=== block 1 ===
--- src/rtl/maquina_pkg.sv ---
// Shared types and defaults for the beverage vending controller.
// Holds the FSM state enum, the default price/recipe tables and the coin decoder.
package maquina_pkg;

    typedef enum logic [1:0] {
        StIdle,
        StCollect,
        StDispense,
        StFin
    } state_e;

    localparam int unsigned DefNProd  = 5;
    localparam int unsigned DefNIng   = 5;
    localparam int unsigned DefMoneyW = 12;

    // Product p sits at slice p, so the rightmost entry is product 0.
    localparam logic [DefNProd*DefMoneyW-1:0] DefaultPrices =
        {12'd300, 12'd900, 12'd800, 12'd700, 12'd600};
    localparam logic [DefNProd*DefNIng-1:0] DefaultRecipes =
        {5'b00001, 5'b01101, 5'b01111, 5'b00111, 5'b00011};

    localparam int unsigned IngAgua      = 0;
    localparam int unsigned IngCafe      = 1;
    localparam int unsigned IngLeche     = 2;
    localparam int unsigned IngChocolate = 3;
    localparam int unsigned IngAzucar    = 4;

    function automatic int unsigned coin_value(input logic [1:0] code,
                                               input int unsigned c1,
                                               input int unsigned c2,
                                               input int unsigned c3);
        int unsigned val;
        case (code)
            2'b01:   val = c1;
            2'b10:   val = c2;
            2'b11:   val = c3;
            default: val = 0;
        endcase
        return val;
    endfunction

endpackage

--- src/rtl/secuenciador_ingredientes.sv ---
// Walks the set bits of a latched recipe in ascending order, holding each
// ingredient output high for STEP_CYCLES cycles; done marks the final cycle.
module secuenciador_ingredientes #(
    parameter int unsigned N_ING       = 5,
    parameter int unsigned STEP_CYCLES = 4
) (
    input  logic             clk,
    input  logic             rst,
    input  logic             start,
    input  logic [N_ING-1:0] recipe,
    output logic [N_ING-1:0] led_ing,
    output logic             done
);

    localparam int unsigned IdxW   = (N_ING > 1) ? $clog2(N_ING) : 1;
    localparam int unsigned DwellW = $clog2(STEP_CYCLES + 1);

    logic             active_q, active_d;
    logic [IdxW-1:0]  idx_q, idx_d;
    logic [DwellW-1:0] dwell_q, dwell_d;
    logic [N_ING-1:0] recipe_q, recipe_d;

    logic [IdxW-1:0] first_idx, next_idx;
    logic            next_found, last_dwell;

    always_comb begin
        first_idx  = '0;
        next_idx   = '0;
        next_found = 1'b0;
        // Descending scans so the lowest qualifying index wins.
        for (int i = N_ING - 1; i >= 0; i--) begin
            if (recipe[i]) begin
                first_idx = IdxW'(i);
            end
            if (recipe_q[i] && (i > int'(idx_q))) begin
                next_idx   = IdxW'(i);
                next_found = 1'b1;
            end
        end
        last_dwell = (dwell_q == DwellW'(STEP_CYCLES - 1));
        done       = active_q && last_dwell && !next_found;
    end

    always_comb begin
        active_d = active_q;
        idx_d    = idx_q;
        dwell_d  = dwell_q;
        recipe_d = recipe_q;
        if (start) begin
            recipe_d = recipe;
            idx_d    = first_idx;
            dwell_d  = '0;
            active_d = |recipe;
        end else if (active_q) begin
            if (last_dwell) begin
                dwell_d = '0;
                if (next_found) begin
                    idx_d = next_idx;
                end else begin
                    active_d = 1'b0;
                end
            end else begin
                dwell_d = dwell_q + DwellW'(1);
            end
        end
    end

    always_comb begin
        led_ing = active_q ? (N_ING'(1) << idx_q) : '0;
    end

    always_ff @(posedge clk) begin
        if (rst) begin
            active_q <= 1'b0;
            idx_q    <= '0;
            dwell_q  <= '0;
            recipe_q <= '0;
        end else begin
            active_q <= active_d;
            idx_q    <= idx_d;
            dwell_q  <= dwell_d;
            recipe_q <= recipe_d;
        end
    end

endmodule

--- src/rtl/maquina_bebidas.sv ---
// Beverage vending controller: coin credit, selection check against the price
// table, ingredient sequencing, change reporting and cancel/timeout refund.
module maquina_bebidas
    import maquina_pkg::*;
#(
    parameter int unsigned N_PROD         = 5,
    parameter int unsigned N_ING          = 5,
    parameter int unsigned MONEY_W        = 12,
    parameter int unsigned COIN1          = 100,
    parameter int unsigned COIN2          = 500,
    parameter int unsigned COIN3          = 1000,
    parameter logic [N_PROD*MONEY_W-1:0] PRICES  = DefaultPrices,
    parameter logic [N_PROD*N_ING-1:0]   RECIPES = DefaultRecipes,
    parameter int unsigned STEP_CYCLES    = 4,
    parameter int unsigned TIMEOUT_CYCLES = 1000
) (
    input  logic                      clk_fpga,
    input  logic                      rst,
    input  logic [1:0]                moneda,
    input  logic                      coin_valid,
    input  logic [$clog2(N_PROD)-1:0] sel,
    input  logic                      sel_valid,
    input  logic                      cancel,
    output logic [N_ING-1:0]          led_ing,
    output logic                      busy,
    output logic                      coin_reject,
    output logic                      sel_error,
    output logic                      enable_fin,
    output logic [MONEY_W-1:0]        ingresado,
    output logic [MONEY_W-1:0]        devuelto
);

    localparam int unsigned SelW   = $clog2(N_PROD);
    localparam int unsigned TimerW = $clog2(TIMEOUT_CYCLES + 1);

    state_e             state_q, state_d;
    logic [MONEY_W-1:0] credit_q, credit_d;
    logic [MONEY_W-1:0] ingresado_q, ingresado_d;
    logic [MONEY_W-1:0] devuelto_q, devuelto_d;
    logic [TimerW-1:0]  timer_q, timer_d;
    logic               coin_reject_q, coin_reject_d;
    logic               sel_error_q, sel_error_d;

    logic [MONEY_W-1:0] coin_val, price, credit_eff;
    logic [MONEY_W:0]   coin_sum;
    logic               coin_present, coin_fits, sel_in_range, any_event;
    logic [SelW-1:0]    sel_idx;
    logic [N_ING-1:0]   recipe_sel;
    logic               seq_start, seq_done;

    always_comb begin
        coin_val     = MONEY_W'(coin_value(moneda, COIN1, COIN2, COIN3));
        coin_present = coin_valid && (moneda != 2'b00);
        coin_sum     = {1'b0, credit_q} + {1'b0, coin_val};
        coin_fits    = !coin_sum[MONEY_W];
        sel_in_range = 32'(sel) < N_PROD;
        sel_idx      = sel_in_range ? sel : '0;
        price        = PRICES[32'(sel_idx)*MONEY_W +: MONEY_W];
        recipe_sel   = RECIPES[32'(sel_idx)*N_ING +: N_ING];
    end

    always_comb begin
        state_d       = state_q;
        credit_d      = credit_q;
        ingresado_d   = ingresado_q;
        devuelto_d    = devuelto_q;
        timer_d       = timer_q;
        coin_reject_d = 1'b0;
        sel_error_d   = 1'b0;
        seq_start     = 1'b0;
        credit_eff    = credit_q;
        any_event     = 1'b0;
        unique case (state_q)
            StIdle: begin
                if (coin_present) begin
                    credit_d    = coin_val;
                    ingresado_d = coin_val;
                    devuelto_d  = '0;
                    timer_d     = '0;
                    state_d     = StCollect;
                end
            end
            StCollect: begin
                // A coin in the same cycle counts before cancel/sel are judged.
                if (coin_present) begin
                    if (coin_fits) begin
                        credit_eff  = coin_sum[MONEY_W-1:0];
                        ingresado_d = credit_eff;
                    end else begin
                        coin_reject_d = 1'b1;
                    end
                end
                credit_d  = credit_eff;
                any_event = (coin_present && coin_fits) || sel_valid || cancel;
                if (cancel) begin
                    devuelto_d = credit_eff;
                    credit_d   = '0;
                    state_d    = StFin;
                end else if (sel_valid) begin
                    if (!sel_in_range || (credit_eff < price)) begin
                        sel_error_d = 1'b1;
                    end else begin
                        devuelto_d = credit_eff - price;
                        credit_d   = '0;
                        seq_start  = |recipe_sel;
                        state_d    = (|recipe_sel) ? StDispense : StFin;
                    end
                end
                if (any_event) begin
                    timer_d = '0;
                end else if (timer_q == TimerW'(TIMEOUT_CYCLES - 1)) begin
                    devuelto_d = credit_q;
                    credit_d   = '0;
                    state_d    = StFin;
                end else begin
                    timer_d = timer_q + TimerW'(1);
                end
            end
            StDispense: begin
                coin_reject_d = coin_present;
                sel_error_d   = sel_valid;
                if (seq_done) begin
                    state_d = StFin;
                end
            end
            StFin: begin
                coin_reject_d = coin_present;
                sel_error_d   = sel_valid;
                credit_d      = '0;
                state_d       = StIdle;
            end
            default: state_d = StIdle;
        endcase
    end

    always_comb begin
        busy        = (state_q == StDispense) || (state_q == StFin);
        enable_fin  = (state_q == StFin);
        coin_reject = coin_reject_q;
        sel_error   = sel_error_q;
        ingresado   = ingresado_q;
        devuelto    = devuelto_q;
    end

    always_ff @(posedge clk_fpga) begin
        if (rst) begin
            state_q       <= StIdle;
            credit_q      <= '0;
            ingresado_q   <= '0;
            devuelto_q    <= '0;
            timer_q       <= '0;
            coin_reject_q <= 1'b0;
            sel_error_q   <= 1'b0;
        end else begin
            state_q       <= state_d;
            credit_q      <= credit_d;
            ingresado_q   <= ingresado_d;
            devuelto_q    <= devuelto_d;
            timer_q       <= timer_d;
            coin_reject_q <= coin_reject_d;
            sel_error_q   <= sel_error_d;
        end
    end

    secuenciador_ingredientes #(
        .N_ING       (N_ING),
        .STEP_CYCLES (STEP_CYCLES)
    ) u_secuenciador (
        .clk     (clk_fpga),
        .rst     (rst),
        .start   (seq_start),
        .recipe  (recipe_sel),
        .led_ing (led_ing),
        .done    (seq_done)
    );

endmodule

--- config.mk ---
export PLATFORM = sky130hd
export DESIGN_NAME = maquina_bebidas
export DESIGN_NICKNAME = d
export VERILOG_FILES = /design/src/rtl/maquina_pkg.sv /design/src/rtl/secuenciador_ingredientes.sv /design/src/rtl/maquina_bebidas.sv
export SDC_FILE = /design/constraint.sdc
export NUM_CORES = 1
export LEC_CHECK = 0
export CORE_MARGIN = 1.5
export CORE_UTILIZATION = 58
export DETAILED_ROUTE_END_ITERATION = 8
export PLACE_DENSITY = 0.82
export SLEW_MARGIN = 15
export SYNTH_ARGS = -nofsm -noshare
export SYNTH_HDL_FRONTEND = slang
export SYNTH_HIERARCHICAL = 1
export SYNTH_SLANG_ARGS = --single-unit
export TNS_END_PERCENT = 5
--- constraint.sdc ---
create_clock -name clk_fpga -period 7.1 [get_ports clk_fpga]
set_input_delay 1.065 -clock clk_fpga [delete_from_list [all_inputs] [get_ports clk_fpga]]
set_output_delay 1.065 -clock clk_fpga [all_outputs]
set_load 0.1 [all_outputs]
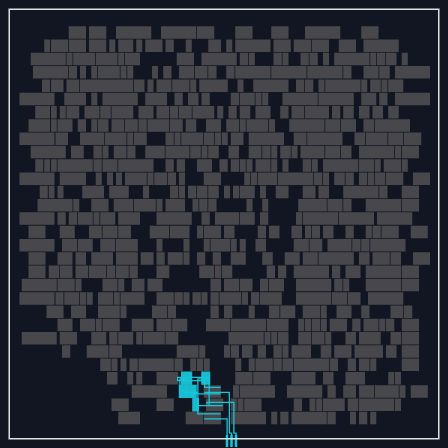
Fig. 1. I/O nets highlighted (block 1).
| colour | port | bits | direction | edge | end cells | buffers | wire |
|---|---|---|---|---|---|---|---|
| cyan | sel | 3 | input | south | 5 | 3 | 90.5 µm |
IO buf count: 42
I/O Pins: 43

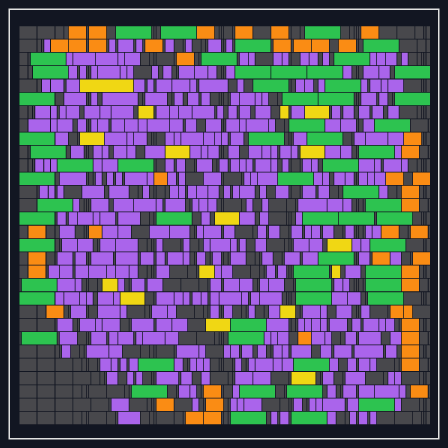
Fig. 2. Cell classes on the final placement (block 1).
Fill, decap, tap and diode cells in grey.
| colour | class | cells | share of their area |
|---|---|---|---|
| yellow | clock drivers and dummy loads | 16 | 4.2% |
| purple | remaining logic cells | 433 | 60% |
| green | registers | 61 | 26% |
| orange | remaining buffers and delay cells | 46 | 9.5% |
num rows: 30
fin util: 70.0%
post-route cell area: 4810 µm²
placeable core area: 6870 µm²

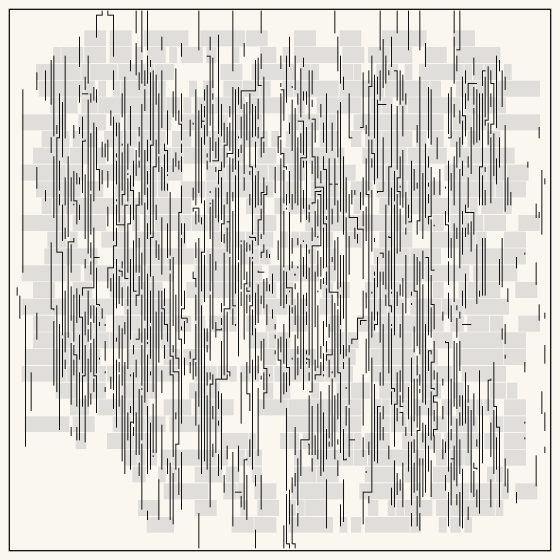
Fig. 3. Metal 2 (block 1).
share of all routed wire: 47%
nets with wire on the layer: 493
main direction: vertical
wire length on this layer: 5300 µm
longest straight run: 29.6 µm
Routed WL: 11400 µm
DR vias: 4141
M2 GR Usage: 50.3%

==> impl_metrics.json <==
{
  "grt_pass1_wl_um": 18700,
  "power.density_nw_per_um2": 221,
  "clock_sinks": 61,
  "nets": 585,
  "yosysMostFrequentCell": "nor2_1",
  "switching_share_pct": 39.1,
  "worst_slew_pin_slew_ns": 0.982,
  "flops": 61,
  "clock_buffers": 9,
  "finalClockPeriodUsage_pct": 93.6,
  "nFillCells": 585,
  "cts_resized": 0,
  "dp_hpwl_um": 8370,
  "power-top-group": "sequential cells",
  "grt_pass1_vias": 3848,
  "hold_path_class": "reg2reg",
  "ant_nets": 0,
  "postPlaceCellArea_um2": 4600,
  "p_leak_nw": 1.80,
  "grt_antenna_before_repair": 0,
  "worstPathMaxFanout": 10,
  "ff_type": "dfxtp_1",
  "drtIter0Drc": 392,
  "synth_flops": 61,
  "rr_startpoint": "credit_q[9]",
  "synth.area.top_cells": "dfxtp_1, ha_1, nor2_1",
  "max_cap_violations": 0,
  "logic_gate_count": 411,
  "grt-ovfl-total": 0,
  "p_int_mw": 0.646,
  "chip_area_um2": 7670,
  "status": "finished clean",
  "crit_required_ns": 7.32,
  "top_layer_used": "met4",
  "end_kind": "register",
  "seq-power_mw": 0.380,
  "synthArstFlopShare_pct": 0,
  "seq_area_share_pct": 25.4,
  "crit_path_end": "u_secuenciador/idx_q[0]",
  "synth.distinct_cells": 79,
  "pwr-share-comb_pct": 34.1,
  "crit_start": "moneda[0]",
  "r2r_cells": 17
}
==> logic make-up (layout without fill, tap and decap cells) <==
kind of cell             Yosys count  after routing  synth area share (%)
flip-flops                        61             61                  29.5
AND/OR/NAND/NOR                  190            190                  22.3
AND-OR/OR-AND                    160            160                  28.1
multiplexers                      14             14                  3.50
XOR/XNOR                          20             20                  4.22
other                              1              3                0.0904
adder cells (fa/ha/maj)           24             24                  7.42
buffers and inverters             46             84                  4.92
==> worst min-delay path by stage <==
stage,from,endpoint,cells after the start,slack [ns]
after CTS,u_secuenciador/dwell_q[2],u_secuenciador/dwell_q[2],2,0.45
final,ingresado[3],ingresado[3],2,0.45
after global placement,u_secuenciador/dwell_q[2],u_secuenciador/dwell_q[2],2,0.43
after detailed placement,u_secuenciador/dwell_q[2],u_secuenciador/dwell_q[2],2,0.44
after global routing,u_secuenciador/dwell_q[2],u_secuenciador/dwell_q[2],2,0.47
after floorplan,u_secuenciador/dwell_q[2],u_secuenciador/dwell_q[2],2,0.42
==> layer usage <==
layer / GRT usage [%] / up-vias
met5: 0 / -
met1: 42.7 / 1959
met3: 6.97 / 24
met2: 50.3 / 203
met4: 8.95 / 0
li1: - / 1955

=== block 2 ===
## config.mk

```make
export PLATFORM = sky130hd
export DESIGN_NAME = pc_sequencer_flat
export DESIGN_NICKNAME = d
export VERILOG_FILES = /design/src/rtl/pc_sequencer_if.sv /design/src/rtl/pc_sequencer.sv /design/src/flat_wrapper.sv
export SDC_FILE = /design/constraint.sdc
export NUM_CORES = 1
export LEC_CHECK = 0
export ABC_AREA = 1
export CORE_UTILIZATION = 54
export CTS_BUF_LIST = sky130_fd_sc_hd__clkbuf_4
export CTS_CLUSTER_DIAMETER = 30
export DETAILED_ROUTE_END_ITERATION = 10
export PLACE_DENSITY = 0.82
export SYNTH_ARGS = -nofsm -noshare
export SYNTH_HDL_FRONTEND = slang
export SYNTH_SLANG_ARGS = --single-unit
```

## constraint.sdc

```tcl
create_clock -name clk -period 2.3 [get_ports clk]
set_input_delay 0.46 -clock clk [delete_from_list [all_inputs] [get_ports clk]]
set_output_delay 0.46 -clock clk [all_outputs]
set_load 0.1 [all_outputs]
```

## src/rtl/pc_sequencer_if.sv

```systemverilog
// Bus between the microcode host/control logic and the PC sequencer.
// Groups the step/branch request inputs and the next-address mux operands.
interface pc_sequencer_if #(
  parameter int ADDR_BITS   = 8,
  parameter int STACK_DEPTH = 4
);
  localparam int SP_BITS = $clog2(STACK_DEPTH) + 1;

  // step is the only transfer qualifier: a request (jump/call/ret/target) is
  // consumed exactly on a rising edge where step=1 and the sequencer is in RUN
  // with no halt_req; there is no back-pressure, so with step=0 or outside RUN
  // the request lines are ignored and need not be held.
  logic                 step;
  logic                 jump;
  logic                 call;
  logic                 ret;
  logic [ADDR_BITS-1:0] target;
  logic                 halt_req;
  logic                 resume;

  logic [ADDR_BITS-1:0] pc;
  logic [ADDR_BITS-1:0] pc_inc;
  logic [ADDR_BITS-1:0] pc_target;
  logic                 sel;
  logic                 running;
  logic                 fault;
  logic [SP_BITS-1:0]   sp;
  logic [1:0]           dbg_state;

  modport master (
    output step, jump, call, ret, target, halt_req, resume,
    input  pc, pc_inc, pc_target, sel, running, fault, sp, dbg_state
  );

  modport slave (
    input  step, jump, call, ret, target, halt_req, resume,
    output pc, pc_inc, pc_target, sel, running, fault, sp, dbg_state
  );
endinterface

```

## src/rtl/pc_sequencer.sv

```systemverilog
// Program-counter sequencer: holds pc, feeds the 2:1 next-address mux and
// manages a small return stack under a run/halt/fault state machine.
module pc_sequencer #(
  parameter int ADDR_BITS   = 8,
  parameter int STACK_DEPTH = 4,
  parameter int RESET_ADDR  = 0
) (
  input logic            clk,
  input logic            rst,
  pc_sequencer_if.slave  bus
);
  localparam int SP_BITS  = $clog2(STACK_DEPTH) + 1;
  localparam int PTR_BITS = $clog2(STACK_DEPTH);
  localparam logic [ADDR_BITS-1:0] RST_PC = ADDR_BITS'(RESET_ADDR);
  localparam logic [SP_BITS-1:0]   SP_FULL = SP_BITS'(STACK_DEPTH);

  typedef enum logic [1:0] {
    ST_RUN   = 2'd0,
    ST_HALT  = 2'd1,
    ST_FAULT = 2'd2
  } state_t;

  state_t               state;
  logic [ADDR_BITS-1:0] pc_q;
  logic [SP_BITS-1:0]   sp_q;
  logic                 running_q;
  logic                 fault_q;
  logic [ADDR_BITS-1:0] stack [STACK_DEPTH];

  logic                 advance;
  logic                 ret_take;
  logic                 call_take;
  logic                 jump_take;
  logic                 stack_err;
  logic [PTR_BITS-1:0]  top_idx;
  logic [PTR_BITS-1:0]  push_idx;
  logic [ADDR_BITS-1:0] pc_inc;
  logic [ADDR_BITS-1:0] pc_target;
  logic                 sel;

  always_comb begin
    advance   = (state == ST_RUN) && !bus.halt_req && bus.step;
    top_idx   = sp_q[PTR_BITS-1:0] - PTR_BITS'(1);
    push_idx  = sp_q[PTR_BITS-1:0];
    pc_inc    = pc_q + ADDR_BITS'(1);
    // Requests are decoded in ret > call > jump priority; a ret or call that
    // would break the stack is not taken and instead raises the fault.
    ret_take  = advance && bus.ret && (sp_q != '0);
    call_take = advance && !bus.ret && bus.call && (sp_q != SP_FULL);
    jump_take = advance && !bus.ret && !bus.call && bus.jump;
    stack_err = advance && ((bus.ret && (sp_q == '0)) ||
                            (!bus.ret && bus.call && (sp_q == SP_FULL)));
    sel       = ret_take || call_take || jump_take;
    pc_target = ret_take ? stack[top_idx] : bus.target;
  end

  always_ff @(posedge clk) begin
    if (rst) begin
      state     <= ST_RUN;
      pc_q      <= RST_PC;
      sp_q      <= '0;
      running_q <= 1'b1;
      fault_q   <= 1'b0;
    end else begin
      case (state)
        ST_RUN: begin
          if (bus.halt_req) begin
            state     <= ST_HALT;
            running_q <= 1'b0;
          end else if (stack_err) begin
            state     <= ST_FAULT;
            running_q <= 1'b0;
            fault_q   <= 1'b1;
          end else if (advance) begin
            // Register update uses the same operands the external mux sees.
            pc_q <= sel ? pc_target : pc_inc;
            if (ret_take) begin
              sp_q <= sp_q - SP_BITS'(1);
            end else if (call_take) begin
              stack[push_idx] <= pc_inc;
              sp_q            <= sp_q + SP_BITS'(1);
            end
          end
        end
        ST_HALT: begin
          if (bus.resume && !bus.halt_req) begin
            state     <= ST_RUN;
            running_q <= 1'b1;
          end
        end
        ST_FAULT: begin
          if (bus.resume) begin
            state     <= ST_RUN;
            pc_q      <= RST_PC;
            sp_q      <= '0;
            running_q <= 1'b1;
            fault_q   <= 1'b0;
          end
        end
        default: begin
          state     <= ST_FAULT;
          running_q <= 1'b0;
          fault_q   <= 1'b1;
        end
      endcase
    end
  end

  assign bus.pc        = pc_q;
  assign bus.pc_inc    = pc_inc;
  assign bus.pc_target = pc_target;
  assign bus.sel       = sel;
  assign bus.running   = running_q;
  assign bus.fault     = fault_q;
  assign bus.sp        = sp_q;
  assign bus.dbg_state = state;
endmodule
```

## src/flat_wrapper.sv

```systemverilog
// flat-port wrapper written by rule: the top's interface ports become plain ports
module pc_sequencer_flat 
#(
  parameter int ADDR_BITS   = 8,
  parameter int STACK_DEPTH = 4,
  parameter int RESET_ADDR  = 0
)
  (clk, rst, bus_step, bus_jump, bus_call, bus_ret, bus_target, bus_halt_req, bus_resume, bus_pc, bus_pc_inc, bus_pc_target, bus_sel, bus_running, bus_fault, bus_sp, bus_dbg_state);
  pc_sequencer_if #(.ADDR_BITS(ADDR_BITS), .STACK_DEPTH(STACK_DEPTH)) bus_i ();
  input logic clk;
  input logic rst;
  input wire logic [$bits(bus_i.step)-1:0] bus_step;
  input wire logic [$bits(bus_i.jump)-1:0] bus_jump;
  input wire logic [$bits(bus_i.call)-1:0] bus_call;
  input wire logic [$bits(bus_i.ret)-1:0] bus_ret;
  input wire logic [$bits(bus_i.target)-1:0] bus_target;
  input wire logic [$bits(bus_i.halt_req)-1:0] bus_halt_req;
  input wire logic [$bits(bus_i.resume)-1:0] bus_resume;
  output wire logic [$bits(bus_i.pc)-1:0] bus_pc;
  output wire logic [$bits(bus_i.pc_inc)-1:0] bus_pc_inc;
  output wire logic [$bits(bus_i.pc_target)-1:0] bus_pc_target;
  output wire logic [$bits(bus_i.sel)-1:0] bus_sel;
  output wire logic [$bits(bus_i.running)-1:0] bus_running;
  output wire logic [$bits(bus_i.fault)-1:0] bus_fault;
  output wire logic [$bits(bus_i.sp)-1:0] bus_sp;
  output wire logic [$bits(bus_i.dbg_state)-1:0] bus_dbg_state;
  assign bus_i.step = bus_step;
  assign bus_i.jump = bus_jump;
  assign bus_i.call = bus_call;
  assign bus_i.ret = bus_ret;
  assign bus_i.target = bus_target;
  assign bus_i.halt_req = bus_halt_req;
  assign bus_i.resume = bus_resume;
  assign bus_pc = bus_i.pc;
  assign bus_pc_inc = bus_i.pc_inc;
  assign bus_pc_target = bus_i.pc_target;
  assign bus_sel = bus_i.sel;
  assign bus_running = bus_i.running;
  assign bus_fault = bus_i.fault;
  assign bus_sp = bus_i.sp;
  assign bus_dbg_state = bus_i.dbg_state;
  pc_sequencer #(.ADDR_BITS(ADDR_BITS), .STACK_DEPTH(STACK_DEPTH), .RESET_ADDR(RESET_ADDR)) u_core (.clk(clk), .rst(rst), .bus(bus_i));
endmodule
```

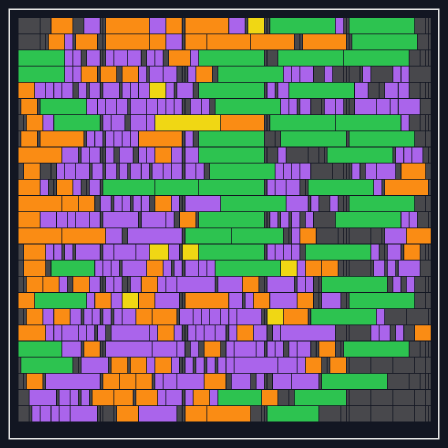
Fig. 4. Cell classes on the final placement (block 2).
Fill, decap, tap and diode cells in grey.
| colour | class | cells | share of their area |
|---|---|---|---|
| green | registers | 47 | 34% |
| yellow | clock drivers and dummy loads | 8 | 2.2% |
| purple | remaining logic cells | 274 | 40% |
| orange | remaining buffers and delay cells | 88 | 24% |

==> impl_metrics.json <==
{
  "grt_pass1_vias": 2345,
  "ys_seq_share_pct": 47.7,
  "wire_per_inst_um": 15.3,
  "worstSetupStartpointType": "register",
  "grt_max_degree": 21,
  "seq_area_share_pct": 32.9,
  "flops": 47,
  "setup_ws_ns": -0.0705,
  "period_needed_ns": 2.37,
  "setup_viol_count_final": 4,
  "clock_area_share_pct": 2.14,
  "grt_usage_pct": 28.3,
  "violations": "negative setup slack",
  "edf_count": 32,
  "worstPathMaxFanout": 5,
  "p_total_mw": 2.56,
  "yosysWarnings": 0,
  "status": "complete, but fails checks",
  "grt-ovfl-total": 0,
  "synth-xor-area-share_pct": 0.331,
  "holdPathEnd": "u_core.bus.fault",
  "die_y_um": 72.0,
  "crit_required_ns": 1.84,
  "cts_htree_levels": 2,
  "max_freq_mhz": 422,
  "slew_headroom_pct": 76.8,
  "fp_util_pct": 56.0
}
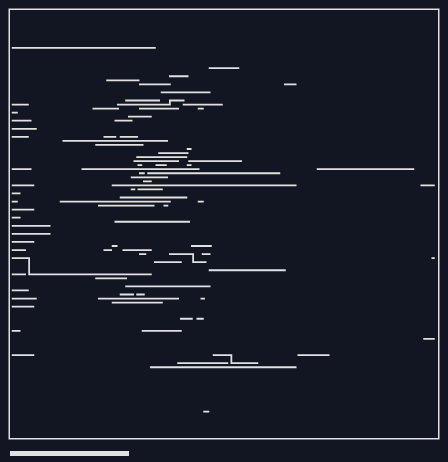
Fig. 5. The metal 3 layer (block 2).
Scale bar: 20 µm.
longest straight run: 30.8 µm
main direction: horizontal
nets with wire on the layer: 69
share of all routed wire: 7.2%
wire length on this layer: 534 µm
DR vias: 2571
GRT met3 Usage: 5.42%
Routed WL: 7410 µm

-- per-stage QoR --
step                utilization (%)  hold WS [ns]  instances
floorplan                         -         0.522        326
global placement               76.1         0.458        458
detailed placement             76.1         0.459        458
CTS                            79.5         0.481        471
global route                   83.0         0.529        484
finish                         83.0         0.497        484
-- power by group --
group | internal, mW | switching, mW
sequential | 0.937 | 0.0343
combinational | 0.347 | 0.712
clock | 0.232 | 0.293
-- cells in the final DEF (no fill, tap or decap), types with 4 or more instances in the layout --
| master | count |
|---|---|
| buf_6 | 4 |
| edfxtp_1 | 32 |
| dfxtp_2 | 5 |
| a21oi_1 | 12 |
| nor2_4 | 4 |
| buf_12 | 16 |
| nor2_1 | 12 |
| clkinvlp_4 | 9 |
| buf_4 | 53 |
| nand3_2 | 7 |
| inv_1 | 32 |
| dfxtp_4 | 6 |
| ha_1 | 6 |
| nand2_2 | 19 |
| inv_2 | 5 |
| nand3_1 | 33 |
| clkbuf_4 | 5 |
| clkdlybuf4s50_1 | 13 |
| nand2_1 | 104 |
| dfxtp_1 | 4 |
-- metal layers --
metal	track usage, %	up-vias
met5	0	-
met4	13.3	0
met1	36.2	1187
met3	5.42	31
li1	-	1215
met2	46.8	138

=== block 3 ===
==> src/rtl/calc_display_pkg.sv <==
// Shared glyph patterns and glyph-select codes for the calculator's
// seven-segment output stage. Patterns are {g,f,e,d,c,b,a}, active-low.
package calc_display_pkg;

    localparam logic [6:0] G_0     = 7'b1000000;
    localparam logic [6:0] G_1     = 7'b1111001;
    localparam logic [6:0] G_2     = 7'b0100100;
    localparam logic [6:0] G_3     = 7'b0110000;
    localparam logic [6:0] G_4     = 7'b0011001;
    localparam logic [6:0] G_5     = 7'b0010010;
    localparam logic [6:0] G_6     = 7'b0000010;
    localparam logic [6:0] G_7     = 7'b1111000;
    localparam logic [6:0] G_8     = 7'b0000000;
    localparam logic [6:0] G_9     = 7'b0010000;
    localparam logic [6:0] G_MINUS = 7'b0111111;
    localparam logic [6:0] G_E     = 7'b0000110;
    localparam logic [6:0] G_R     = 7'b0101111;
    localparam logic [6:0] G_BLANK = 7'b1111111;

    // Codes 0..9 coincide with the decimal digit value so a units digit casts directly.
    typedef enum logic [3:0] {
        GC_0     = 4'd0,
        GC_1     = 4'd1,
        GC_2     = 4'd2,
        GC_3     = 4'd3,
        GC_4     = 4'd4,
        GC_5     = 4'd5,
        GC_6     = 4'd6,
        GC_7     = 4'd7,
        GC_8     = 4'd8,
        GC_9     = 4'd9,
        GC_MINUS = 4'd10,
        GC_E     = 4'd11,
        GC_R     = 4'd12,
        GC_BLANK = 4'd15
    } glyph_t;

endpackage

==> src/rtl/seg7_encode.sv <==
// Combinational glyph-code to active-low seven-segment pattern lookup.
module seg7_encode
    import calc_display_pkg::*;
(
    input  glyph_t     code,
    output logic [6:0] seg
);

    always_comb begin
        seg = G_BLANK;
        case (code)
            GC_0:     seg = G_0;
            GC_1:     seg = G_1;
            GC_2:     seg = G_2;
            GC_3:     seg = G_3;
            GC_4:     seg = G_4;
            GC_5:     seg = G_5;
            GC_6:     seg = G_6;
            GC_7:     seg = G_7;
            GC_8:     seg = G_8;
            GC_9:     seg = G_9;
            GC_MINUS: seg = G_MINUS;
            GC_E:     seg = G_E;
            GC_R:     seg = G_R;
            default:  seg = G_BLANK;
        endcase
    end

endmodule

==> src/rtl/result_display.sv <==
// Latches a signed-magnitude calculator result and scans it onto a 4-digit
// common-anode display, showing a blinking "Err" on divide-by-zero.
module result_display
    import calc_display_pkg::*;
#(
    parameter int SCAN_DIV     = 50000,
    parameter int BLINK_FRAMES = 64
) (
    input  logic       clk,
    input  logic       rst,
    input  logic       load,
    input  logic [4:0] result,
    input  logic       divbyzero,
    input  logic       zero,
    output logic [6:0] seg,
    output logic [3:0] an
);

    localparam int PW = $clog2(SCAN_DIV);
    localparam int FW = (BLINK_FRAMES > 1) ? $clog2(BLINK_FRAMES) : 1;
    localparam logic [PW-1:0] PS_LAST = PW'(SCAN_DIV - 1);
    localparam logic [FW-1:0] FR_LAST = FW'(BLINK_FRAMES - 1);

    logic [PW-1:0] prescale;
    logic [1:0]    digit;
    logic [FW-1:0] frame_cnt;
    logic          blink_on;
    logic          valid;
    logic [4:0]    res_q;
    logic          err_q;
    logic          zq;

    logic          wrap;
    logic          frame_end;
    logic [3:0]    mag;
    logic          tens;
    logic [3:0]    units;
    glyph_t        code;
    logic [6:0]    seg_next;

    assign wrap      = (prescale == PS_LAST);
    assign frame_end = wrap && (digit == 2'd3);

    // A load restarts the blink phase but never disturbs the scan position.
    always_ff @(posedge clk) begin
        if (rst) begin
            prescale  <= '0;
            digit     <= 2'd0;
            frame_cnt <= '0;
            blink_on  <= 1'b1;
            valid     <= 1'b0;
            res_q     <= 5'd0;
            err_q     <= 1'b0;
            zq        <= 1'b0;
        end else begin
            prescale <= wrap ? '0 : prescale + 1'b1;
            if (wrap) begin
                digit <= digit + 2'd1;
            end
            if (load) begin
                res_q     <= result;
                err_q     <= divbyzero;
                zq        <= zero | (result[3:0] == 4'd0);
                valid     <= 1'b1;
                blink_on  <= 1'b1;
                frame_cnt <= '0;
            end else if (frame_end) begin
                if (frame_cnt == FR_LAST) begin
                    blink_on  <= ~blink_on;
                    frame_cnt <= '0;
                end else begin
                    frame_cnt <= frame_cnt + 1'b1;
                end
            end
        end
    end

    always_comb begin
        mag   = res_q[3:0];
        tens  = (mag >= 4'd10);
        units = tens ? (mag - 4'd10) : mag;
        code  = GC_BLANK;
        if (err_q) begin
            if (blink_on) begin
                case (digit)
                    2'd2:      code = GC_E;
                    2'd1, 2'd0: code = GC_R;
                    default:   code = GC_BLANK;
                endcase
            end
        end else begin
            case (digit)
                2'd0:    code = glyph_t'(units);
                2'd1:    code = tens ? GC_1 : GC_BLANK;
                2'd3:    code = (res_q[4] && !zq) ? GC_MINUS : GC_BLANK;
                default: code = GC_BLANK;
            endcase
        end
    end

    seg7_encode u_encode (
        .code (code),
        .seg  (seg_next)
    );

    always_ff @(posedge clk) begin
        if (rst || !valid) begin
            seg <= G_BLANK;
            an  <= 4'hF;
        end else begin
            seg <= seg_next;
            an  <= ~(4'b0001 << digit);
        end
    end

endmodule

==> config.mk <==
export PLATFORM = sky130hd
export DESIGN_NAME = result_display
export DESIGN_NICKNAME = d
export VERILOG_FILES = /design/src/rtl/calc_display_pkg.sv /design/src/rtl/seg7_encode.sv /design/src/rtl/result_display.sv
export SDC_FILE = /design/constraint.sdc
export NUM_CORES = 1
export LEC_CHECK = 0
export CORE_MARGIN = 5
export CORE_UTILIZATION = 55
export DETAILED_ROUTE_END_ITERATION = 8
export GPL_ROUTABILITY_DRIVEN = 0
export GPL_TIMING_DRIVEN = 0
export PLACE_DENSITY = 0.74
export SLEW_MARGIN = 10
export SYNTH_ARGS = -nofsm -noshare
export SYNTH_HDL_FRONTEND = slang
export SYNTH_SLANG_ARGS = --single-unit
==> constraint.sdc <==
create_clock -name clk -period 6.9 [get_ports clk]
set_clock_uncertainty 0.05 [all_clocks]
set_input_delay 1.38 -clock clk [delete_from_list [all_inputs] [get_ports clk]]
set_output_delay 1.38 -clock clk [all_outputs]
set_load 0.05 [all_outputs]
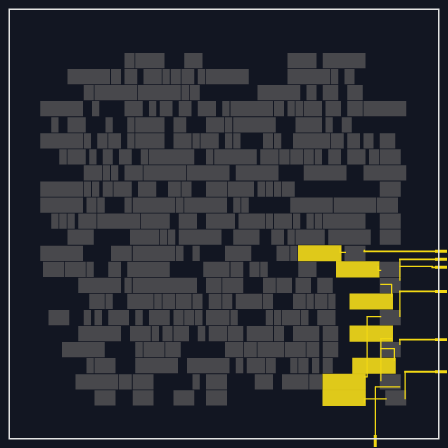
Fig. 6. I/O nets highlighted (block 3).
| colour | port | bits | direction | edge | end cells | buffers | wire |
|---|---|---|---|---|---|---|---|
| yellow | seg | 7 | output | 6 east, 1 south | 7 | 7 | 106 µm |

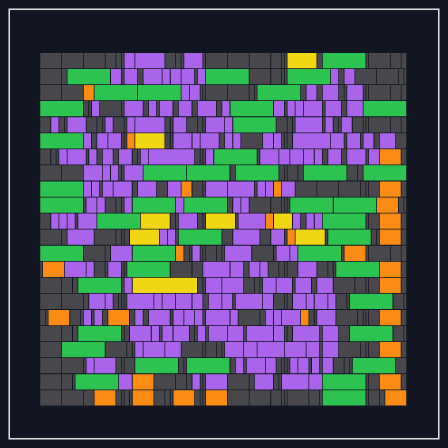
Fig. 7. Cell classes on the final placement (block 3).
Fill, decap, tap and diode cells in grey.
| colour | class | cells | share of their area |
|---|---|---|---|
| green | registers | 44 | 36% |
| purple | remaining logic cells | 190 | 50% |
| yellow | clock drivers and dummy loads | 8 | 4.9% |
| orange | remaining buffers and delay cells | 28 | 9.4% |

## power by group
part | internal, mW | switching, mW | total (mW)
combinational | 0.0263 | 0.0390 | 0.0653
clock | 0.118 | 0.0834 | 0.202
sequential | 0.262 | 0.00521 | 0.267
total | 0.406 | 0.128 | 0.534
## cell usage after synthesis (2+ instances only)
cell / number
clkbuf_1: 6
o21a_1: 2
a21oi_1: 7
nand3_1: 10
and3_1: 5
nor3_1: 4
nand4b_1: 2
ha_1: 13
nand2_1: 21
or2_2: 3
a311oi_1: 2
a31oi_1: 2
mux2i_1: 8
nand4_1: 3
xor2_1: 9
o21ai_0: 7
nor2_1: 34
inv_1: 12
nand2b_1: 3
dfxtp_1: 44
nor4_1: 3
xnor2_1: 6
or4b_4: 2
or3_1: 5
o211ai_1: 4
a211oi_1: 7
## worst reg2reg max path, delay by kind of cell, from the launching register on
kind            cells  cell delay, ns
flops               1            0.35
fa+ha+maj           2            0.46
compound gates      1            0.11
buf+inv             1            0.21
simple gates        4            1.37
## cell type report
class	count	area share, %
Buffer	8	1.29
Clock buffer	6	3.27
Clock inverter	2	1.53
Inverter	12	1.78
Multi-Input combinational cell	178	47.0
Sequential cell	44	34.8
Tap cell	48	2.38
Timing Repair Buffer	20	7.92
==> impl_metrics.json <==
{
  "fp_util_pct": 57.8,
  "hold_path.startpoint": "prescale[0]",
  "coreArea_um2": 3720,
  "mux_area_share_pct": 3.73,
  "synth_chip_area_um2": 2150,
  "top_layer_used": "met4",
  "p_total_mw": 0.534,
  "wire_per_inst_um": 12.7,
  "yosysWarnings": 0,
  "grt_usage_pct": 17.5,
  "num_io_pins": 21,
  "n_antenna_cell": 0,
  "final_util_pct": 68.0,
  "status": "finished clean",
  "dp_cells": 310,
  "synth-xor-area-share_pct": 6.12,
  "vias_per_cell": 5.44,
  "grt_use_met2_pct": 28.4,
  "edf_count": 0,
  "simple_gate_share_pct": 24.7,
  "via_count": 1731,
  "synth.distinct_cells": 44,
  "dp_hpwl_um": 3030,
  "p_leak_nw": 0.953,
  "holdBufCountCts": 0,
  "top_logic_kind": "simple AND/OR/NAND/NOR gates",
  "grt_use_met1_pct": 22.3
}

=== block 4 ===
Fig. 8: block 4, cell outlines without signal wires
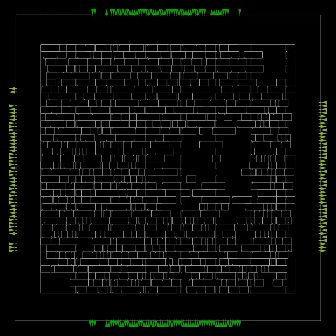
Fig. 9: block 4, the metal 3 layer
Scale bar: 20 µm.
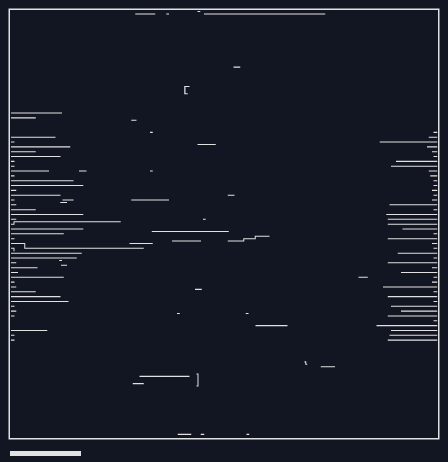
Fig. 10: block 4, I/O nets highlighted
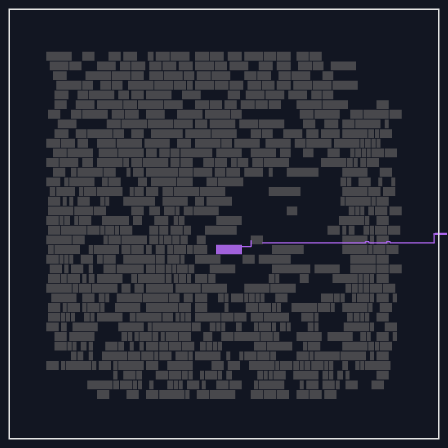
### src/rtl/bus_master_if_pkg.sv
// Shared bus definitions: active-low strobe levels, direction codes, word
// widths, slave-select field position and the master interface state encoding.
package bus_master_if_pkg;

  localparam logic ENABLE_  = 1'b0;
  localparam logic DISABLE_ = 1'b1;
  localparam logic READ     = 1'b1;
  localparam logic WRITE    = 1'b0;

  localparam int WORD_ADDR_W = 30;
  localparam int WORD_DATA_W = 32;

  // Top three word-address bits pick one of the eight slaves.
  localparam int SLV_IDX_W   = 3;
  localparam int SLV_IDX_MSB = WORD_ADDR_W - 1;
  localparam int SLV_IDX_LSB = WORD_ADDR_W - SLV_IDX_W;

  typedef enum logic [1:0] {
    BUS_IF_IDLE   = 2'd0,
    BUS_IF_REQ    = 2'd1,
    BUS_IF_ACCESS = 2'd2,
    BUS_IF_STALL  = 2'd3
  } bus_if_state_e;

  function automatic logic [SLV_IDX_W-1:0] slave_idx(input logic [WORD_ADDR_W-1:0] addr);
    return addr[SLV_IDX_MSB:SLV_IDX_LSB];
  endfunction

endpackage

### src/rtl/bus_master_if_tmo.sv
// Ready-timeout counter: cleared when the address strobe is issued, counts
// every ACCESS cycle and flags the last cycle the slave is allowed to take.
module bus_tmo_counter #(
  parameter int TIMEOUT = 16
) (
  input  logic clk,
  input  logic reset,
  input  logic clr,
  input  logic en,
  output logic tc
);

  localparam int CNT_W = $clog2(TIMEOUT);

  logic [CNT_W-1:0] cnt_q, cnt_d;

  always_comb begin
    cnt_d = cnt_q;
    if (clr)     cnt_d = '0;
    else if (en) cnt_d = cnt_q + CNT_W'(1);
  end

  always_ff @(posedge clk) begin
    if (reset) cnt_q <= '0;
    else       cnt_q <= cnt_d;
  end

  assign tc = (cnt_q == CNT_W'(TIMEOUT - 1));

endmodule

### src/rtl/bus_master_if.sv
// Initiator side of one master slot: request/grant/strobe/ready handshake,
// transaction latching, read-data return and a ready-timeout abort.
module bus_master_if
  import bus_master_if_pkg::*;
#(
  parameter int ADDR_W  = WORD_ADDR_W,
  parameter int DATA_W  = WORD_DATA_W,
  parameter int TIMEOUT = 16
) (
  input  logic              clk,
  input  logic              reset,
  input  logic              stall,
  input  logic              flush,
  input  logic              core_as_,
  input  logic              core_rw,
  input  logic [ADDR_W-1:0] core_addr,
  input  logic [DATA_W-1:0] core_wr_data,
  output logic [DATA_W-1:0] core_rd_data,
  output logic              busy,
  output logic              err,
  output logic              bus_req_,
  input  logic              bus_grnt_,
  output logic [ADDR_W-1:0] bus_addr,
  output logic              bus_as_,
  output logic              bus_rw,
  output logic [DATA_W-1:0] bus_wr_data,
  input  logic [DATA_W-1:0] bus_rd_data,
  input  logic              bus_rdy_
);

  bus_if_state_e     state_q, state_d;
  logic              req_q, req_d;
  logic              as_q, as_d;
  logic              rw_q, rw_d;
  logic              err_q, err_d;
  logic [ADDR_W-1:0] addr_q, addr_d;
  logic [DATA_W-1:0] wdata_q, wdata_d;
  logic [DATA_W-1:0] rd_buf_q, rd_buf_d;
  logic              tmo_clr, tmo_en, tmo_tc;

  bus_tmo_counter #(.TIMEOUT(TIMEOUT)) u_tmo (
    .clk   (clk),
    .reset (reset),
    .clr   (tmo_clr),
    .en    (tmo_en),
    .tc    (tmo_tc)
  );

  always_comb begin
    state_d      = state_q;
    req_d        = req_q;
    as_d         = DISABLE_;
    rw_d         = rw_q;
    addr_d       = addr_q;
    wdata_d      = wdata_q;
    rd_buf_d     = rd_buf_q;
    err_d        = 1'b0;
    tmo_clr      = 1'b0;
    tmo_en       = 1'b0;
    busy         = 1'b0;
    core_rd_data = rd_buf_q;

    case (state_q)
      BUS_IF_IDLE: begin
        busy = (core_as_ == ENABLE_) && !flush;
        if (busy) begin
          addr_d  = core_addr;
          rw_d    = core_rw;
          wdata_d = core_wr_data;
          req_d   = ENABLE_;
          state_d = BUS_IF_REQ;
        end
      end
      BUS_IF_REQ: begin
        busy = 1'b1;
        if (bus_grnt_ == ENABLE_) begin
          as_d    = ENABLE_;
          tmo_clr = 1'b1;
          state_d = BUS_IF_ACCESS;
        end
      end
      BUS_IF_ACCESS: begin
        tmo_en = 1'b1;
        // Ready is checked first so a reply on the last allowed cycle still wins.
        if (bus_rdy_ == ENABLE_) begin
          if (rw_q == READ) begin
            rd_buf_d     = bus_rd_data;
            core_rd_data = bus_rd_data;
          end
          req_d   = DISABLE_;
          state_d = stall ? BUS_IF_STALL : BUS_IF_IDLE;
        end else if (tmo_tc) begin
          req_d    = DISABLE_;
          err_d    = 1'b1;
          rd_buf_d = '0;
          state_d  = stall ? BUS_IF_STALL : BUS_IF_IDLE;
        end else begin
          busy = 1'b1;
        end
      end
      BUS_IF_STALL: begin
        if (!stall) state_d = BUS_IF_IDLE;
      end
      default: state_d = BUS_IF_IDLE;
    endcase
  end

  always_ff @(posedge clk) begin
    if (reset) begin
      state_q  <= BUS_IF_IDLE;
      req_q    <= DISABLE_;
      as_q     <= DISABLE_;
      rw_q     <= READ;
      addr_q   <= '0;
      wdata_q  <= '0;
      rd_buf_q <= '0;
      err_q    <= 1'b0;
    end else begin
      state_q  <= state_d;
      req_q    <= req_d;
      as_q     <= as_d;
      rw_q     <= rw_d;
      addr_q   <= addr_d;
      wdata_q  <= wdata_d;
      rd_buf_q <= rd_buf_d;
      err_q    <= err_d;
    end
  end

  assign bus_req_    = req_q;
  assign bus_as_     = as_q;
  assign bus_rw      = rw_q;
  assign bus_addr    = addr_q;
  assign bus_wr_data = wdata_q;
  assign err         = err_q;

endmodule

### config.mk
export PLATFORM = sky130hd
export DESIGN_NAME = bus_master_if
export DESIGN_NICKNAME = d
export VERILOG_FILES = /design/src/rtl/bus_master_if_pkg.sv /design/src/rtl/bus_master_if_tmo.sv /design/src/rtl/bus_master_if.sv
export SDC_FILE = /design/constraint.sdc
export NUM_CORES = 1
export LEC_CHECK = 0
export CAP_MARGIN = 20
export CORE_MARGIN = 10
export CORE_UTILIZATION = 40
export CTS_BUF_LIST = sky130_fd_sc_hd__clkbuf_16
export DETAILED_ROUTE_END_ITERATION = 10
export PLACE_DENSITY = 0.8
export SYNTH_ARGS = -nofsm -noshare
export SYNTH_HDL_FRONTEND = slang
export SYNTH_HIERARCHICAL = 1
export SYNTH_SLANG_ARGS = --single-unit
### constraint.sdc
create_clock -name clk -period 2 [get_ports clk]
set_input_delay 0.4 -clock clk [delete_from_list [all_inputs] [get_ports clk]]
set_output_delay 0.4 -clock clk [all_outputs]
set_load 0.005 [all_outputs]
==> impl_metrics.json <==
{
  "grt_antenna_before_repair": 0,
  "violations": "negative setup slack",
  "synth-xor-area-share_pct": 0.217,
  "route.met2.wl_um": 7340,
  "final_cell_mix": "clkdlybuf4s50_1, nand2_1, dfxtp_1",
  "pg_comb_mw": 0.819,
  "grt_max_degree": 50,
  "max_freq_mhz": 439,
  "r2r-end": "rd_buf_q[29]",
  "postSynthCellCount": 429,
  "maxSlewViolCount": 0,
  "fp.dieW_um": 120,
  "grt_setup_unrepaired": "yes",
  "log.warning_count": 28,
  "ant_nets": 0,
  "setup_ws_ns": -0.276,
  "synth_area_um2": 4040,
  "yosysCellCount": 429,
  "setup_viol_count_final": 32,
  "fin_area_um2": 6870,
  "rr_startpoint": "u_tmo/cnt_q[0]",
  "top_logic_kind": "AND-OR/OR-AND gates",
  "pwr-share-comb_pct": 16.9,
  "end_kind": "output port",
  "holdPathStages": 2,
  "synth_chip_area_um2": 4040,
  "top_usage_layer": "met2",
  "clk_latency_ns": 0.33,
  "final.setup.tns_ns": -6.82,
  "crit_start": "state_q[1]",
  "worstSetupStartpointType": "register",
  "synth.distinct_cells": 33,
  "status": "complete, but fails checks",
  "p_leak_nw": 2.66,
  "grt_use_met1_pct": 20.5,
  "drtIter0Drc": 300,
  "synth_flops": 104,
  "fp_util_pct": 41.1
}
## Picture notes: Fig. 8
Filler Cells Inserted: 719
fin util: 69.9%

## Picture notes: Fig. 9
longest straight run: 33.8 µm
main direction: horizontal
nets with wire on the layer: 106
DR vias: 3867
Routed WL: 14200 µm
GRT met3 Usage: 5.07%

## Picture notes: Fig. 10
| colour | port | bits | direction | edge | end cells | buffers | wire |
|---|---|---|---|---|---|---|---|
| purple | err | 1 | output | east | 1 | 1 | 57.4 µm |

-- final cells by class --
| class | instances | area, µm² | area share, % |
|---|---|---|---|
| well taps | 133 | 166 | 2.42 |
| multi-input cells | 290 | 1840 | 26.7 |
| clock buffers | 9 | 225 | 3.28 |
| flip-flops and latches | 104 | 2090 | 30.4 |
| inverters | 2 | 7.51 | 0.109 |
| clock inverters | 6 | 85.1 | 1.24 |
| repair buffers | 235 | 2460 | 35.9 |
-- what timing repair did --
item / in CTS / in global routing
hold endpoints to repair: 0 / 0
buffers inserted: 13 / 2
resized: 204 / 6
pin swaps: 1 / 1
gates cloned: 3 / 0
endpoints found under the setup margin: 33 / 32
-- worst max-delay path, cell delays in order (launching register included) --
cell      delay, ns
dfxtp_2        0.33
nor4bb_4       0.34
buf_4          0.21
buf_12         0.14
buf_6          0.11
mux2_4         0.29
buf_6          0.12
-- Yosys cell counts, drive strengths merged, types with 2 or more instances --
cell type	instances	area share, %
nand2	128	12
nor2	4	0.37
a21oi	66	8.2
dfxtp	104	52
nor3	3	0.37
a22o	32	6.9
nor3b	2	0.37
inv	2	0.19
nand2b	3	0.53
nand3b	2	0.37
clkbuf	8	0.74
mux2	34	9.5
buf	25	5.4

=== block 5 ===
<file path="config.mk">
export PLATFORM = sky130hd
export DESIGN_NAME = mux_2x1_stream_flat
export DESIGN_NICKNAME = d
export VERILOG_FILES = /design/src/rtl/mux_2x1_stream_if.sv /design/src/rtl/mux_2x1_stream.sv /design/src/flat_wrapper.sv
export SDC_FILE = /design/constraint.sdc
export NUM_CORES = 1
export LEC_CHECK = 0
export CAP_MARGIN = 40
export CORE_ASPECT_RATIO = 1.1
export CORE_UTILIZATION = 49
export CTS_CLUSTER_SIZE = 10
export DETAILED_ROUTE_END_ITERATION = 8
export PLACE_DENSITY = 0.85
export SLEW_MARGIN = 10
export SYNTH_ARGS = -nofsm -noshare
export SYNTH_HDL_FRONTEND = slang
export SYNTH_SLANG_ARGS = --single-unit
</file>
<file path="constraint.sdc">
create_clock -name clk -period 2.75 [get_ports clk]
set_input_delay 0.4125 -clock clk [delete_from_list [all_inputs] [get_ports clk]]
set_output_delay 0.4125 -clock clk [all_outputs]
set_load 0.05 [all_outputs]
</file>
<file path="src/rtl/mux_2x1_stream_if.sv">
// Valid/ready beat channel with packet-end flag and source tag.
// Sources leave sel unused; the merged output drives it.
interface mux_2x1_stream_if #(
    parameter int WIDTH = 8
);
    logic [WIDTH-1:0] data;
    logic             valid;
    logic             last;
    logic             sel;
    logic             ready;

    modport master (
        output data,
        output valid,
        output last,
        output sel,
        input  ready
    );

    modport slave (
        input  data,
        input  valid,
        input  last,
        output ready
    );
endinterface

</file>
<file path="src/rtl/mux_2x1_stream.sv">
// Two-source packet mux: round-robin grant, packet lock,
// registered output tagged with the source index.
module mux_2x1_stream #(
    parameter int WIDTH = 8
) (
    input  logic             clk,
    input  logic             rst,
    mux_2x1_stream_if.slave  i0,
    mux_2x1_stream_if.slave  i1,
    mux_2x1_stream_if.master y
);
    typedef enum logic [1:0] {
        IDLE  = 2'd0,
        LOCK0 = 2'd1,
        LOCK1 = 2'd2
    } state_t;

    state_t           state_q;
    state_t           state_d;
    logic             rr_q;
    logic             rr_d;
    logic             load;
    logic             gnt_vld;
    logic             gnt_idx;
    logic             acc;
    logic             acc_last;
    logic [WIDTH-1:0] acc_data;

    logic             y_valid_q;
    logic             y_last_q;
    logic             y_sel_q;
    logic [WIDTH-1:0] y_data_q;

    assign load = !y_valid_q | y.ready;

    // Grant is combinational so an idle channel accepts in the same cycle.
    always_comb begin
        gnt_vld = 1'b0;
        gnt_idx = rr_q;
        unique case (state_q)
            LOCK0: begin
                gnt_vld = 1'b1;
                gnt_idx = 1'b0;
            end
            LOCK1: begin
                gnt_vld = 1'b1;
                gnt_idx = 1'b1;
            end
            default: begin
                unique case (1'b1)
                    (i0.valid & i1.valid): begin
                        gnt_vld = 1'b1;
                        gnt_idx = rr_q;
                    end
                    (i0.valid & !i1.valid): begin
                        gnt_vld = 1'b1;
                        gnt_idx = 1'b0;
                    end
                    (!i0.valid & i1.valid): begin
                        gnt_vld = 1'b1;
                        gnt_idx = 1'b1;
                    end
                    default: begin
                        gnt_vld = 1'b0;
                    end
                endcase
            end
        endcase
    end

    assign i0.ready = !rst & load & gnt_vld & !gnt_idx;
    assign i1.ready = !rst & load & gnt_vld & gnt_idx;

    assign acc      = gnt_idx ? (i1.valid & i1.ready)
                              : (i0.valid & i0.ready);
    assign acc_data = gnt_idx ? i1.data : i0.data;
    assign acc_last = gnt_idx ? i1.last : i0.last;

    always_comb begin
        state_d = state_q;
        rr_d    = rr_q;
        if (acc) begin
            if (acc_last) begin
                state_d = IDLE;
                rr_d    = !gnt_idx;
            end else begin
                state_d = gnt_idx ? LOCK1 : LOCK0;
            end
        end
    end

    always_ff @(posedge clk) begin
        if (rst) begin
            state_q   <= IDLE;
            rr_q      <= 1'b0;
            y_valid_q <= 1'b0;
            y_last_q  <= 1'b0;
            y_sel_q   <= 1'b0;
            y_data_q  <= '0;
        end else begin
            state_q <= state_d;
            rr_q    <= rr_d;
            if (load) begin
                y_valid_q <= acc;
                if (acc) begin
                    y_data_q <= acc_data;
                    y_last_q <= acc_last;
                    y_sel_q  <= gnt_idx;
                end
            end
        end
    end

    assign y.data  = y_data_q;
    assign y.valid = y_valid_q;
    assign y.last  = y_last_q;
    assign y.sel   = y_sel_q;
endmodule

</file>
<file path="src/flat_wrapper.sv">
// flat-port wrapper written by rule: the top's interface ports become plain ports
module mux_2x1_stream_flat 
#(
    parameter int WIDTH = 8
)
  (clk, rst, i0_data, i0_valid, i0_last, i0_ready, i1_data, i1_valid, i1_last, i1_ready, y_data, y_valid, y_last, y_sel, y_ready);
  mux_2x1_stream_if #(.WIDTH(WIDTH)) i0_i ();
  mux_2x1_stream_if #(.WIDTH(WIDTH)) i1_i ();
  mux_2x1_stream_if #(.WIDTH(WIDTH)) y_i ();
  input  logic clk;
  input  logic rst;
  input wire logic [$bits(i0_i.data)-1:0] i0_data;
  input wire logic [$bits(i0_i.valid)-1:0] i0_valid;
  input wire logic [$bits(i0_i.last)-1:0] i0_last;
  output wire logic [$bits(i0_i.ready)-1:0] i0_ready;
  input wire logic [$bits(i1_i.data)-1:0] i1_data;
  input wire logic [$bits(i1_i.valid)-1:0] i1_valid;
  input wire logic [$bits(i1_i.last)-1:0] i1_last;
  output wire logic [$bits(i1_i.ready)-1:0] i1_ready;
  output wire logic [$bits(y_i.data)-1:0] y_data;
  output wire logic [$bits(y_i.valid)-1:0] y_valid;
  output wire logic [$bits(y_i.last)-1:0] y_last;
  output wire logic [$bits(y_i.sel)-1:0] y_sel;
  input wire logic [$bits(y_i.ready)-1:0] y_ready;
  assign i0_i.data = i0_data;
  assign i0_i.valid = i0_valid;
  assign i0_i.last = i0_last;
  assign i0_ready = i0_i.ready;
  assign i1_i.data = i1_data;
  assign i1_i.valid = i1_valid;
  assign i1_i.last = i1_last;
  assign i1_ready = i1_i.ready;
  assign y_data = y_i.data;
  assign y_valid = y_i.valid;
  assign y_last = y_i.last;
  assign y_sel = y_i.sel;
  assign y_i.ready = y_ready;
  mux_2x1_stream #(.WIDTH(WIDTH)) u_core (.clk(clk), .rst(rst), .i0(i0_i), .i1(i1_i), .y(y_i));
endmodule
</file>
==> impl_metrics.json <==
{
  "status": "finished clean",
  "p_seq_share_pct": 34.6,
  "largest_area_cell": "dfxtp_1",
  "largestClassByArea": "logic gates",
  "syn_to_final_growth_pct": 41.9,
  "worstPathMaxFanout": 2,
  "holdBufCountCts": 0,
  "cp_num_buf_inv": 3,
  "max_cap_violations": 0,
  "grt_setup_unrepaired": "no",
  "flops": 14,
  "ff_type": "dfxtp_1",
  "rr_startpoint": "u_core.state_q[0]",
  "yosysWarnings": 0,
  "vias_per_cell": 5.31,
  "chip_area_um2": 2390,
  "setup_viol_count_final": 0,
  "clk_pin_slew_ns": 0.08,
  "logic_gate_count": 69,
  "switching_share_pct": 35.0,
  "wire_per_inst_um": 14.4,
  "synth_area_um2": 1070,
  "hold_path_class": "reg2reg",
  "drc": 0,
  "num_io_pins": 36
}
==> layer usage <==
layer / vias up / part of all wire, %
li1: 448 / -
met1: 430 / 41
met2: 38 / 51
met3: 8 / 5.3
met4: 0 / 2.9
met5: - / 0
==> logic make-up after synthesis <==
kind of cell | synth area share, %
AND-OR/OR-AND | 30.7
adder cells (fa/ha/maj) | 3.49
buffers and inverters | 11.1
flip-flops | 26.1
multiplexers | 10.8
AND/OR/NAND/NOR | 17.8
==> stage by stage <==
stage	util (%)	hold slack (ns)
floorplan	-	0.480
global placement	72.9	0.449
detailed placement	72.9	0.455
CTS	74.7	0.469
global route	74.7	0.488
finish	74.7	0.465
==> state kept, by name, summed over array words and instances (netlist names) <==
| name | flops |
|---|---|
| u_core.state_q | 2 |
| u_core.y.valid | 1 |
| u_core.rr_q | 1 |
| u_core.y.last | 1 |
| u_core.y.sel | 1 |
| u_core.y.data | 8 |
==> power by group through the flow <==
stage                     Clock (mW)  Sequential [mW]  Combinational, mW
final                          0.150            0.228              0.282
after detailed placement           0            0.233              0.282
after global routing           0.171            0.230              0.299
after CTS                      0.156            0.228              0.284
after floorplan                    0            0.283              0.136
after global placement             0            0.232              0.277
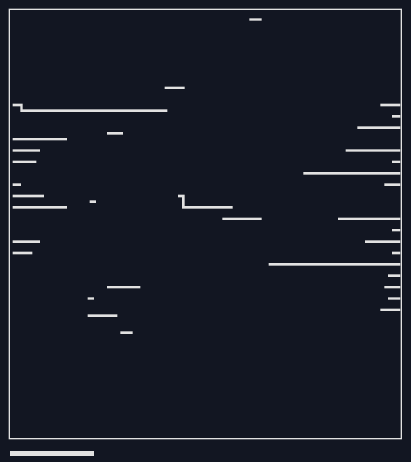
Fig. 11. The metal 3 layer (block 5).
Scale bar: 10 µm.
wire length on this layer: 132 µm
main direction: horizontal
longest straight run: 17.2 µm
Routed WL: 2500 µm
DR vias: 924
GRT met3 Usage: 5.30%

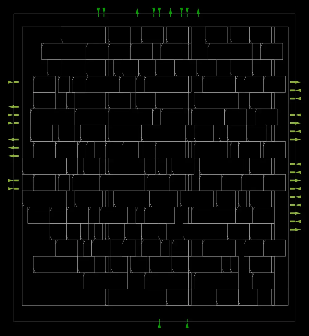
Fig. 12. Cell outlines without signal wires (block 5).
placeable core area: 2040 µm²
fin util: 74.7%
num rows: 17

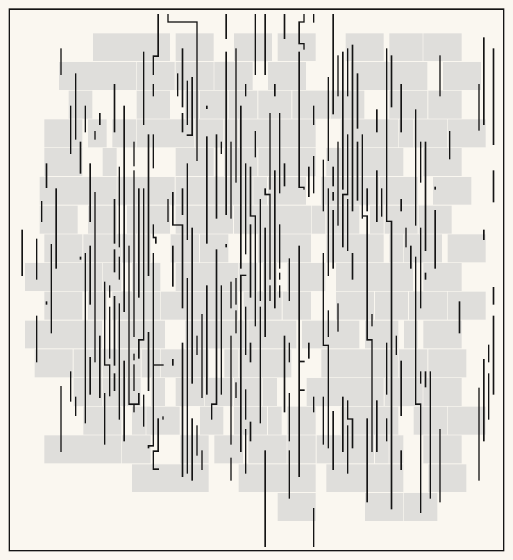
Fig. 13. Metal 2 (block 5).
share of all routed wire: 51%
longest straight run: 27.2 µm
nets with wire on the layer: 156
M2 GR Usage: 42.6%


=== block 6 ===
Fig. 14: block 6, metal 2
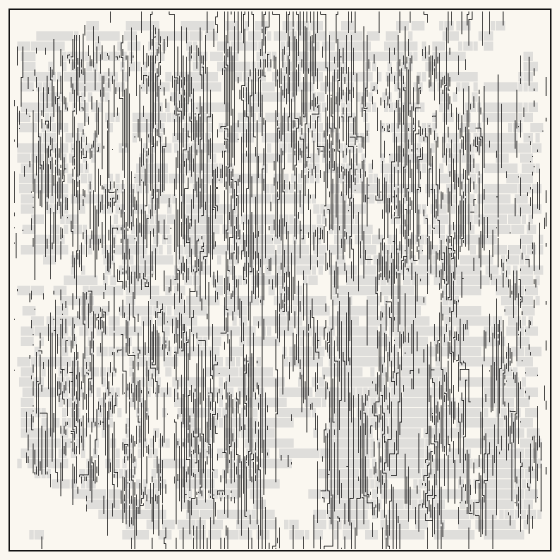
Fig. 15: block 6, the metal 3 layer
Scale bar: 50 µm.
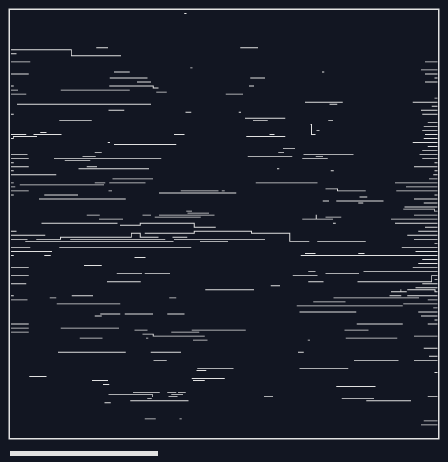
Fig. 16: block 6, cell outlines without signal wires
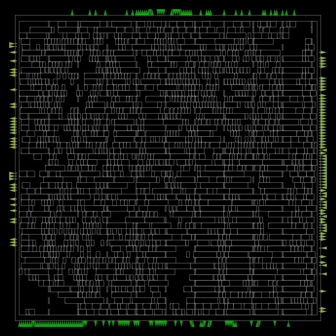
## src/rtl/noc_flit_sink.sv

```systemverilog
// noc_flit_sink: terminal NoC sink. It accepts flits addressed to (SINK_X, SINK_Y),
// queues their 16-bit payloads in a small receive FIFO for a downstream consumer,
// throws away misrouted flits and keeps saturating telemetry counters.
//
// Optional feature: define FLIT_SINK_SEQCHECK_EN to build the payload sequence
// checker that drives seq_err_count. Without that macro, seq_err_count is tied to
// zero and no tracker logic is built.
//
// Flit fields: dx=[55:48], dy=[47:40], flags=[39:38], payload=[37:22].
module noc_flit_sink #(
   parameter int FLIT_WIDTH = 64,
   parameter int SINK_X     = 0,
   parameter int SINK_Y     = 0,
   parameter int FIFO_DEPTH = 4
) (
   input  logic                  clk,
   input  logic                  reset_n,
   input  logic                  enable,
   input  logic                  clear,
   input  logic                  halt_on_err,
   input  logic [7:0]            bp_pattern,
   input  logic [FLIT_WIDTH-1:0] flit_in,
   input  logic                  valid_in,
   output logic                  ready_out,
   output logic [15:0]           data_out,
   output logic                  data_valid_out,
   input  logic                  data_ready_in,
   output logic [31:0]           flits_rx_count,
   output logic [31:0]           misroute_count,
   output logic [31:0]           seq_err_count,
   output logic [31:0]           stall_count
);

   localparam int               PTR_W   = $clog2(FIFO_DEPTH);
   localparam logic [PTR_W:0]   DEPTH_C = (PTR_W + 1)'(FIFO_DEPTH);
   localparam logic [7:0]       MY_X    = 8'(SINK_X);
   localparam logic [7:0]       MY_Y    = 8'(SINK_Y);

   typedef enum logic [1:0] {
      ST_IDLE = 2'd0,
      ST_RUN  = 2'd1,
      ST_HALT = 2'd2
   } state_t;

   // Counters stop at all-ones instead of wrapping back to zero.
   function automatic logic [31:0] sat_inc(input logic [31:0] v, input logic en);
      return (en && (v != 32'hFFFF_FFFF)) ? v + 32'd1 : v;
   endfunction

   state_t            state_q, state_d;
   logic [2:0]        bp_ptr_q, bp_ptr_d;
   logic [PTR_W-1:0]  wr_ptr_q, wr_ptr_d;
   logic [PTR_W-1:0]  rd_ptr_q, rd_ptr_d;
   logic [PTR_W:0]    count_q, count_d;
   logic [15:0]       mem_q [FIFO_DEPTH];
   logic [31:0]       flits_rx_q, flits_rx_d;
   logic [31:0]       misroute_q, misroute_d;
   logic [31:0]       stall_q, stall_d;

   logic              fifo_full;
   logic              xfer;
   logic              dest_match;
   logic              push;
   logic              pop;
   logic [15:0]       payload;
   logic              unused_flit;

   assign payload     = flit_in[37:22];
   assign dest_match  = (flit_in[55:48] == MY_X) && (flit_in[47:40] == MY_Y);
   // Fields the sink never looks at.
   assign unused_flit = ^{flit_in[FLIT_WIDTH-1:56], flit_in[39:38], flit_in[21:0]};

   // Handshake and FIFO control. ready_out comes only from flops so it never
   // loops back through valid_in; a full FIFO blocks input even if it pops now.
   always_comb begin
      fifo_full      = (count_q == DEPTH_C);
      ready_out      = (state_q == ST_RUN) && !fifo_full && !bp_pattern[bp_ptr_q];
      data_valid_out = (count_q != '0);
      data_out       = data_valid_out ? mem_q[rd_ptr_q] : 16'h0000;
      xfer           = valid_in && ready_out && !clear;
      push           = xfer && dest_match;
      pop            = data_valid_out && data_ready_in && !clear;
   end

   // Operating-mode FSM and backpressure slot pointer; clear beats everything.
   always_comb begin
      state_d  = state_q;
      bp_ptr_d = bp_ptr_q;
      case (state_q)
         ST_IDLE: begin
            bp_ptr_d = 3'd0;
            if (enable) begin
               state_d = ST_RUN;
            end
         end
         ST_RUN: begin
            bp_ptr_d = bp_ptr_q + 3'd1;
            if (xfer && !dest_match && halt_on_err) begin
               state_d = ST_HALT;
            end else if (!enable) begin
               state_d = ST_IDLE;
            end
         end
         ST_HALT: begin
            state_d = ST_HALT;
         end
         default: begin
            state_d  = ST_IDLE;
            bp_ptr_d = 3'd0;
         end
      endcase
      if (clear) begin
         state_d  = ST_IDLE;
         bp_ptr_d = 3'd0;
      end
   end

   // FIFO pointers and occupancy; depth is a power of two so pointers wrap freely.
   always_comb begin
      wr_ptr_d = wr_ptr_q + PTR_W'(push);
      rd_ptr_d = rd_ptr_q + PTR_W'(pop);
      count_d  = count_q + (PTR_W + 1)'(push) - (PTR_W + 1)'(pop);
      if (clear) begin
         wr_ptr_d = '0;
         rd_ptr_d = '0;
         count_d  = '0;
      end
   end

   // Telemetry counters; stalls only count while the sink is active (RUN/HALT).
   always_comb begin
      flits_rx_d = sat_inc(flits_rx_q, xfer);
      misroute_d = sat_inc(misroute_q, xfer && !dest_match);
      stall_d    = sat_inc(stall_q, valid_in && !ready_out && (state_q != ST_IDLE));
      if (clear) begin
         flits_rx_d = 32'd0;
         misroute_d = 32'd0;
         stall_d    = 32'd0;
      end
   end

   // Control and counter registers.
   always_ff @(posedge clk or negedge reset_n) begin
      if (!reset_n) begin
         state_q    <= ST_IDLE;
         bp_ptr_q   <= 3'd0;
         wr_ptr_q   <= '0;
         rd_ptr_q   <= '0;
         count_q    <= '0;
         flits_rx_q <= 32'd0;
         misroute_q <= 32'd0;
         stall_q    <= 32'd0;
      end else begin
         state_q    <= state_d;
         bp_ptr_q   <= bp_ptr_d;
         wr_ptr_q   <= wr_ptr_d;
         rd_ptr_q   <= rd_ptr_d;
         count_q    <= count_d;
         flits_rx_q <= flits_rx_d;
         misroute_q <= misroute_d;
         stall_q    <= stall_d;
      end
   end

   // Payload storage; contents are only visible through data_out while occupied,
   // so it needs no reset.
   always_ff @(posedge clk) begin
      if (push) begin
         mem_q[wr_ptr_q] <= payload;
      end
   end

   assign flits_rx_count = flits_rx_q;
   assign misroute_count = misroute_q;
   assign stall_count    = stall_q;

`ifdef FLIT_SINK_SEQCHECK_EN
   logic        seeded_q, seeded_d;
   logic [15:0] expect_q, expect_d;
   logic [31:0] seq_err_q, seq_err_d;

   // Sequence tracker: every matched payload reseeds the expectation to payload+1;
   // a mismatch only counts once the tracker has been seeded.
   always_comb begin
      seeded_d  = seeded_q;
      expect_d  = expect_q;
      seq_err_d = seq_err_q;
      if (clear) begin
         seeded_d  = 1'b0;
         expect_d  = 16'h0000;
         seq_err_d = 32'd0;
      end else if (push) begin
         seeded_d  = 1'b1;
         expect_d  = payload + 16'd1;
         seq_err_d = sat_inc(seq_err_q, seeded_q && (payload != expect_q));
      end
   end

   // Sequence tracker registers.
   always_ff @(posedge clk or negedge reset_n) begin
      if (!reset_n) begin
         seeded_q  <= 1'b0;
         expect_q  <= 16'h0000;
         seq_err_q <= 32'd0;
      end else begin
         seeded_q  <= seeded_d;
         expect_q  <= expect_d;
         seq_err_q <= seq_err_d;
      end
   end

   assign seq_err_count = seq_err_q;
`else
   assign seq_err_count = 32'd0;
`endif

endmodule

```

## config.mk

```make
export PLATFORM = sky130hd
export DESIGN_NAME = noc_flit_sink
export DESIGN_NICKNAME = d
export VERILOG_FILES = /design/src/rtl/noc_flit_sink.sv
export SDC_FILE = /design/constraint.sdc
export NUM_CORES = 1
export LEC_CHECK = 0
export ABC_AREA = 1
export CAP_MARGIN = 20
export CORE_MARGIN = 1.5
export CORE_UTILIZATION = 52
export CTS_CLUSTER_SIZE = 8
export DETAILED_ROUTE_END_ITERATION = 10
export GPL_TIMING_DRIVEN = 0
export PLACE_DENSITY = 0.82
export SLEW_MARGIN = 15
export SYNTH_ARGS = -nofsm -noshare
export SYNTH_HDL_FRONTEND = slang
export SYNTH_SLANG_ARGS = --single-unit
export TNS_END_PERCENT = 1
```

## constraint.sdc

```tcl
create_clock -name clk -period 3 [get_ports clk]
set_input_delay 0.45 -clock clk [delete_from_list [all_inputs] [get_ports clk]]
set_output_delay 0.45 -clock clk [all_outputs]
set_load 0.02 [all_outputs]
```

==> impl_metrics.json <==
{
  "synth.area.top_cells": "dfrtp_1, edfxtp_1, nand2_1",
  "wl_met1_um": 12600,
  "worst_slew_pin_slew_ns": 0.730,
  "power-top-group": "sequential cells",
  "postSynthCellCount": 1408,
  "grt_usage_pct": 29.3,
  "status": "finished clean",
  "setup_viol_count_final": 0,
  "synth_chip_area_um2": 10400,
  "cts_htree_levels": 4,
  "fp_util_pct": 53.2,
  "power_switching_mw": 1.83,
  "p_total_mw": 5.86,
  "yosysCellCount": 1408,
  "top_register": "mem_q",
  "max_freq_mhz": 345,
  "yosysWarnings": 0,
  "synth.cellmix.adderShare_pct": 1.16,
  "log.warning_count": 59,
  "clock_area_share_pct": 4.84,
  "hold_path_class": "in2async",
  "p_leak_nw": 5.75,
  "clock_buffers": 17,
  "pg_comb_mw": 1.03,
  "rrSetupSlack_ns": 0.25,
  "seq-power_mw": 2.50,
  "crit_required_ns": 2.55,
  "largest_area_cell": "dfrtp_1",
  "tritoncts": "built",
  "syn_area_per_cell_um2": 7.37,
  "place_ws_ns": -0.552,
  "fp.dieW_um": 144
}
## Picture notes: Fig. 14
wire length on this layer: 14200 µm
nets with wire on the layer: 1306
DR vias: 10000
Routed WL: 29700 µm
M2 GR Usage: 48.5%

## Picture notes: Fig. 15
wire length on this layer: 2230 µm
nets with wire on the layer: 211
GRT met3 Usage: 5.00%

## Picture notes: Fig. 16
placeable core area: 19500 µm²
fin util: 67.6%
final cell count without fillers: 1900
num rows: 51
Filler Cells Inserted: 1680

-- synth_stat cells (2+ instances only) --
library cell and number:
a21o_1 5, a21oi_1 20, buf_1 9, buf_2 15, buf_4 32, buf_6 6, clkbuf_1 22, dfrtp_1 108
edfxtp_1 64, ha_1 8, inv_1 118, inv_2 11, nand2_1 387, nand2_2 4, nand3_1 141, nand3_2 2
nand3b_1 8, nand4_1 55, nand4_4 2, nor2_1 244, nor2_2 6, nor3_1 26, o21ai_0 36, o21ai_1 23
xnor2_1 22, xor2_1 22
-- how the worst max path moves through the flow --
| stage | to | from | depth (start not counted) | slack [ns] |
|---|---|---|---|---|
| 6_report | data_out[11] | rd_ptr_q[1] | 6 | 0.10 |
| 3_5_place_dp | count_q[2] | clear | 14 | -0.55 |
| 2_1_floorplan | count_q[2] | clear | 14 | 0.31 |
| 3_3_place_gp | flits_rx_count[18] | reset_n | 1 | -2.73 |
| 4_1_cts | data_out[14] | rd_ptr_q[0] | 6 | -0.0001 |
| 5_1_grt | data_out[12] | rd_ptr_q[0] | 7 | -0.0004 |

=== block 7 ===
Fig. 17: block 7, I/O nets highlighted
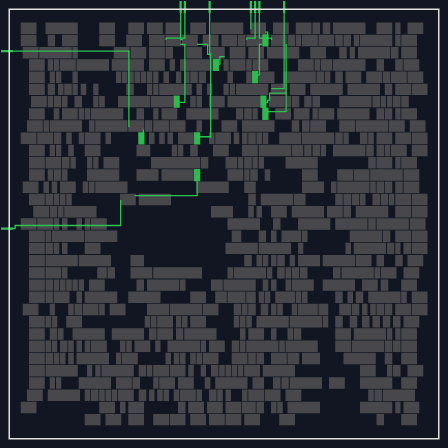
==> src/rtl/mem_arbiter_if.sv <==
// rtl/mem_arbiter_if.sv - requester, status and memory-port signals of the two-port memory arbiter
interface mem_arbiter_if #(
    parameter int AW = 9,
    parameter int DW = 32
);
    logic          req0;
    logic          we0;
    logic [AW-1:0] addr0;
    logic [DW-1:0] wdata0;
    logic          done0;
    logic          req1;
    logic          we1;
    logic [AW-1:0] addr1;
    logic [DW-1:0] wdata1;
    logic          done1;
    logic [DW-1:0] rdata;
    logic          busy;
    logic          grant;
    logic          mem_Read;
    logic          mem_Write;
    logic [AW-1:0] mem_Address;
    logic [DW-1:0] mem_Wdata;
    logic [DW-1:0] mem_Rdata;

    modport slave (
        input  req0, we0, addr0, wdata0, req1, we1, addr1, wdata1, mem_Rdata,
        output done0, done1, rdata, busy, grant,
               mem_Read, mem_Write, mem_Address, mem_Wdata
    );

    modport master (
        output req0, we0, addr0, wdata0, req1, we1, addr1, wdata1, mem_Rdata,
        input  done0, done1, rdata, busy, grant,
               mem_Read, mem_Write, mem_Address, mem_Wdata
    );
endinterface

==> src/rtl/mem_arbiter.sv <==
// rtl/mem_arbiter.sv - round-robin two-port arbiter sequencing fixed-length accesses to main memory
module mem_arbiter #(
    parameter int WAIT_CYCLES = 2,
    parameter int AW          = 9,
    parameter int DW          = 32
) (
    input  logic          Clock,
    input  logic          Clear,
    mem_arbiter_if.slave  bus
);
    typedef enum logic [1:0] {IDLE, ACCESS, RESP} state_t;

    state_t        state_q, state_d;
    logic [3:0]    cnt_q, cnt_d;
    logic          we_q, we_d;
    logic          grant_q, grant_d;
    logic          done0_q, done0_d;
    logic          done1_q, done1_d;
    logic          rd_q, rd_d;
    logic          wr_q, wr_d;
    logic [AW-1:0] addr_q, addr_d;
    logic [DW-1:0] wdata_q, wdata_d;
    logic [DW-1:0] rdata_q, rdata_d;
    logic          win;

    always_ff @(posedge Clock) begin
        if (Clear) begin
            state_q <= IDLE;
            cnt_q   <= '0;
            we_q    <= 1'b0;
            grant_q <= 1'b1;
            done0_q <= 1'b0;
            done1_q <= 1'b0;
            rd_q    <= 1'b0;
            wr_q    <= 1'b0;
            addr_q  <= '0;
            wdata_q <= '0;
            rdata_q <= '0;
        end else begin
            state_q <= state_d;
            cnt_q   <= cnt_d;
            we_q    <= we_d;
            grant_q <= grant_d;
            done0_q <= done0_d;
            done1_q <= done1_d;
            rd_q    <= rd_d;
            wr_q    <= wr_d;
            addr_q  <= addr_d;
            wdata_q <= wdata_d;
            rdata_q <= rdata_d;
        end
    end

    // On a tie the port not served last wins; grant resets to 1 so port 0 takes the first tie.
    always_comb begin
        win = 1'b0;
        if (bus.req0 && bus.req1) begin
            win = ~grant_q;
        end else if (bus.req1) begin
            win = 1'b1;
        end
    end

    always_comb begin
        state_d = state_q;
        cnt_d   = cnt_q;
        we_d    = we_q;
        grant_d = grant_q;
        done0_d = 1'b0;
        done1_d = 1'b0;
        rd_d    = rd_q;
        wr_d    = wr_q;
        addr_d  = addr_q;
        wdata_d = wdata_q;
        rdata_d = rdata_q;
        case (state_q)
            IDLE: begin
                if (bus.req0 || bus.req1) begin
                    grant_d = win;
                    we_d    = win ? bus.we1 : bus.we0;
                    addr_d  = win ? bus.addr1 : bus.addr0;
                    wdata_d = win ? bus.wdata1 : bus.wdata0;
                    rd_d    = ~(win ? bus.we1 : bus.we0);
                    wr_d    = win ? bus.we1 : bus.we0;
                    cnt_d   = 4'(WAIT_CYCLES - 1);
                    state_d = ACCESS;
                end
            end
            ACCESS: begin
                if (cnt_q == 4'd0) begin
                    rd_d = 1'b0;
                    wr_d = 1'b0;
                    if (!we_q) begin
                        rdata_d = bus.mem_Rdata;
                    end
                    done0_d = ~grant_q;
                    done1_d = grant_q;
                    state_d = RESP;
                end else begin
                    cnt_d = cnt_q - 4'd1;
                end
            end
            RESP: begin
                state_d = IDLE;
            end
            default: begin
                state_d = IDLE;
            end
        endcase
    end

    assign bus.done0       = done0_q;
    assign bus.done1       = done1_q;
    assign bus.rdata       = rdata_q;
    assign bus.busy        = (state_q != IDLE);
    assign bus.grant       = grant_q;
    assign bus.mem_Read    = rd_q;
    assign bus.mem_Write   = wr_q;
    assign bus.mem_Address = addr_q;
    assign bus.mem_Wdata   = wdata_q;
endmodule

==> src/flat_wrapper.sv <==
// flat-port wrapper written by rule: the top's interface ports become plain ports
module mem_arbiter_flat 
#(
    parameter int WAIT_CYCLES = 2,
    parameter int AW          = 9,
    parameter int DW          = 32
)
  (Clock, Clear, bus_req0, bus_we0, bus_addr0, bus_wdata0, bus_req1, bus_we1, bus_addr1, bus_wdata1, bus_mem_Rdata, bus_done0, bus_done1, bus_rdata, bus_busy, bus_grant, bus_mem_Read, bus_mem_Write, bus_mem_Address, bus_mem_Wdata);
  mem_arbiter_if #(.AW(AW), .DW(DW)) bus_i ();
  input  logic Clock;
  input  logic Clear;
  input wire logic [$bits(bus_i.req0)-1:0] bus_req0;
  input wire logic [$bits(bus_i.we0)-1:0] bus_we0;
  input wire logic [$bits(bus_i.addr0)-1:0] bus_addr0;
  input wire logic [$bits(bus_i.wdata0)-1:0] bus_wdata0;
  input wire logic [$bits(bus_i.req1)-1:0] bus_req1;
  input wire logic [$bits(bus_i.we1)-1:0] bus_we1;
  input wire logic [$bits(bus_i.addr1)-1:0] bus_addr1;
  input wire logic [$bits(bus_i.wdata1)-1:0] bus_wdata1;
  input wire logic [$bits(bus_i.mem_Rdata)-1:0] bus_mem_Rdata;
  output wire logic [$bits(bus_i.done0)-1:0] bus_done0;
  output wire logic [$bits(bus_i.done1)-1:0] bus_done1;
  output wire logic [$bits(bus_i.rdata)-1:0] bus_rdata;
  output wire logic [$bits(bus_i.busy)-1:0] bus_busy;
  output wire logic [$bits(bus_i.grant)-1:0] bus_grant;
  output wire logic [$bits(bus_i.mem_Read)-1:0] bus_mem_Read;
  output wire logic [$bits(bus_i.mem_Write)-1:0] bus_mem_Write;
  output wire logic [$bits(bus_i.mem_Address)-1:0] bus_mem_Address;
  output wire logic [$bits(bus_i.mem_Wdata)-1:0] bus_mem_Wdata;
  assign bus_i.req0 = bus_req0;
  assign bus_i.we0 = bus_we0;
  assign bus_i.addr0 = bus_addr0;
  assign bus_i.wdata0 = bus_wdata0;
  assign bus_i.req1 = bus_req1;
  assign bus_i.we1 = bus_we1;
  assign bus_i.addr1 = bus_addr1;
  assign bus_i.wdata1 = bus_wdata1;
  assign bus_i.mem_Rdata = bus_mem_Rdata;
  assign bus_done0 = bus_i.done0;
  assign bus_done1 = bus_i.done1;
  assign bus_rdata = bus_i.rdata;
  assign bus_busy = bus_i.busy;
  assign bus_grant = bus_i.grant;
  assign bus_mem_Read = bus_i.mem_Read;
  assign bus_mem_Write = bus_i.mem_Write;
  assign bus_mem_Address = bus_i.mem_Address;
  assign bus_mem_Wdata = bus_i.mem_Wdata;
  mem_arbiter #(.WAIT_CYCLES(WAIT_CYCLES), .AW(AW), .DW(DW)) u_core (.Clock(Clock), .Clear(Clear), .bus(bus_i));
endmodule
==> config.mk <==
export PLATFORM = sky130hd
export DESIGN_NAME = mem_arbiter_flat
export DESIGN_NICKNAME = d
export VERILOG_FILES = /design/src/rtl/mem_arbiter_if.sv /design/src/rtl/mem_arbiter.sv /design/src/flat_wrapper.sv
export SDC_FILE = /design/constraint.sdc
export NUM_CORES = 1
export LEC_CHECK = 0
export ABC_AREA = 1
export CAP_MARGIN = 25
export CORE_MARGIN = 2
export CORE_UTILIZATION = 41
export DETAILED_ROUTE_END_ITERATION = 6
export PLACE_DENSITY = 0.88
export SYNTH_ARGS = -nofsm -noshare
export SYNTH_HDL_FRONTEND = slang
export SYNTH_SLANG_ARGS = --single-unit
==> constraint.sdc <==
create_clock -name Clock -period 2.8 [get_ports Clock]
set_input_delay 0.84 -clock Clock [delete_from_list [all_inputs] [get_ports Clock]]
set_output_delay 0.84 -clock Clock [all_outputs]
set_load 0.05 [all_outputs]
==> impl_metrics.json <==
{
  "crit_start": "u_core.state_q[1]",
  "synth.area.top_cells": "dfxtp_1, nand2_1, nor2_1",
  "top_usage_layer": "met2",
  "worstPathMaxFanout": 3,
  "power_switching_mw": 1.53,
  "clock-skew-final_ns": 0.0101,
  "p_clk_mw": 0.936,
  "finalClockPeriodUsage_pct": 88.2,
  "synth_area_um2": 3410,
  "first_pass_iters": 4,
  "setup_viol_count_final": 0,
  "postPlaceCellArea_um2": 5450,
  "clk_pin_slew_ns": 0.08,
  "grt-ovfl-total": 0,
  "synth.cellmix.adderShare_pct": 0.734,
  "cts_htree_levels": 3,
  "grt_use_met1_pct": 22.0,
  "p_total_mw": 4.01,
  "p_leak_nw": 2.34,
  "pg_comb_mw": 1.58,
  "drive_gt1_share_pct": 4.81,
  "synth_flops": 85,
  "n_antenna_cell": 0,
  "slew_headroom_pct": 42.3,
  "final_hold_viol_count": 0,
  "status": "finished clean",
  "dp_hpwl_um": 7670,
  "wl_met1_um": 3870,
  "clock_sinks": 85,
  "cts_made_buffers": 9,
  "maxSlewViolCount": 0,
  "crit_required_ns": 1.96,
  "crit_path_top_delay_cell": "clkdlybuf4s50_1",
  "critPathArrivalTime_ns": 1.63,
  "grt_use_met2_pct": 39.0,
  "detail_route.wirelength_um": 10100
}
About Fig. 17:
| colour | port | bits | direction | edge | end cells | buffers | wire |
|---|---|---|---|---|---|---|---|
| green | bus_addr0 | 9 | input | 7 north, 2 west | 9 | 9 | 242 µm |
I/O Pins: 199
IO buf count: 198

cells by family after synthesis:
kind of cell,count (synthesis)
AND-OR/OR-AND,119
AND/OR/NAND/NOR,191
flip-flops,85
adder cells (fa/ha/maj),2
buffers and inverters,73
cells in the final DEF (no fill, tap or decap), types with 5 or more instances in the layout:
cell,instances
a21oi_1,37
buf_4,7
clkbuf_8,9
clkdlybuf4s50_1,198
dfxtp_1,85
inv_1,43
nand2_1,90
nand3_1,5
nor2_1,87
o21ai_0,52
o21ai_1,27
worst paths after layout:
path	end	slack (ns)	depth (start not counted)
worst max-delay path	bus_busy	0.33	3
worst min-delay path	u_core.bus.rdata[8]	0.45	2
worst max register to register	u_core.bus.rdata[19]	0.60	6
worst min register to register	u_core.bus.rdata[8]	0.45	2
layout make-up:
class	count	area (µm²)	area share (%)
multi-input cells	312	1390	24.5
clock inverters	5	85.1	1.50
flip-flops and latches	85	1700	30.0
well taps	105	131	2.32
inverters	46	175	3.09
repair buffers	206	2050	36.3
clock buffers	11	131	2.32
Yosys cell counts, drive strengths merged:
cell    number
a21oi       37
o211ai       2
inv         46
nand4        1
dfxtp       85
nand2       91
ha           2
o21ai       80
clkbuf       7
buf         20
nand3        5
nor3         3
nor2        90
or2          1

=== block 8 ===
$ cat src/rtl/reg_file_8x32_pkg.sv
// Shared constants and types for the 8 x 32-bit register file.
package reg_file_8x32_pkg;

    localparam int DATA_W = 32;
    localparam int ADDR_W = 3;
    localparam int DEPTH  = 2 ** ADDR_W;

    typedef logic [DATA_W-1:0] reg_word_t;

    // One-hot write select: a single bit set at addr when en is high, all zero otherwise.
    function automatic logic [DEPTH-1:0] addr_onehot(input logic [ADDR_W-1:0] addr,
                                                     input logic              en);
        logic [DEPTH-1:0] onehot;
        onehot = '0;
        if (en) begin
            onehot[addr] = 1'b1;
        end
        return onehot;
    endfunction

endpackage

$ cat src/rtl/reg_file_8x32_rd_mux.sv
// Combinational read multiplexer: selects one register word by address.
module regfile_rd_mux
    import reg_file_8x32_pkg::*;
(
    input  reg_word_t [DEPTH-1:0]  regs,
    input  logic      [ADDR_W-1:0] addr,
    output reg_word_t              q
);

    // Zero-latency read: the output follows the address within the same cycle.
    always_comb begin
        q = regs[addr];
    end

endmodule

$ cat src/rtl/reg_file_8x32.sv
// 8 x 32-bit register file: one synchronous write port, two combinational read ports.
// There is no write-to-read bypass: a read of the register being written shows the
// old value until the rising edge, and the new value after it.
module reg_file_8x32
    import reg_file_8x32_pkg::*;
(
    input  logic              clk,
    input  logic              cr,
    input  logic              WE,
    input  logic [DATA_W-1:0] Di,
    input  logic [ADDR_W-1:0] Addr_W,
    input  logic [ADDR_W-1:0] Addr_A,
    input  logic [ADDR_W-1:0] Addr_B,
    output logic [DATA_W-1:0] QA,
    output logic [DATA_W-1:0] QB
);

    logic      [DEPTH-1:0] wr_sel;
    reg_word_t [DEPTH-1:0] regs;

    assign wr_sel = addr_onehot(Addr_W, WE);

    generate
        for (genvar gi = 0; gi < DEPTH; gi++) begin : g_reg
            reg_word_t word_reg;

            // Each register clears asynchronously on cr low (overriding any write) and loads Di when selected.
            always_ff @(posedge clk or negedge cr) begin
                if (!cr) begin
                    word_reg <= '0;
                end else if (wr_sel[gi]) begin
                    word_reg <= Di;
                end
            end

            assign regs[gi] = word_reg;
        end
    endgenerate

    regfile_rd_mux u_rd_mux_a (
        .regs (regs),
        .addr (Addr_A),
        .q    (QA)
    );

    regfile_rd_mux u_rd_mux_b (
        .regs (regs),
        .addr (Addr_B),
        .q    (QB)
    );

endmodule

$ cat config.mk
export PLATFORM = sky130hd
export DESIGN_NAME = reg_file_8x32
export DESIGN_NICKNAME = d
export VERILOG_FILES = /design/src/rtl/reg_file_8x32_pkg.sv /design/src/rtl/reg_file_8x32_rd_mux.sv /design/src/rtl/reg_file_8x32.sv
export SDC_FILE = /design/constraint.sdc
export NUM_CORES = 1
export LEC_CHECK = 0
export ABC_CLOCK_PERIOD_IN_PS = 2150
export CORE_MARGIN = 1.5
export CORE_UTILIZATION = 55
export DETAILED_ROUTE_END_ITERATION = 16
export PLACE_DENSITY = 0.73
export REMOVE_ABC_BUFFERS = 1
export SLEW_MARGIN = 20
export SYNTH_ARGS = -nofsm -noshare
export SYNTH_HDL_FRONTEND = slang
export SYNTH_SLANG_ARGS = --single-unit
$ cat constraint.sdc
create_clock -name clk -period 2.15 [get_ports clk]
set_clock_uncertainty 0.05 [all_clocks]
set_input_delay 0.3225 -clock clk [delete_from_list [all_inputs] [get_ports clk]]
set_output_delay 0.3225 -clock clk [all_outputs]
set_load 0.01 [all_outputs]
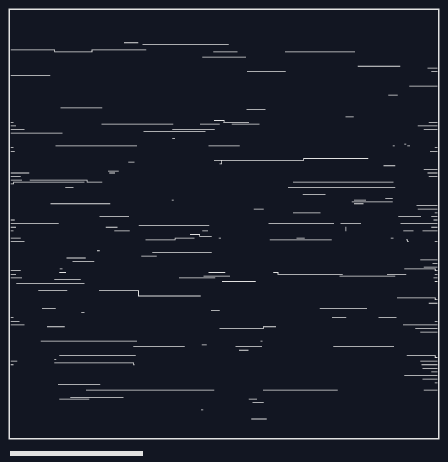
Fig. 18. The metal 3 layer (block 8).
Scale bar: 50 µm.
nets with wire on the layer: 113
longest straight run: 47.8 µm
share of all routed wire: 5.0%
main direction: horizontal
wire length on this layer: 1660 µm
DR vias: 8017
GRT met3 Usage: 3.59%
Routed WL: 33300 µm

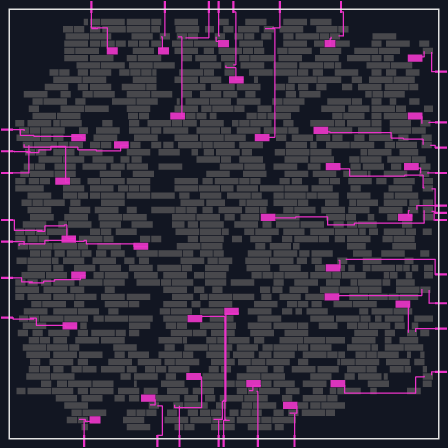
Fig. 19. I/O nets highlighted (block 8).
| colour | port | bits | direction | edge | end cells | buffers | wire |
|---|---|---|---|---|---|---|---|
| magenta | QB | 32 | output | 11 east, 7 north, 7 south, 7 west | 32 | 32 | 1070 µm |
IO buf count: 107
I/O Pins: 108

-- cells in the mapped netlist --
cell type    n
mux2_2     310
dfrtp_1    256
mux4_1      80
mux4_2      48
buf_2       18
buf_1       16
buf_6       14
buf_4       12
mux2_1       9
clkbuf_1     4
clkbuf_2     3
nand4b_1     3
nor4bb_1     3
mux2_4       1
nand4_1      1
nor4b_4      1
-- routing by layer --
layer / up-vias / share of wire (%) / GRT usage, %
met1: 4408 / 43 / 37.6
met3: 49 / 5.0 / 3.59
li1: 3311 / - / -
met4: 0 / 1.8 / 6.94
met5: - / 0 / 0
met2: 249 / 50 / 44.8
-- worst register-to-register path, stage by stage (launching register included) --
cell	delay (ns)
dfrtp_1	0.39
buf_4	0.14
buf_4	0.12
mux2_2	0.26
-- cell type report --
| class | instances | area [µm²] |
|---|---|---|
| clock buffer | 38 | 787 |
| clock inverter | 9 | 124 |
| fill | 1679 | 7940 |
| multi-input combinational | 456 | 6830 |
| sequential | 256 | 6410 |
| tap | 324 | 405 |
| timing repair buffer | 166 | 1900 |
-- cell families after synthesis --
logic type / after synthesis
buffers and inverters: 67
muxes: 448
DFF: 256
and+or+nand+nor: 8
==> impl_metrics.json <==
{
  "pg_comb_mw": 4.64,
  "mux_area_share_pct": 49.5,
  "rrSetupSlack_ns": 1.08,
  "p_leak_nw": 6.94,
  "r2r_cells": 3,
  "crit_type": "reg2out",
  "p_seq_share_pct": 41.6,
  "grt_pass1_wl_um": 53100,
  "simple_gate_share_pct": 0.630,
  "worst_slew_pin_slew_ns": 0.393,
  "setup_ws_ns": -0.0755,
  "crit_path_top_delay_cell": "mux4_2",
  "fin_area_um2": 16500,
  "wire_per_inst_um": 26.6,
  "yosysWarnings": 0,
  "cts_resized": 448,
  "finalNonFillerCells": 1249,
  "compound_area_share_pct": 0,
  "crit_path_max_incr_delay_ns": 0.49,
  "worstPathMaxFanout": 3,
  "rows": 57,
  "first_pass_iters": 6,
  "violations": "negative setup slack",
  "synth.area.top_cells": "dfrtp_1, mux2_2, mux4_1",
  "p_clk_mw": 4.78,
  "worstSetupStartpointType": "register",
  "max_freq_mhz": 449,
  "setup_viol_count_final": 64,
  "status": "complete, but fails checks",
  "cp_num_buf_inv": 1,
  "hold_path_class": "in2async",
  "cts_made_buffers": 27,
  "p_int_mw": 11.9,
  "grt_max_degree": 73
}

=== block 9 ===
===== src/rtl/arm_pkg.sv =====
// Shared ARM control definitions: condition codes, NZCV flag bit positions
// and the meaning of the decoder's FlagW bits.
package arm_pkg;

  localparam logic [3:0] COND_EQ = 4'b0000;
  localparam logic [3:0] COND_NE = 4'b0001;
  localparam logic [3:0] COND_CS = 4'b0010;
  localparam logic [3:0] COND_CC = 4'b0011;
  localparam logic [3:0] COND_MI = 4'b0100;
  localparam logic [3:0] COND_PL = 4'b0101;
  localparam logic [3:0] COND_VS = 4'b0110;
  localparam logic [3:0] COND_VC = 4'b0111;
  localparam logic [3:0] COND_HI = 4'b1000;
  localparam logic [3:0] COND_LS = 4'b1001;
  localparam logic [3:0] COND_GE = 4'b1010;
  localparam logic [3:0] COND_LT = 4'b1011;
  localparam logic [3:0] COND_GT = 4'b1100;
  localparam logic [3:0] COND_LE = 4'b1101;
  localparam logic [3:0] COND_AL = 4'b1110;
  localparam logic [3:0] COND_NV = 4'b1111;

  localparam int FLAG_N = 3;
  localparam int FLAG_Z = 2;
  localparam int FLAG_C = 1;
  localparam int FLAG_V = 0;

  // FlagW[1] enables the N/Z pair, FlagW[0] enables the C/V pair.
  localparam int FLAGW_NZ = 1;
  localparam int FLAGW_CV = 0;

endpackage


===== src/rtl/cond_unit_if.sv =====
// Decoder/ALU/write-port signals around the conditional-execution unit.
interface cond_unit_if;
  logic [3:0] Cond;
  logic [3:0] ALUFlags;
  logic [1:0] FlagW;
  logic       PCS;
  logic       RegW;
  logic       MemW;
  logic       NoWrite;
  logic       Stall;
  logic       PCSrc;
  logic       RegWrite;
  logic       MemWrite;
  logic       CondEx;
  logic [3:0] Flags;
  logic       Carry;

  modport master (
    output Cond, ALUFlags, FlagW, PCS, RegW, MemW, NoWrite, Stall,
    input  PCSrc, RegWrite, MemWrite, CondEx, Flags, Carry
  );

  modport slave (
    input  Cond, ALUFlags, FlagW, PCS, RegW, MemW, NoWrite, Stall,
    output PCSrc, RegWrite, MemWrite, CondEx, Flags, Carry
  );
endinterface


===== src/rtl/cond_unit_check.sv =====
// Combinational condition evaluator: instruction condition field against
// the stored NZCV flags. Shared with the pipelined datapath.
module cond_check
  import arm_pkg::*;
(
  input  logic [3:0] Cond,
  input  logic [3:0] Flags,
  output logic       CondEx
);

  logic n, z, c, v, ge;

  assign n  = Flags[FLAG_N];
  assign z  = Flags[FLAG_Z];
  assign c  = Flags[FLAG_C];
  assign v  = Flags[FLAG_V];
  assign ge = (n == v);

  always_comb begin
    CondEx = 1'b0;
    case (Cond)
      COND_EQ: CondEx = z;
      COND_NE: CondEx = ~z;
      COND_CS: CondEx = c;
      COND_CC: CondEx = ~c;
      COND_MI: CondEx = n;
      COND_PL: CondEx = ~n;
      COND_VS: CondEx = v;
      COND_VC: CondEx = ~v;
      COND_HI: CondEx = c & ~z;
      COND_LS: CondEx = ~c | z;
      COND_GE: CondEx = ge;
      COND_LT: CondEx = ~ge;
      COND_GT: CondEx = ~z & ge;
      COND_LE: CondEx = z | ~ge;
      COND_AL: CondEx = 1'b1;
      default: CondEx = 1'b0;   // NV: reserved, never executes
    endcase
  end

endmodule


===== src/rtl/cond_unit.sv =====
// Conditional-execution unit: holds NZCV, evaluates the condition field and
// gates the decoder's write enables; stalls freeze flags and block writes.
module cond_unit
  import arm_pkg::*;
#(
  parameter logic [3:0] FLAG_RESET = 4'b0000
) (
  input  logic  CLK,
  input  logic  RESET,
  cond_unit_if.slave bus
);

  logic [3:0] flags_q;
  logic       cond_ex;
  logic       commit;

  cond_check u_cond_check (
    .Cond   (bus.Cond),
    .Flags  (flags_q),
    .CondEx (cond_ex)
  );

  // An instruction only takes effect when its condition passes and it is not held.
  assign commit = cond_ex & ~bus.Stall;

  always_ff @(posedge CLK) begin
    if (!RESET) begin
      flags_q <= FLAG_RESET;
    end else begin
      if (commit && bus.FlagW[FLAGW_NZ]) begin
        flags_q[FLAG_N] <= bus.ALUFlags[FLAG_N];
        flags_q[FLAG_Z] <= bus.ALUFlags[FLAG_Z];
      end
      if (commit && bus.FlagW[FLAGW_CV]) begin
        flags_q[FLAG_C] <= bus.ALUFlags[FLAG_C];
        flags_q[FLAG_V] <= bus.ALUFlags[FLAG_V];
      end
    end
  end

  assign bus.CondEx   = cond_ex;
  assign bus.PCSrc    = bus.PCS & commit;
  assign bus.RegWrite = bus.RegW & ~bus.NoWrite & commit;
  assign bus.MemWrite = bus.MemW & commit;
  assign bus.Flags    = flags_q;
  assign bus.Carry    = flags_q[FLAG_C];

endmodule

===== src/flat_wrapper.sv =====
// flat-port wrapper written by rule: the top's interface ports become plain ports
module cond_unit_flat import arm_pkg::*;
#(
  parameter logic [3:0] FLAG_RESET = 4'b0000
)
  (CLK, RESET, bus_Cond, bus_ALUFlags, bus_FlagW, bus_PCS, bus_RegW, bus_MemW, bus_NoWrite, bus_Stall, bus_PCSrc, bus_RegWrite, bus_MemWrite, bus_CondEx, bus_Flags, bus_Carry);
  cond_unit_if bus_i ();
  input  logic CLK;
  input  logic RESET;
  input wire logic [$bits(bus_i.Cond)-1:0] bus_Cond;
  input wire logic [$bits(bus_i.ALUFlags)-1:0] bus_ALUFlags;
  input wire logic [$bits(bus_i.FlagW)-1:0] bus_FlagW;
  input wire logic [$bits(bus_i.PCS)-1:0] bus_PCS;
  input wire logic [$bits(bus_i.RegW)-1:0] bus_RegW;
  input wire logic [$bits(bus_i.MemW)-1:0] bus_MemW;
  input wire logic [$bits(bus_i.NoWrite)-1:0] bus_NoWrite;
  input wire logic [$bits(bus_i.Stall)-1:0] bus_Stall;
  output wire logic [$bits(bus_i.PCSrc)-1:0] bus_PCSrc;
  output wire logic [$bits(bus_i.RegWrite)-1:0] bus_RegWrite;
  output wire logic [$bits(bus_i.MemWrite)-1:0] bus_MemWrite;
  output wire logic [$bits(bus_i.CondEx)-1:0] bus_CondEx;
  output wire logic [$bits(bus_i.Flags)-1:0] bus_Flags;
  output wire logic [$bits(bus_i.Carry)-1:0] bus_Carry;
  assign bus_i.Cond = bus_Cond;
  assign bus_i.ALUFlags = bus_ALUFlags;
  assign bus_i.FlagW = bus_FlagW;
  assign bus_i.PCS = bus_PCS;
  assign bus_i.RegW = bus_RegW;
  assign bus_i.MemW = bus_MemW;
  assign bus_i.NoWrite = bus_NoWrite;
  assign bus_i.Stall = bus_Stall;
  assign bus_PCSrc = bus_i.PCSrc;
  assign bus_RegWrite = bus_i.RegWrite;
  assign bus_MemWrite = bus_i.MemWrite;
  assign bus_CondEx = bus_i.CondEx;
  assign bus_Flags = bus_i.Flags;
  assign bus_Carry = bus_i.Carry;
  cond_unit #(.FLAG_RESET(FLAG_RESET)) u_core (.CLK(CLK), .RESET(RESET), .bus(bus_i));
endmodule

===== config.mk =====
export PLATFORM = sky130hd
export DESIGN_NAME = cond_unit_flat
export DESIGN_NICKNAME = d
export VERILOG_FILES = /design/src/rtl/arm_pkg.sv /design/src/rtl/cond_unit_if.sv /design/src/rtl/cond_unit_check.sv /design/src/rtl/cond_unit.sv /design/src/flat_wrapper.sv
export SDC_FILE = /design/constraint.sdc
export NUM_CORES = 1
export LEC_CHECK = 0
export ABC_AREA = 1
export ABC_CLOCK_PERIOD_IN_PS = 1700
export CAP_MARGIN = 20
export CORE_AREA = 10 10 47 49
export CTS_CLUSTER_SIZE = 16
export DETAILED_ROUTE_END_ITERATION = 8
export DIE_AREA = 0 0 57 59
export GPL_ROUTABILITY_DRIVEN = 0
export PLACE_DENSITY = 0.72
export SLEW_MARGIN = 10
export SYNTH_ARGS = -nofsm -noshare
export SYNTH_HDL_FRONTEND = slang
export SYNTH_HIERARCHICAL = 1
export SYNTH_SLANG_ARGS = --single-unit

===== constraint.sdc =====
create_clock -name CLK -period 1.7 [get_ports CLK]
set_input_delay 0.425 -clock CLK [delete_from_list [all_inputs] [get_ports CLK]]
set_output_delay 0.425 -clock CLK [all_outputs]
set_load 0.02 [all_outputs]

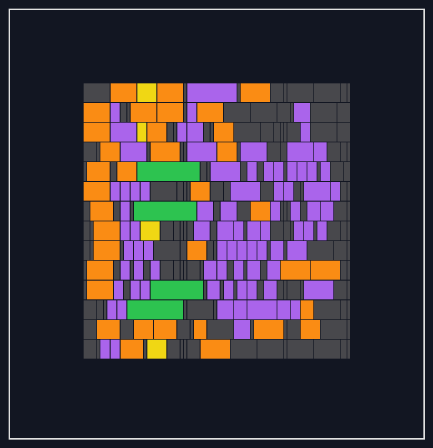
Fig. 20. Cell classes on the final placement (block 9).
Fill, decap, tap and diode cells in grey.
| colour | class | cells | share of their area |
|---|---|---|---|
| orange | remaining buffers and delay cells | 35 | 36% |
| green | registers | 4 | 10% |
| yellow | clock drivers and dummy loads | 4 | 3.0% |
| purple | remaining logic cells | 84 | 50% |
placeable core area: 1400 µm²
Seq/total area: 9.99%

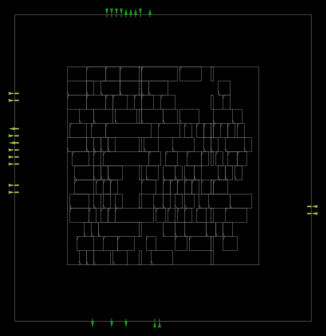
Fig. 21. Cell outlines without signal wires (block 9).
num rows: 14
Tap Count: 16
Seq Cell Count: 4
Filler Cells Inserted: 145

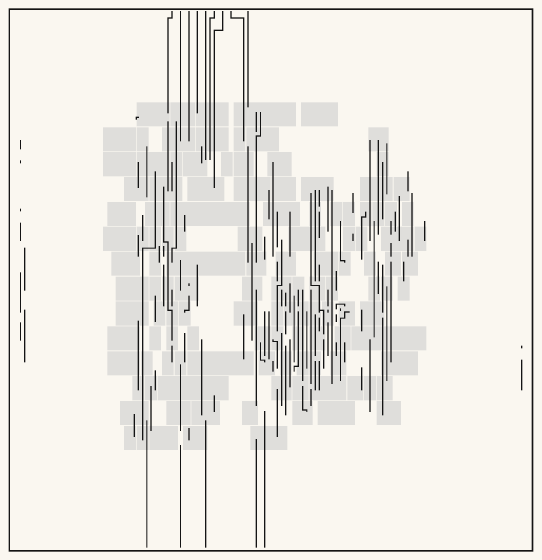
Fig. 22. Metal 2 (block 9).
nets with wire on the layer: 117
longest straight run: 21.1 µm
share of all routed wire: 52%
DR vias: 643
Routed WL: 1530 µm

==> impl_metrics.json <==
{
  "status": "complete, but fails checks",
  "violations": "negative setup slack",
  "inverters_excl_clock": 16,
  "grt_max_degree": 7,
  "end_kind": "output port",
  "dp_cells": 139,
  "holdBufCountCts": 0,
  "fin_area_um2": 890,
  "synth_flops": 4,
  "synth_area_um2": 442,
  "p_int_mw": 0.299,
  "cts_htree_levels": 1,
  "lay_top_count": "nand2_1",
  "worstPathMaxFanout": 4,
  "max_cap_violations": 0,
  "clk_latency_ns": 0.25,
  "syn_area_per_cell_um2": 4.96,
  "setup_ws_ns": -0.215,
  "wire_per_inst_um": 10.7,
  "crit_path_end": "bus_RegWrite",
  "drc": 0,
  "final_cell_mix": "nand2_1, clkdlybuf4s50_1, nor2_1",
  "crit_start": "bus_Cond[0]",
  "fp.dieW_um": 57,
  "power-top-group": "combinational cells",
  "setup_viol_count_final": 4,
  "finalNonFillerCells": 143,
  "route.met2.wl_um": 793,
  "non_clock_buffer_count": 35
}
## cell usage after synthesis, drive strengths merged
cell | count | area [µm²]
nand3b | 1 | 7.51
dfxtp | 4 | 80.1
nand3 | 12 | 70.1
inv | 14 | 52.6
nand2 | 32 | 123
a21oi | 2 | 10.0
clkinv | 2 | 7.51
nor2 | 19 | 71.3
nor3 | 1 | 5.00
nor3b | 1 | 7.51
buf | 1 | 7.51
## through the flow
stage	worst slack (ns)	setup TNS, ns
2_1_floorplan	-0.0335	-0.0335
3_3_place_gp	-1.18	-6.23
3_5_place_dp	-1.24	-6.60
4_1_cts	-0.237	-0.864
5_1_grt	-0.316	-1.18
6_report	-0.215	-0.753
## worst register-to-register path, stage by stage, from the launching register on
cell and delay, ns:
dfxtp_4 0.35, inv_2 0.07, nand2_1 0.07, nand3_2 0.07, nand2_1 0.05, nand2_1 0.05, nand2_1 0.06, nor2_2 0.12
nand2_4 0.07, buf_4 0.15, nand3_2 0.10, nand2_1 0.06, nand2_1 0.05, nor2_1 0.03
## logic make-up (layout without fill, tap and decap cells)
family	Yosys count	after routing	synth area share (%)
AOI/OAI and AO/OA	2	2	2.27
DFF	4	4	18.1
buffers and inverters	17	55	15.3
and+or+nand+nor	66	66	64.3

=== block 10 ===
Fig. 23: block 10, cell outlines without signal wires
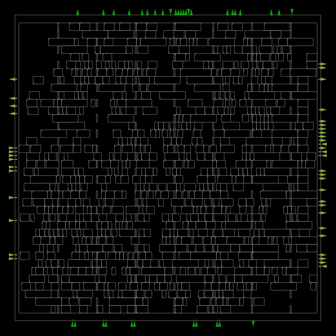
Fig. 24: block 10, cell classes on the final placement
Fill, decap, tap and diode cells in grey.
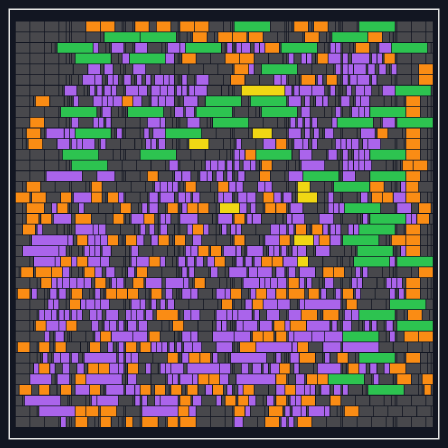
## src/rtl/alu_pkg.sv

```systemverilog
// Shared ALU definitions: opcode encodings, flag bit positions and flag vector width.
package alu_pkg;

    localparam int unsigned OPCODE_W = 4;
    localparam int unsigned FLAG_W   = 5;

    localparam logic [OPCODE_W-1:0] OP_ADD = 4'd1;
    localparam logic [OPCODE_W-1:0] OP_ADC = 4'd2;
    localparam logic [OPCODE_W-1:0] OP_SUB = 4'd3;
    localparam logic [OPCODE_W-1:0] OP_INC = 4'd4;
    localparam logic [OPCODE_W-1:0] OP_DEC = 4'd5;
    localparam logic [OPCODE_W-1:0] OP_AND = 4'd6;
    localparam logic [OPCODE_W-1:0] OP_NOT = 4'd7;
    localparam logic [OPCODE_W-1:0] OP_ROL = 4'd8;
    localparam logic [OPCODE_W-1:0] OP_ROR = 4'd9;

    localparam int unsigned FLAG_C = 0;
    localparam int unsigned FLAG_B = 1;
    localparam int unsigned FLAG_Z = 2;
    localparam int unsigned FLAG_P = 3;
    localparam int unsigned FLAG_I = 4;

    // Arithmetic ops are the ones whose carry/borrow feeds the sticky CF.
    function automatic logic is_arith(input logic [OPCODE_W-1:0] op);
        return (op >= OP_ADD) && (op <= OP_DEC);
    endfunction

endpackage

```

## src/rtl/alu_core.sv

```systemverilog
// Combinational ALU datapath.
// Ports: opcode/a/b/carry_in in; y and the flag vector {invalid_op, parity, zero, borrow, carry_out} out.
module alu_core
    import alu_pkg::*;
#(
    parameter int unsigned BUS_WIDTH = 8
) (
    input  logic [OPCODE_W-1:0]  opcode,
    input  logic [BUS_WIDTH-1:0] a,
    input  logic [BUS_WIDTH-1:0] b,
    input  logic                 carry_in,
    output logic [BUS_WIDTH-1:0] y,
    output logic [FLAG_W-1:0]    flags
);

    localparam int unsigned W = BUS_WIDTH;

    logic [W:0]   ext;
    logic [W-1:0] y_c;
    logic         carry_c;
    logic         borrow_c;
    logic         invalid_c;

    // Arithmetic at W+1 bits; the top bit is carry (add) or borrow (subtract).
    always_comb begin
        ext       = '0;
        y_c       = '0;
        carry_c   = 1'b0;
        borrow_c  = 1'b0;
        invalid_c = 1'b0;
        case (opcode)
            OP_ADD: begin
                ext     = {1'b0, a} + {1'b0, b};
                y_c     = ext[W-1:0];
                carry_c = ext[W];
            end
            OP_ADC: begin
                ext     = {1'b0, a} + {1'b0, b} + (W+1)'(carry_in);
                y_c     = ext[W-1:0];
                carry_c = ext[W];
            end
            OP_SUB: begin
                ext      = {1'b0, a} - {1'b0, b};
                y_c      = ext[W-1:0];
                borrow_c = ext[W];
            end
            OP_INC: begin
                ext     = {1'b0, a} + (W+1)'(1);
                y_c     = ext[W-1:0];
                carry_c = ext[W];
            end
            OP_DEC: begin
                ext      = {1'b0, a} - (W+1)'(1);
                y_c      = ext[W-1:0];
                borrow_c = ext[W];
            end
            OP_AND: y_c = a & b;
            OP_NOT: y_c = ~a;
            OP_ROL: y_c = {a[W-2:0], a[W-1]};
            OP_ROR: y_c = {a[0], a[W-1:1]};
            default: invalid_c = 1'b1;
        endcase
    end

    always_comb begin
        y             = y_c;
        flags         = '0;
        flags[FLAG_C] = carry_c;
        flags[FLAG_B] = borrow_c;
        flags[FLAG_Z] = (y_c == '0);
        flags[FLAG_P] = ^y_c;
        flags[FLAG_I] = invalid_c;
    end

endmodule

```

## src/rtl/alu_issue_stage.sv

```systemverilog
// Registered issue/retire wrapper around alu_core with a sticky carry flag.
// Ports: in_valid/in_ready command handshake (opcode, a, b, in_use_cf, in_carry),
//        clear_cf, out_valid/out_ready result handshake (out_y, out_flags),
//        cf, and saturating op_count/err_count.
module alu_issue_stage
    import alu_pkg::*;
#(
    parameter int unsigned BUS_WIDTH = 8,
    parameter int unsigned CNT_WIDTH = 16
) (
    input  logic                 clk,
    input  logic                 rst_n,
    input  logic                 in_valid,
    output logic                 in_ready,
    input  logic [OPCODE_W-1:0]  in_opcode,
    input  logic [BUS_WIDTH-1:0] in_a,
    input  logic [BUS_WIDTH-1:0] in_b,
    input  logic                 in_use_cf,
    input  logic                 in_carry,
    input  logic                 clear_cf,
    output logic                 out_valid,
    input  logic                 out_ready,
    output logic [BUS_WIDTH-1:0] out_y,
    output logic [FLAG_W-1:0]    out_flags,
    output logic                 cf,
    output logic [CNT_WIDTH-1:0] op_count,
    output logic [CNT_WIDTH-1:0] err_count
);

    logic                 out_valid_q, out_valid_d;
    logic [BUS_WIDTH-1:0] out_y_q, out_y_d;
    logic [FLAG_W-1:0]    out_flags_q, out_flags_d;
    logic                 cf_q, cf_d;
    logic [CNT_WIDTH-1:0] op_count_q, op_count_d;
    logic [CNT_WIDTH-1:0] err_count_q, err_count_d;

    logic                 accept_c;
    logic                 stall_c;
    logic                 cf_eff_c;
    logic                 carry_in_c;
    logic [BUS_WIDTH-1:0] core_y_c;
    logic [FLAG_W-1:0]    core_flags_c;

    // Ready passes straight through from downstream; the output register is the only storage.
    assign in_ready   = !out_valid_q || out_ready;
    assign accept_c   = in_valid && in_ready;
    assign stall_c    = out_valid_q && !out_ready;
    // A same-cycle clear is seen by the command being accepted.
    assign cf_eff_c   = clear_cf ? 1'b0 : cf_q;
    assign carry_in_c = in_use_cf ? cf_eff_c : in_carry;

    alu_core #(
        .BUS_WIDTH (BUS_WIDTH)
    ) u_core (
        .opcode   (in_opcode),
        .a        (in_a),
        .b        (in_b),
        .carry_in (carry_in_c),
        .y        (core_y_c),
        .flags    (core_flags_c)
    );

    // Next-state for the output register, CF and counters.
    always_comb begin
        out_valid_d = out_valid_q;
        out_y_d     = out_y_q;
        out_flags_d = out_flags_q;
        cf_d        = cf_q;
        op_count_d  = op_count_q;
        err_count_d = err_count_q;

        if (out_valid_q && out_ready) begin
            out_valid_d = 1'b0;
        end

        if (!stall_c) begin
            cf_d = cf_eff_c;
        end

        if (accept_c) begin
            out_valid_d = 1'b1;
            out_y_d     = core_y_c;
            out_flags_d = core_flags_c;
            if (is_arith(in_opcode)) begin
                cf_d = core_flags_c[FLAG_C] | core_flags_c[FLAG_B];
            end
            if (op_count_q != '1) begin
                op_count_d = op_count_q + CNT_WIDTH'(1);
            end
            if (core_flags_c[FLAG_I] && (err_count_q != '1)) begin
                err_count_d = err_count_q + CNT_WIDTH'(1);
            end
        end
    end

    always_ff @(posedge clk or negedge rst_n) begin
        if (!rst_n) begin
            out_valid_q <= 1'b0;
            out_y_q     <= '0;
            out_flags_q <= '0;
            cf_q        <= 1'b0;
            op_count_q  <= '0;
            err_count_q <= '0;
        end else begin
            out_valid_q <= out_valid_d;
            out_y_q     <= out_y_d;
            out_flags_q <= out_flags_d;
            cf_q        <= cf_d;
            op_count_q  <= op_count_d;
            err_count_q <= err_count_d;
        end
    end

    assign out_valid = out_valid_q;
    assign out_y     = out_y_q;
    assign out_flags = out_flags_q;
    assign cf        = cf_q;
    assign op_count  = op_count_q;
    assign err_count = err_count_q;

endmodule

```

## config.mk

```make
export PLATFORM = sky130hd
export DESIGN_NAME = alu_issue_stage
export DESIGN_NICKNAME = d
export VERILOG_FILES = /design/src/rtl/alu_pkg.sv /design/src/rtl/alu_core.sv /design/src/rtl/alu_issue_stage.sv
export SDC_FILE = /design/constraint.sdc
export NUM_CORES = 1
export LEC_CHECK = 0
export ABC_AREA = 1
export CAP_MARGIN = 20
export CORE_UTILIZATION = 35
export CTS_BUF_LIST = sky130_fd_sc_hd__clkbuf_4 sky130_fd_sc_hd__clkbuf_8
export DETAILED_ROUTE_END_ITERATION = 12
export PLACE_DENSITY_LB_ADDON = 0.12
export SYNTH_ARGS = -nofsm -noshare
export SYNTH_HDL_FRONTEND = slang
export SYNTH_SLANG_ARGS = --single-unit
```

## constraint.sdc

```tcl
create_clock -name clk -period 2.6 [get_ports clk]
set_clock_uncertainty 0.15 [all_clocks]
set_input_delay 0.39 -clock clk [delete_from_list [all_inputs] [get_ports clk]]
set_output_delay 0.39 -clock clk [all_outputs]
set_load 0.005 [all_outputs]
```

==> impl_metrics.json <==
{
  "synth.distinct_cells": 40,
  "log.warning_count": 38,
  "ys_seq_share_pct": 29.4,
  "dp_cells": 905,
  "detail_route.wirelength_um": 12800,
  "final_cell_mix": "buf_4, nand2_1, inv_1",
  "setup_viol_count_final": 1,
  "max_freq_mhz": 361,
  "vias_per_cell": 4.90,
  "grt_pass1_wl_um": 20400,
  "rrSetupSlack_ns": -0.03,
  "setup_ws_ns": -0.173,
  "grt_pass1_vias": 4293,
  "grt_setup_unrepaired": "yes",
  "rr_startpoint": "cf",
  "tritoncts": "built",
  "synth_flops": 47,
  "violations": "negative setup slack",
  "max_cap_violations": 0,
  "cp.depth": 20,
  "top_layer_used": "met4",
  "peakVddDrop_uv": 397,
  "final.setup.tns_ns": -0.173,
  "crit_required_ns": 2.64,
  "path_cells": "buf_8, ha_4, inv_4, fa_2, inv_2, buf_6, nand2_4, nor2_4, nand3_2, nor2_4, nand2_2, nor2_2, nand2_1, nand3_2, nand3_2, inv_2, ha_4, xnor2_2, xnor2_1, o21ai_1",
  "yosys-top-cells-count": "nand2_1, inv_1, nand3_1",
  "worst_slew_pin_slew_ns": 0.623,
  "status": "complete, but fails checks",
  "worstSetupStartpointType": "input port",
  "crit_start": "in_a[0]",
  "hold_path_class": "in2async",
  "grt_usage_pct": 22.0,
  "cts_made_buffers": 5,
  "grt_max_degree": 48,
  "ff_type": "dfrtp_1",
  "cp_num_buf_inv": 5
}
About Fig. 23:
Filler Cells Inserted: 1054
Seq/total area: 18.3%
fin util: 58.5%
num rows: 38
Seq Cell Count: 47

About Fig. 24:
| colour | class | cells | share of their area |
|---|---|---|---|
| yellow | clock drivers and dummy loads | 8 | 1.8% |
| green | registers | 47 | 19% |
| orange | remaining buffers and delay cells | 210 | 29% |
| purple | remaining logic cells | 526 | 51% |
placeable core area: 11000 µm²
post-route cell area: 6420 µm²

## area by class of cell
type / instances / area (µm²)
Multi-Input combinational cell: 440 / 2850
Sequential cell: 47 / 1180
Clock inverter: 3 / 46.3
Clock buffer: 5 / 68.8
Fill cell: 1054 / 4560
Timing Repair Buffer: 210 / 1790
Inverter: 86 / 328
Tap cell: 140 / 175
## what timing repair did
action                                  4_1_cts  5_1_grt
pin swaps                                    35       25
endpoints found under the setup margin       11        8
gates resized                                84       64
buffers inserted                             20        5
## report_power, final
| part | switching [mW] | internal (mW) |
|---|---|---|
| clock | 0.271 | 0.290 |
| combinational | 0.612 | 0.715 |
| sequential | 0.170 | 0.874 |
| total | 1.05 | 1.88 |
## cells by family (layout without fill, tap and decap cells)
group | after synthesis | in the layout | share of synthesized area [%]
AOI/OAI and AO/OA | 74 | 74 | 10.6
xor gates and xnor gates | 33 | 33 | 7.23
adders and majority gates | 28 | 28 | 9.13
buffers and inverters | 96 | 304 | 9.45
DFF | 47 | 47 | 29.4
and+or+nand+nor | 305 | 305 | 34.2
## state kept, by name (all words and copies together), names as in the netlist
signal	flops
cf	1
out_flags	5
op_count	16
err_count	16
out_y	8
out_valid	1

=== block 11 ===
Fig. 25: block 11, I/O nets highlighted
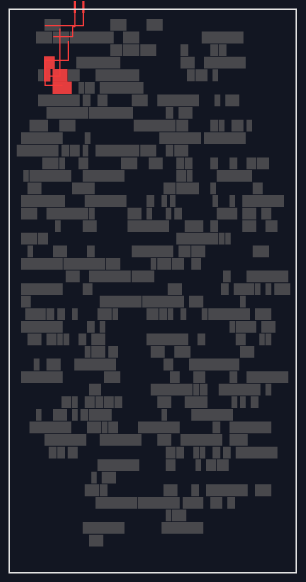
--- config.mk ---
export PLATFORM = sky130hd
export DESIGN_NAME = sub_result_display_flat
export DESIGN_NICKNAME = d
export VERILOG_FILES = /design/src/rtl/sub_result_display_if.sv /design/src/rtl/sub_result_display.sv /design/src/flat_wrapper.sv
export SDC_FILE = /design/constraint.sdc
export NUM_CORES = 1
export LEC_CHECK = 0
export CAP_MARGIN = 20
export CELL_PAD_IN_SITES_DETAIL_PLACEMENT = 0
export CELL_PAD_IN_SITES_GLOBAL_PLACEMENT = 2
export CORE_ASPECT_RATIO = 2
export CORE_UTILIZATION = 35
export CTS_BUF_LIST = sky130_fd_sc_hd__clkbuf_8
export CTS_CLUSTER_DIAMETER = 120
export DETAILED_ROUTE_END_ITERATION = 6
export GPL_ROUTABILITY_DRIVEN = 0
export GPL_TIMING_DRIVEN = 0
export PLACE_DENSITY = 0.75
export SLEW_MARGIN = 20
export SYNTH_ARGS = -nofsm -noshare
export SYNTH_HDL_FRONTEND = slang
export SYNTH_SLANG_ARGS = --single-unit
--- constraint.sdc ---
create_clock -name clk -period 4.6 [get_ports clk]
set_input_delay 0.69 -clock clk [delete_from_list [all_inputs] [get_ports clk]]
set_output_delay 0.69 -clock clk [all_outputs]
set_load 0.05 [all_outputs]
--- src/rtl/sub_result_display_if.sv ---
// Result/display bundle between a subtractor front end and the two-digit display block.
interface sub_result_display_if;
    logic [1:0] result;
    logic       sign;
    logic       in_valid;
    logic       in_ready;
    logic       disp_valid;
    logic [6:0] seg;
    logic [1:0] an;

    modport master (output result, sign, in_valid, input in_ready, disp_valid, seg, an);
    modport slave  (input result, sign, in_valid, output in_ready, disp_valid, seg, an);
endinterface

--- src/rtl/sub_result_display.sv ---
// Captures a signed 2-bit subtraction result, holds it for MIN_HOLD cycles and
// multiplexes it onto a two-digit active-low seven-segment display (sign + magnitude).
module sub_result_display #(
    parameter int REFRESH_DIV = 50000,
    parameter int MIN_HOLD    = 25000000
) (
    input logic                 clk,
    input logic                 rst,
    sub_result_display_if.slave bus
);
    localparam int RW = $clog2(REFRESH_DIV);
    localparam int HW = (MIN_HOLD > 0) ? $clog2(MIN_HOLD + 1) : 1;

    typedef enum logic {EMPTY, SHOW} state_t;

    state_t        state_q, state_d;
    logic [RW-1:0] ref_q, ref_d;
    logic          sel_q, sel_d;
    logic [HW-1:0] hold_q, hold_d;
    logic [1:0]    mag_q, mag_d;
    logic          neg_q, neg_d;
    logic [6:0]    seg_q, seg_d;
    logic [1:0]    an_q, an_d;
    logic          cap;
    logic [1:0]    mag_in;

    always_comb begin
        state_d = state_q;
        ref_d   = ref_q + 1'b1;
        sel_d   = sel_q;
        hold_d  = hold_q;
        mag_d   = mag_q;
        neg_d   = neg_q;
        seg_d   = 7'h7F;
        an_d    = sel_q ? 2'b01 : 2'b10;

        cap    = bus.in_valid && (hold_q == '0);
        mag_in = bus.sign ? bus.result : (~bus.result + 2'd1);

        if (ref_q == RW'(REFRESH_DIV - 1)) begin
            ref_d = '0;
            sel_d = ~sel_q;
        end

        if (hold_q != '0) hold_d = hold_q - 1'b1;

        if (cap) begin
            state_d = SHOW;
            hold_d  = HW'(MIN_HOLD);
            mag_d   = mag_in;
            neg_d   = !bus.sign && (mag_in != 2'd0);
        end

        // Pattern comes from the pre-edge select and stored value: one cycle of latency.
        if (state_q == SHOW) begin
            if (sel_q) begin
                seg_d = neg_q ? 7'h3F : 7'h7F;
            end else begin
                unique case (mag_q)
                    2'd0: seg_d = 7'h40;
                    2'd1: seg_d = 7'h79;
                    2'd2: seg_d = 7'h24;
                    2'd3: seg_d = 7'h30;
                endcase
            end
        end
    end

    always_ff @(posedge clk or posedge rst) begin
        if (rst) begin
            state_q <= EMPTY;
            ref_q   <= '0;
            sel_q   <= 1'b0;
            hold_q  <= '0;
            mag_q   <= 2'd0;
            neg_q   <= 1'b0;
            seg_q   <= 7'h7F;
            an_q    <= 2'b10;
        end else begin
            state_q <= state_d;
            ref_q   <= ref_d;
            sel_q   <= sel_d;
            hold_q  <= hold_d;
            mag_q   <= mag_d;
            neg_q   <= neg_d;
            seg_q   <= seg_d;
            an_q    <= an_d;
        end
    end

    assign bus.in_ready   = (hold_q == '0);
    assign bus.disp_valid = (state_q == SHOW);
    assign bus.seg        = seg_q;
    assign bus.an         = an_q;
endmodule

--- src/flat_wrapper.sv ---
// flat-port wrapper written by rule: the top's interface ports become plain ports
module sub_result_display_flat 
#(
    parameter int REFRESH_DIV = 50000,
    parameter int MIN_HOLD    = 25000000
)
  (clk, rst, bus_result, bus_sign, bus_in_valid, bus_in_ready, bus_disp_valid, bus_seg, bus_an);
  sub_result_display_if bus_i ();
  input logic clk;
  input logic rst;
  input wire logic [$bits(bus_i.result)-1:0] bus_result;
  input wire logic [$bits(bus_i.sign)-1:0] bus_sign;
  input wire logic [$bits(bus_i.in_valid)-1:0] bus_in_valid;
  output wire logic [$bits(bus_i.in_ready)-1:0] bus_in_ready;
  output wire logic [$bits(bus_i.disp_valid)-1:0] bus_disp_valid;
  output wire logic [$bits(bus_i.seg)-1:0] bus_seg;
  output wire logic [$bits(bus_i.an)-1:0] bus_an;
  assign bus_i.result = bus_result;
  assign bus_i.sign = bus_sign;
  assign bus_i.in_valid = bus_in_valid;
  assign bus_in_ready = bus_i.in_ready;
  assign bus_disp_valid = bus_i.disp_valid;
  assign bus_seg = bus_i.seg;
  assign bus_an = bus_i.an;
  sub_result_display #(.REFRESH_DIV(REFRESH_DIV), .MIN_HOLD(MIN_HOLD)) u_core (.clk(clk), .rst(rst), .bus(bus_i));
endmodule
==> impl_metrics.json <==
{
  "status": "finished clean",
  "clock_sinks": 54,
  "chip_area_um2": 7510,
  "cts_made_buffers": 5,
  "log.warning_count": 27,
  "holdPathEnd": "u_core.bus.seg[6]",
  "tritoncts": "built",
  "ff_type": "dfrtp_1",
  "dp_cells": 344,
  "clk_latency_ns": 0.32,
  "detail_route.wirelength_um": 5450,
  "hold_path.startpoint": "u_core.bus.disp_valid",
  "fp.dieW_um": 61.8,
  "yosysTopAreaCellShare_pct": 47.0,
  "lay_top_count": "dfrtp_1",
  "pwr-share-comb_pct": 13.9,
  "grt_setup_unrepaired": "no",
  "via_count": 1795,
  "dp_hpwl_um": 3930,
  "vias_per_cell": 5.10,
  "peakVddDrop_uv": 246,
  "switching_share_pct": 29.8,
  "comb_area_um2": 1080,
  "coreArea_um2": 6940,
  "drc": 0,
  "setup_ws_ns": 0.768
}
Notes on Fig. 25 above:
| colour | port | bits | direction | edge | end cells | buffers | wire |
|---|---|---|---|---|---|---|---|
| red | bus_result | 2 | input | north | 4 | 2 | 52.5 µm |
IO buf count: 16
I/O Pins: 17

## through the flow
step	cell area (µm²)	hold slack (ns)
final	2900	0.435
after global routing	2900	0.477
after CTS	2900	0.443
after detailed placement	2790	0.426
after global placement	2770	0.429
after floorplan	2500	0.409
## worst max-delay path: stages (launching register included)
cell	delay, ns
dfrtp_1	0.41
inv_1	0.13
ha_1	0.19
nor2b_1	0.22
nand4_2	0.25
or3_1	0.37
buf_4	0.18
inv_6	0.09
buf_6	0.15
clkdlybuf4s50_1	0.81
## area by class of cell
class / count / share of cell area (%)
Buffer: 4 / 1.04
Clock buffer: 5 / 2.37
Clock inverter: 3 / 1.55
Inverter: 9 / 1.42
Multi-Input combinational cell: 171 / 37.3
Sequential cell: 54 / 46.9
Tap cell: 90 / 3.88
Timing Repair Buffer: 16 / 5.52
## routing by layer
layer	vias to the layer above	GRT usage (%)	routed length, µm
met5	-	0	0
met4	0	6.25	91
met3	6	3.61	92
met2	14	30.3	3130
met1	897	18.7	2130
li1	878	-	-
## registers in the layout (all words and copies together), names as in the netlist
register               count
u_core.bus.an              2
u_core.sel_q               1
u_core.mag_q               2
u_core.hold_q             25
u_core.bus.disp_valid      1
u_core.ref_q              16
u_core.bus.seg             6
u_core.neg_q               1


==> notes/layouts.md <==
Pictures saved along the way, in no particular order.

The metal 3 layer.
Scale bar: 20 µm.
shot_01.png
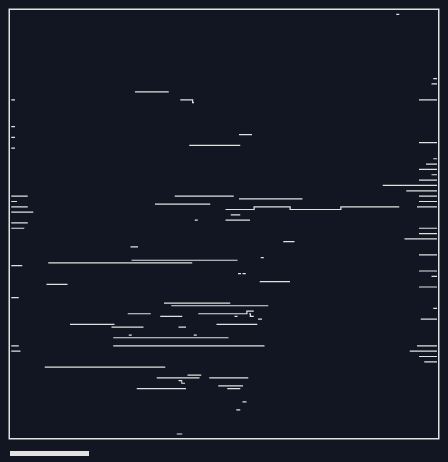
shot_02.png
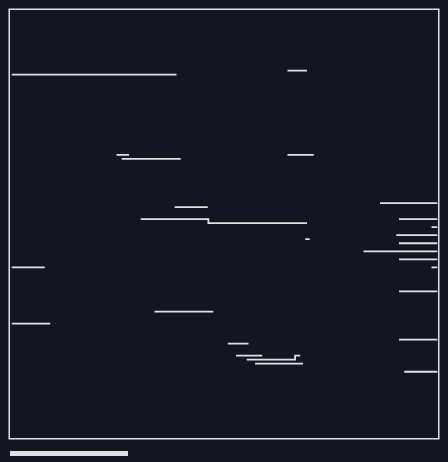
shot_03.png
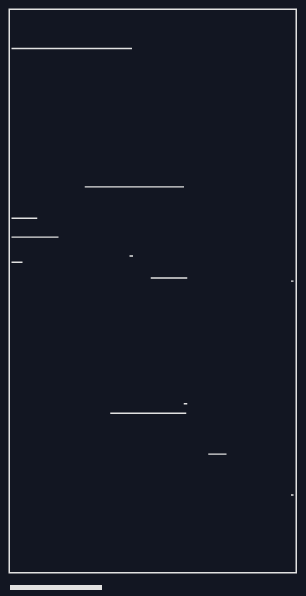
shot_04.png
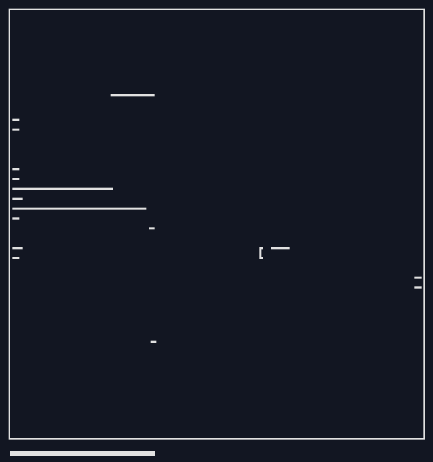
shot_05.png
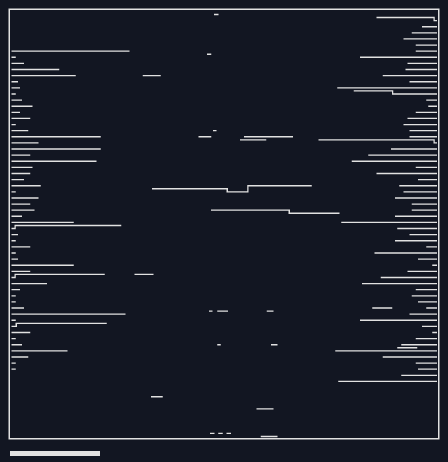
shot_06.png
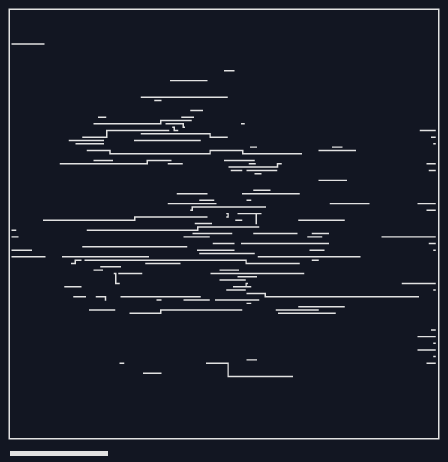
Of these, largest die: shot_01.png
shot_03.png: block 11
shot_05.png: block 7
shot_04.png: block 9
shot_02.png: block 3
shot_01.png: block 10
shot_06.png: block 1


==> gallery <==
Cell outlines without signal wires.
(a)
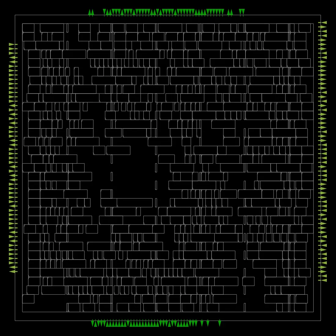
(b)
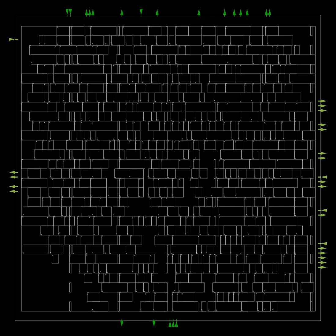
(c)
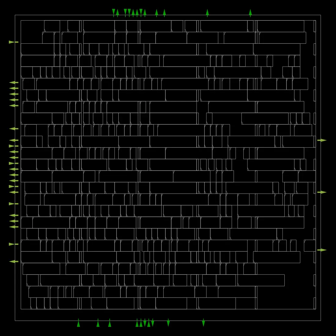
(d)
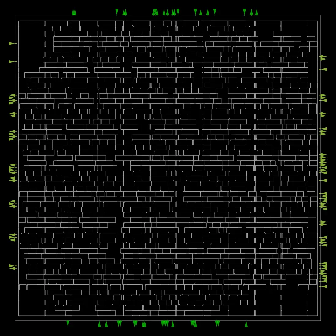
(a) is block 7.
(c) is block 2.
(b) is block 1.
(d) is block 8.
Of these, most sequential cells: (d)

Power figures rest on the tool's default switching activity, not on a simulated workload.
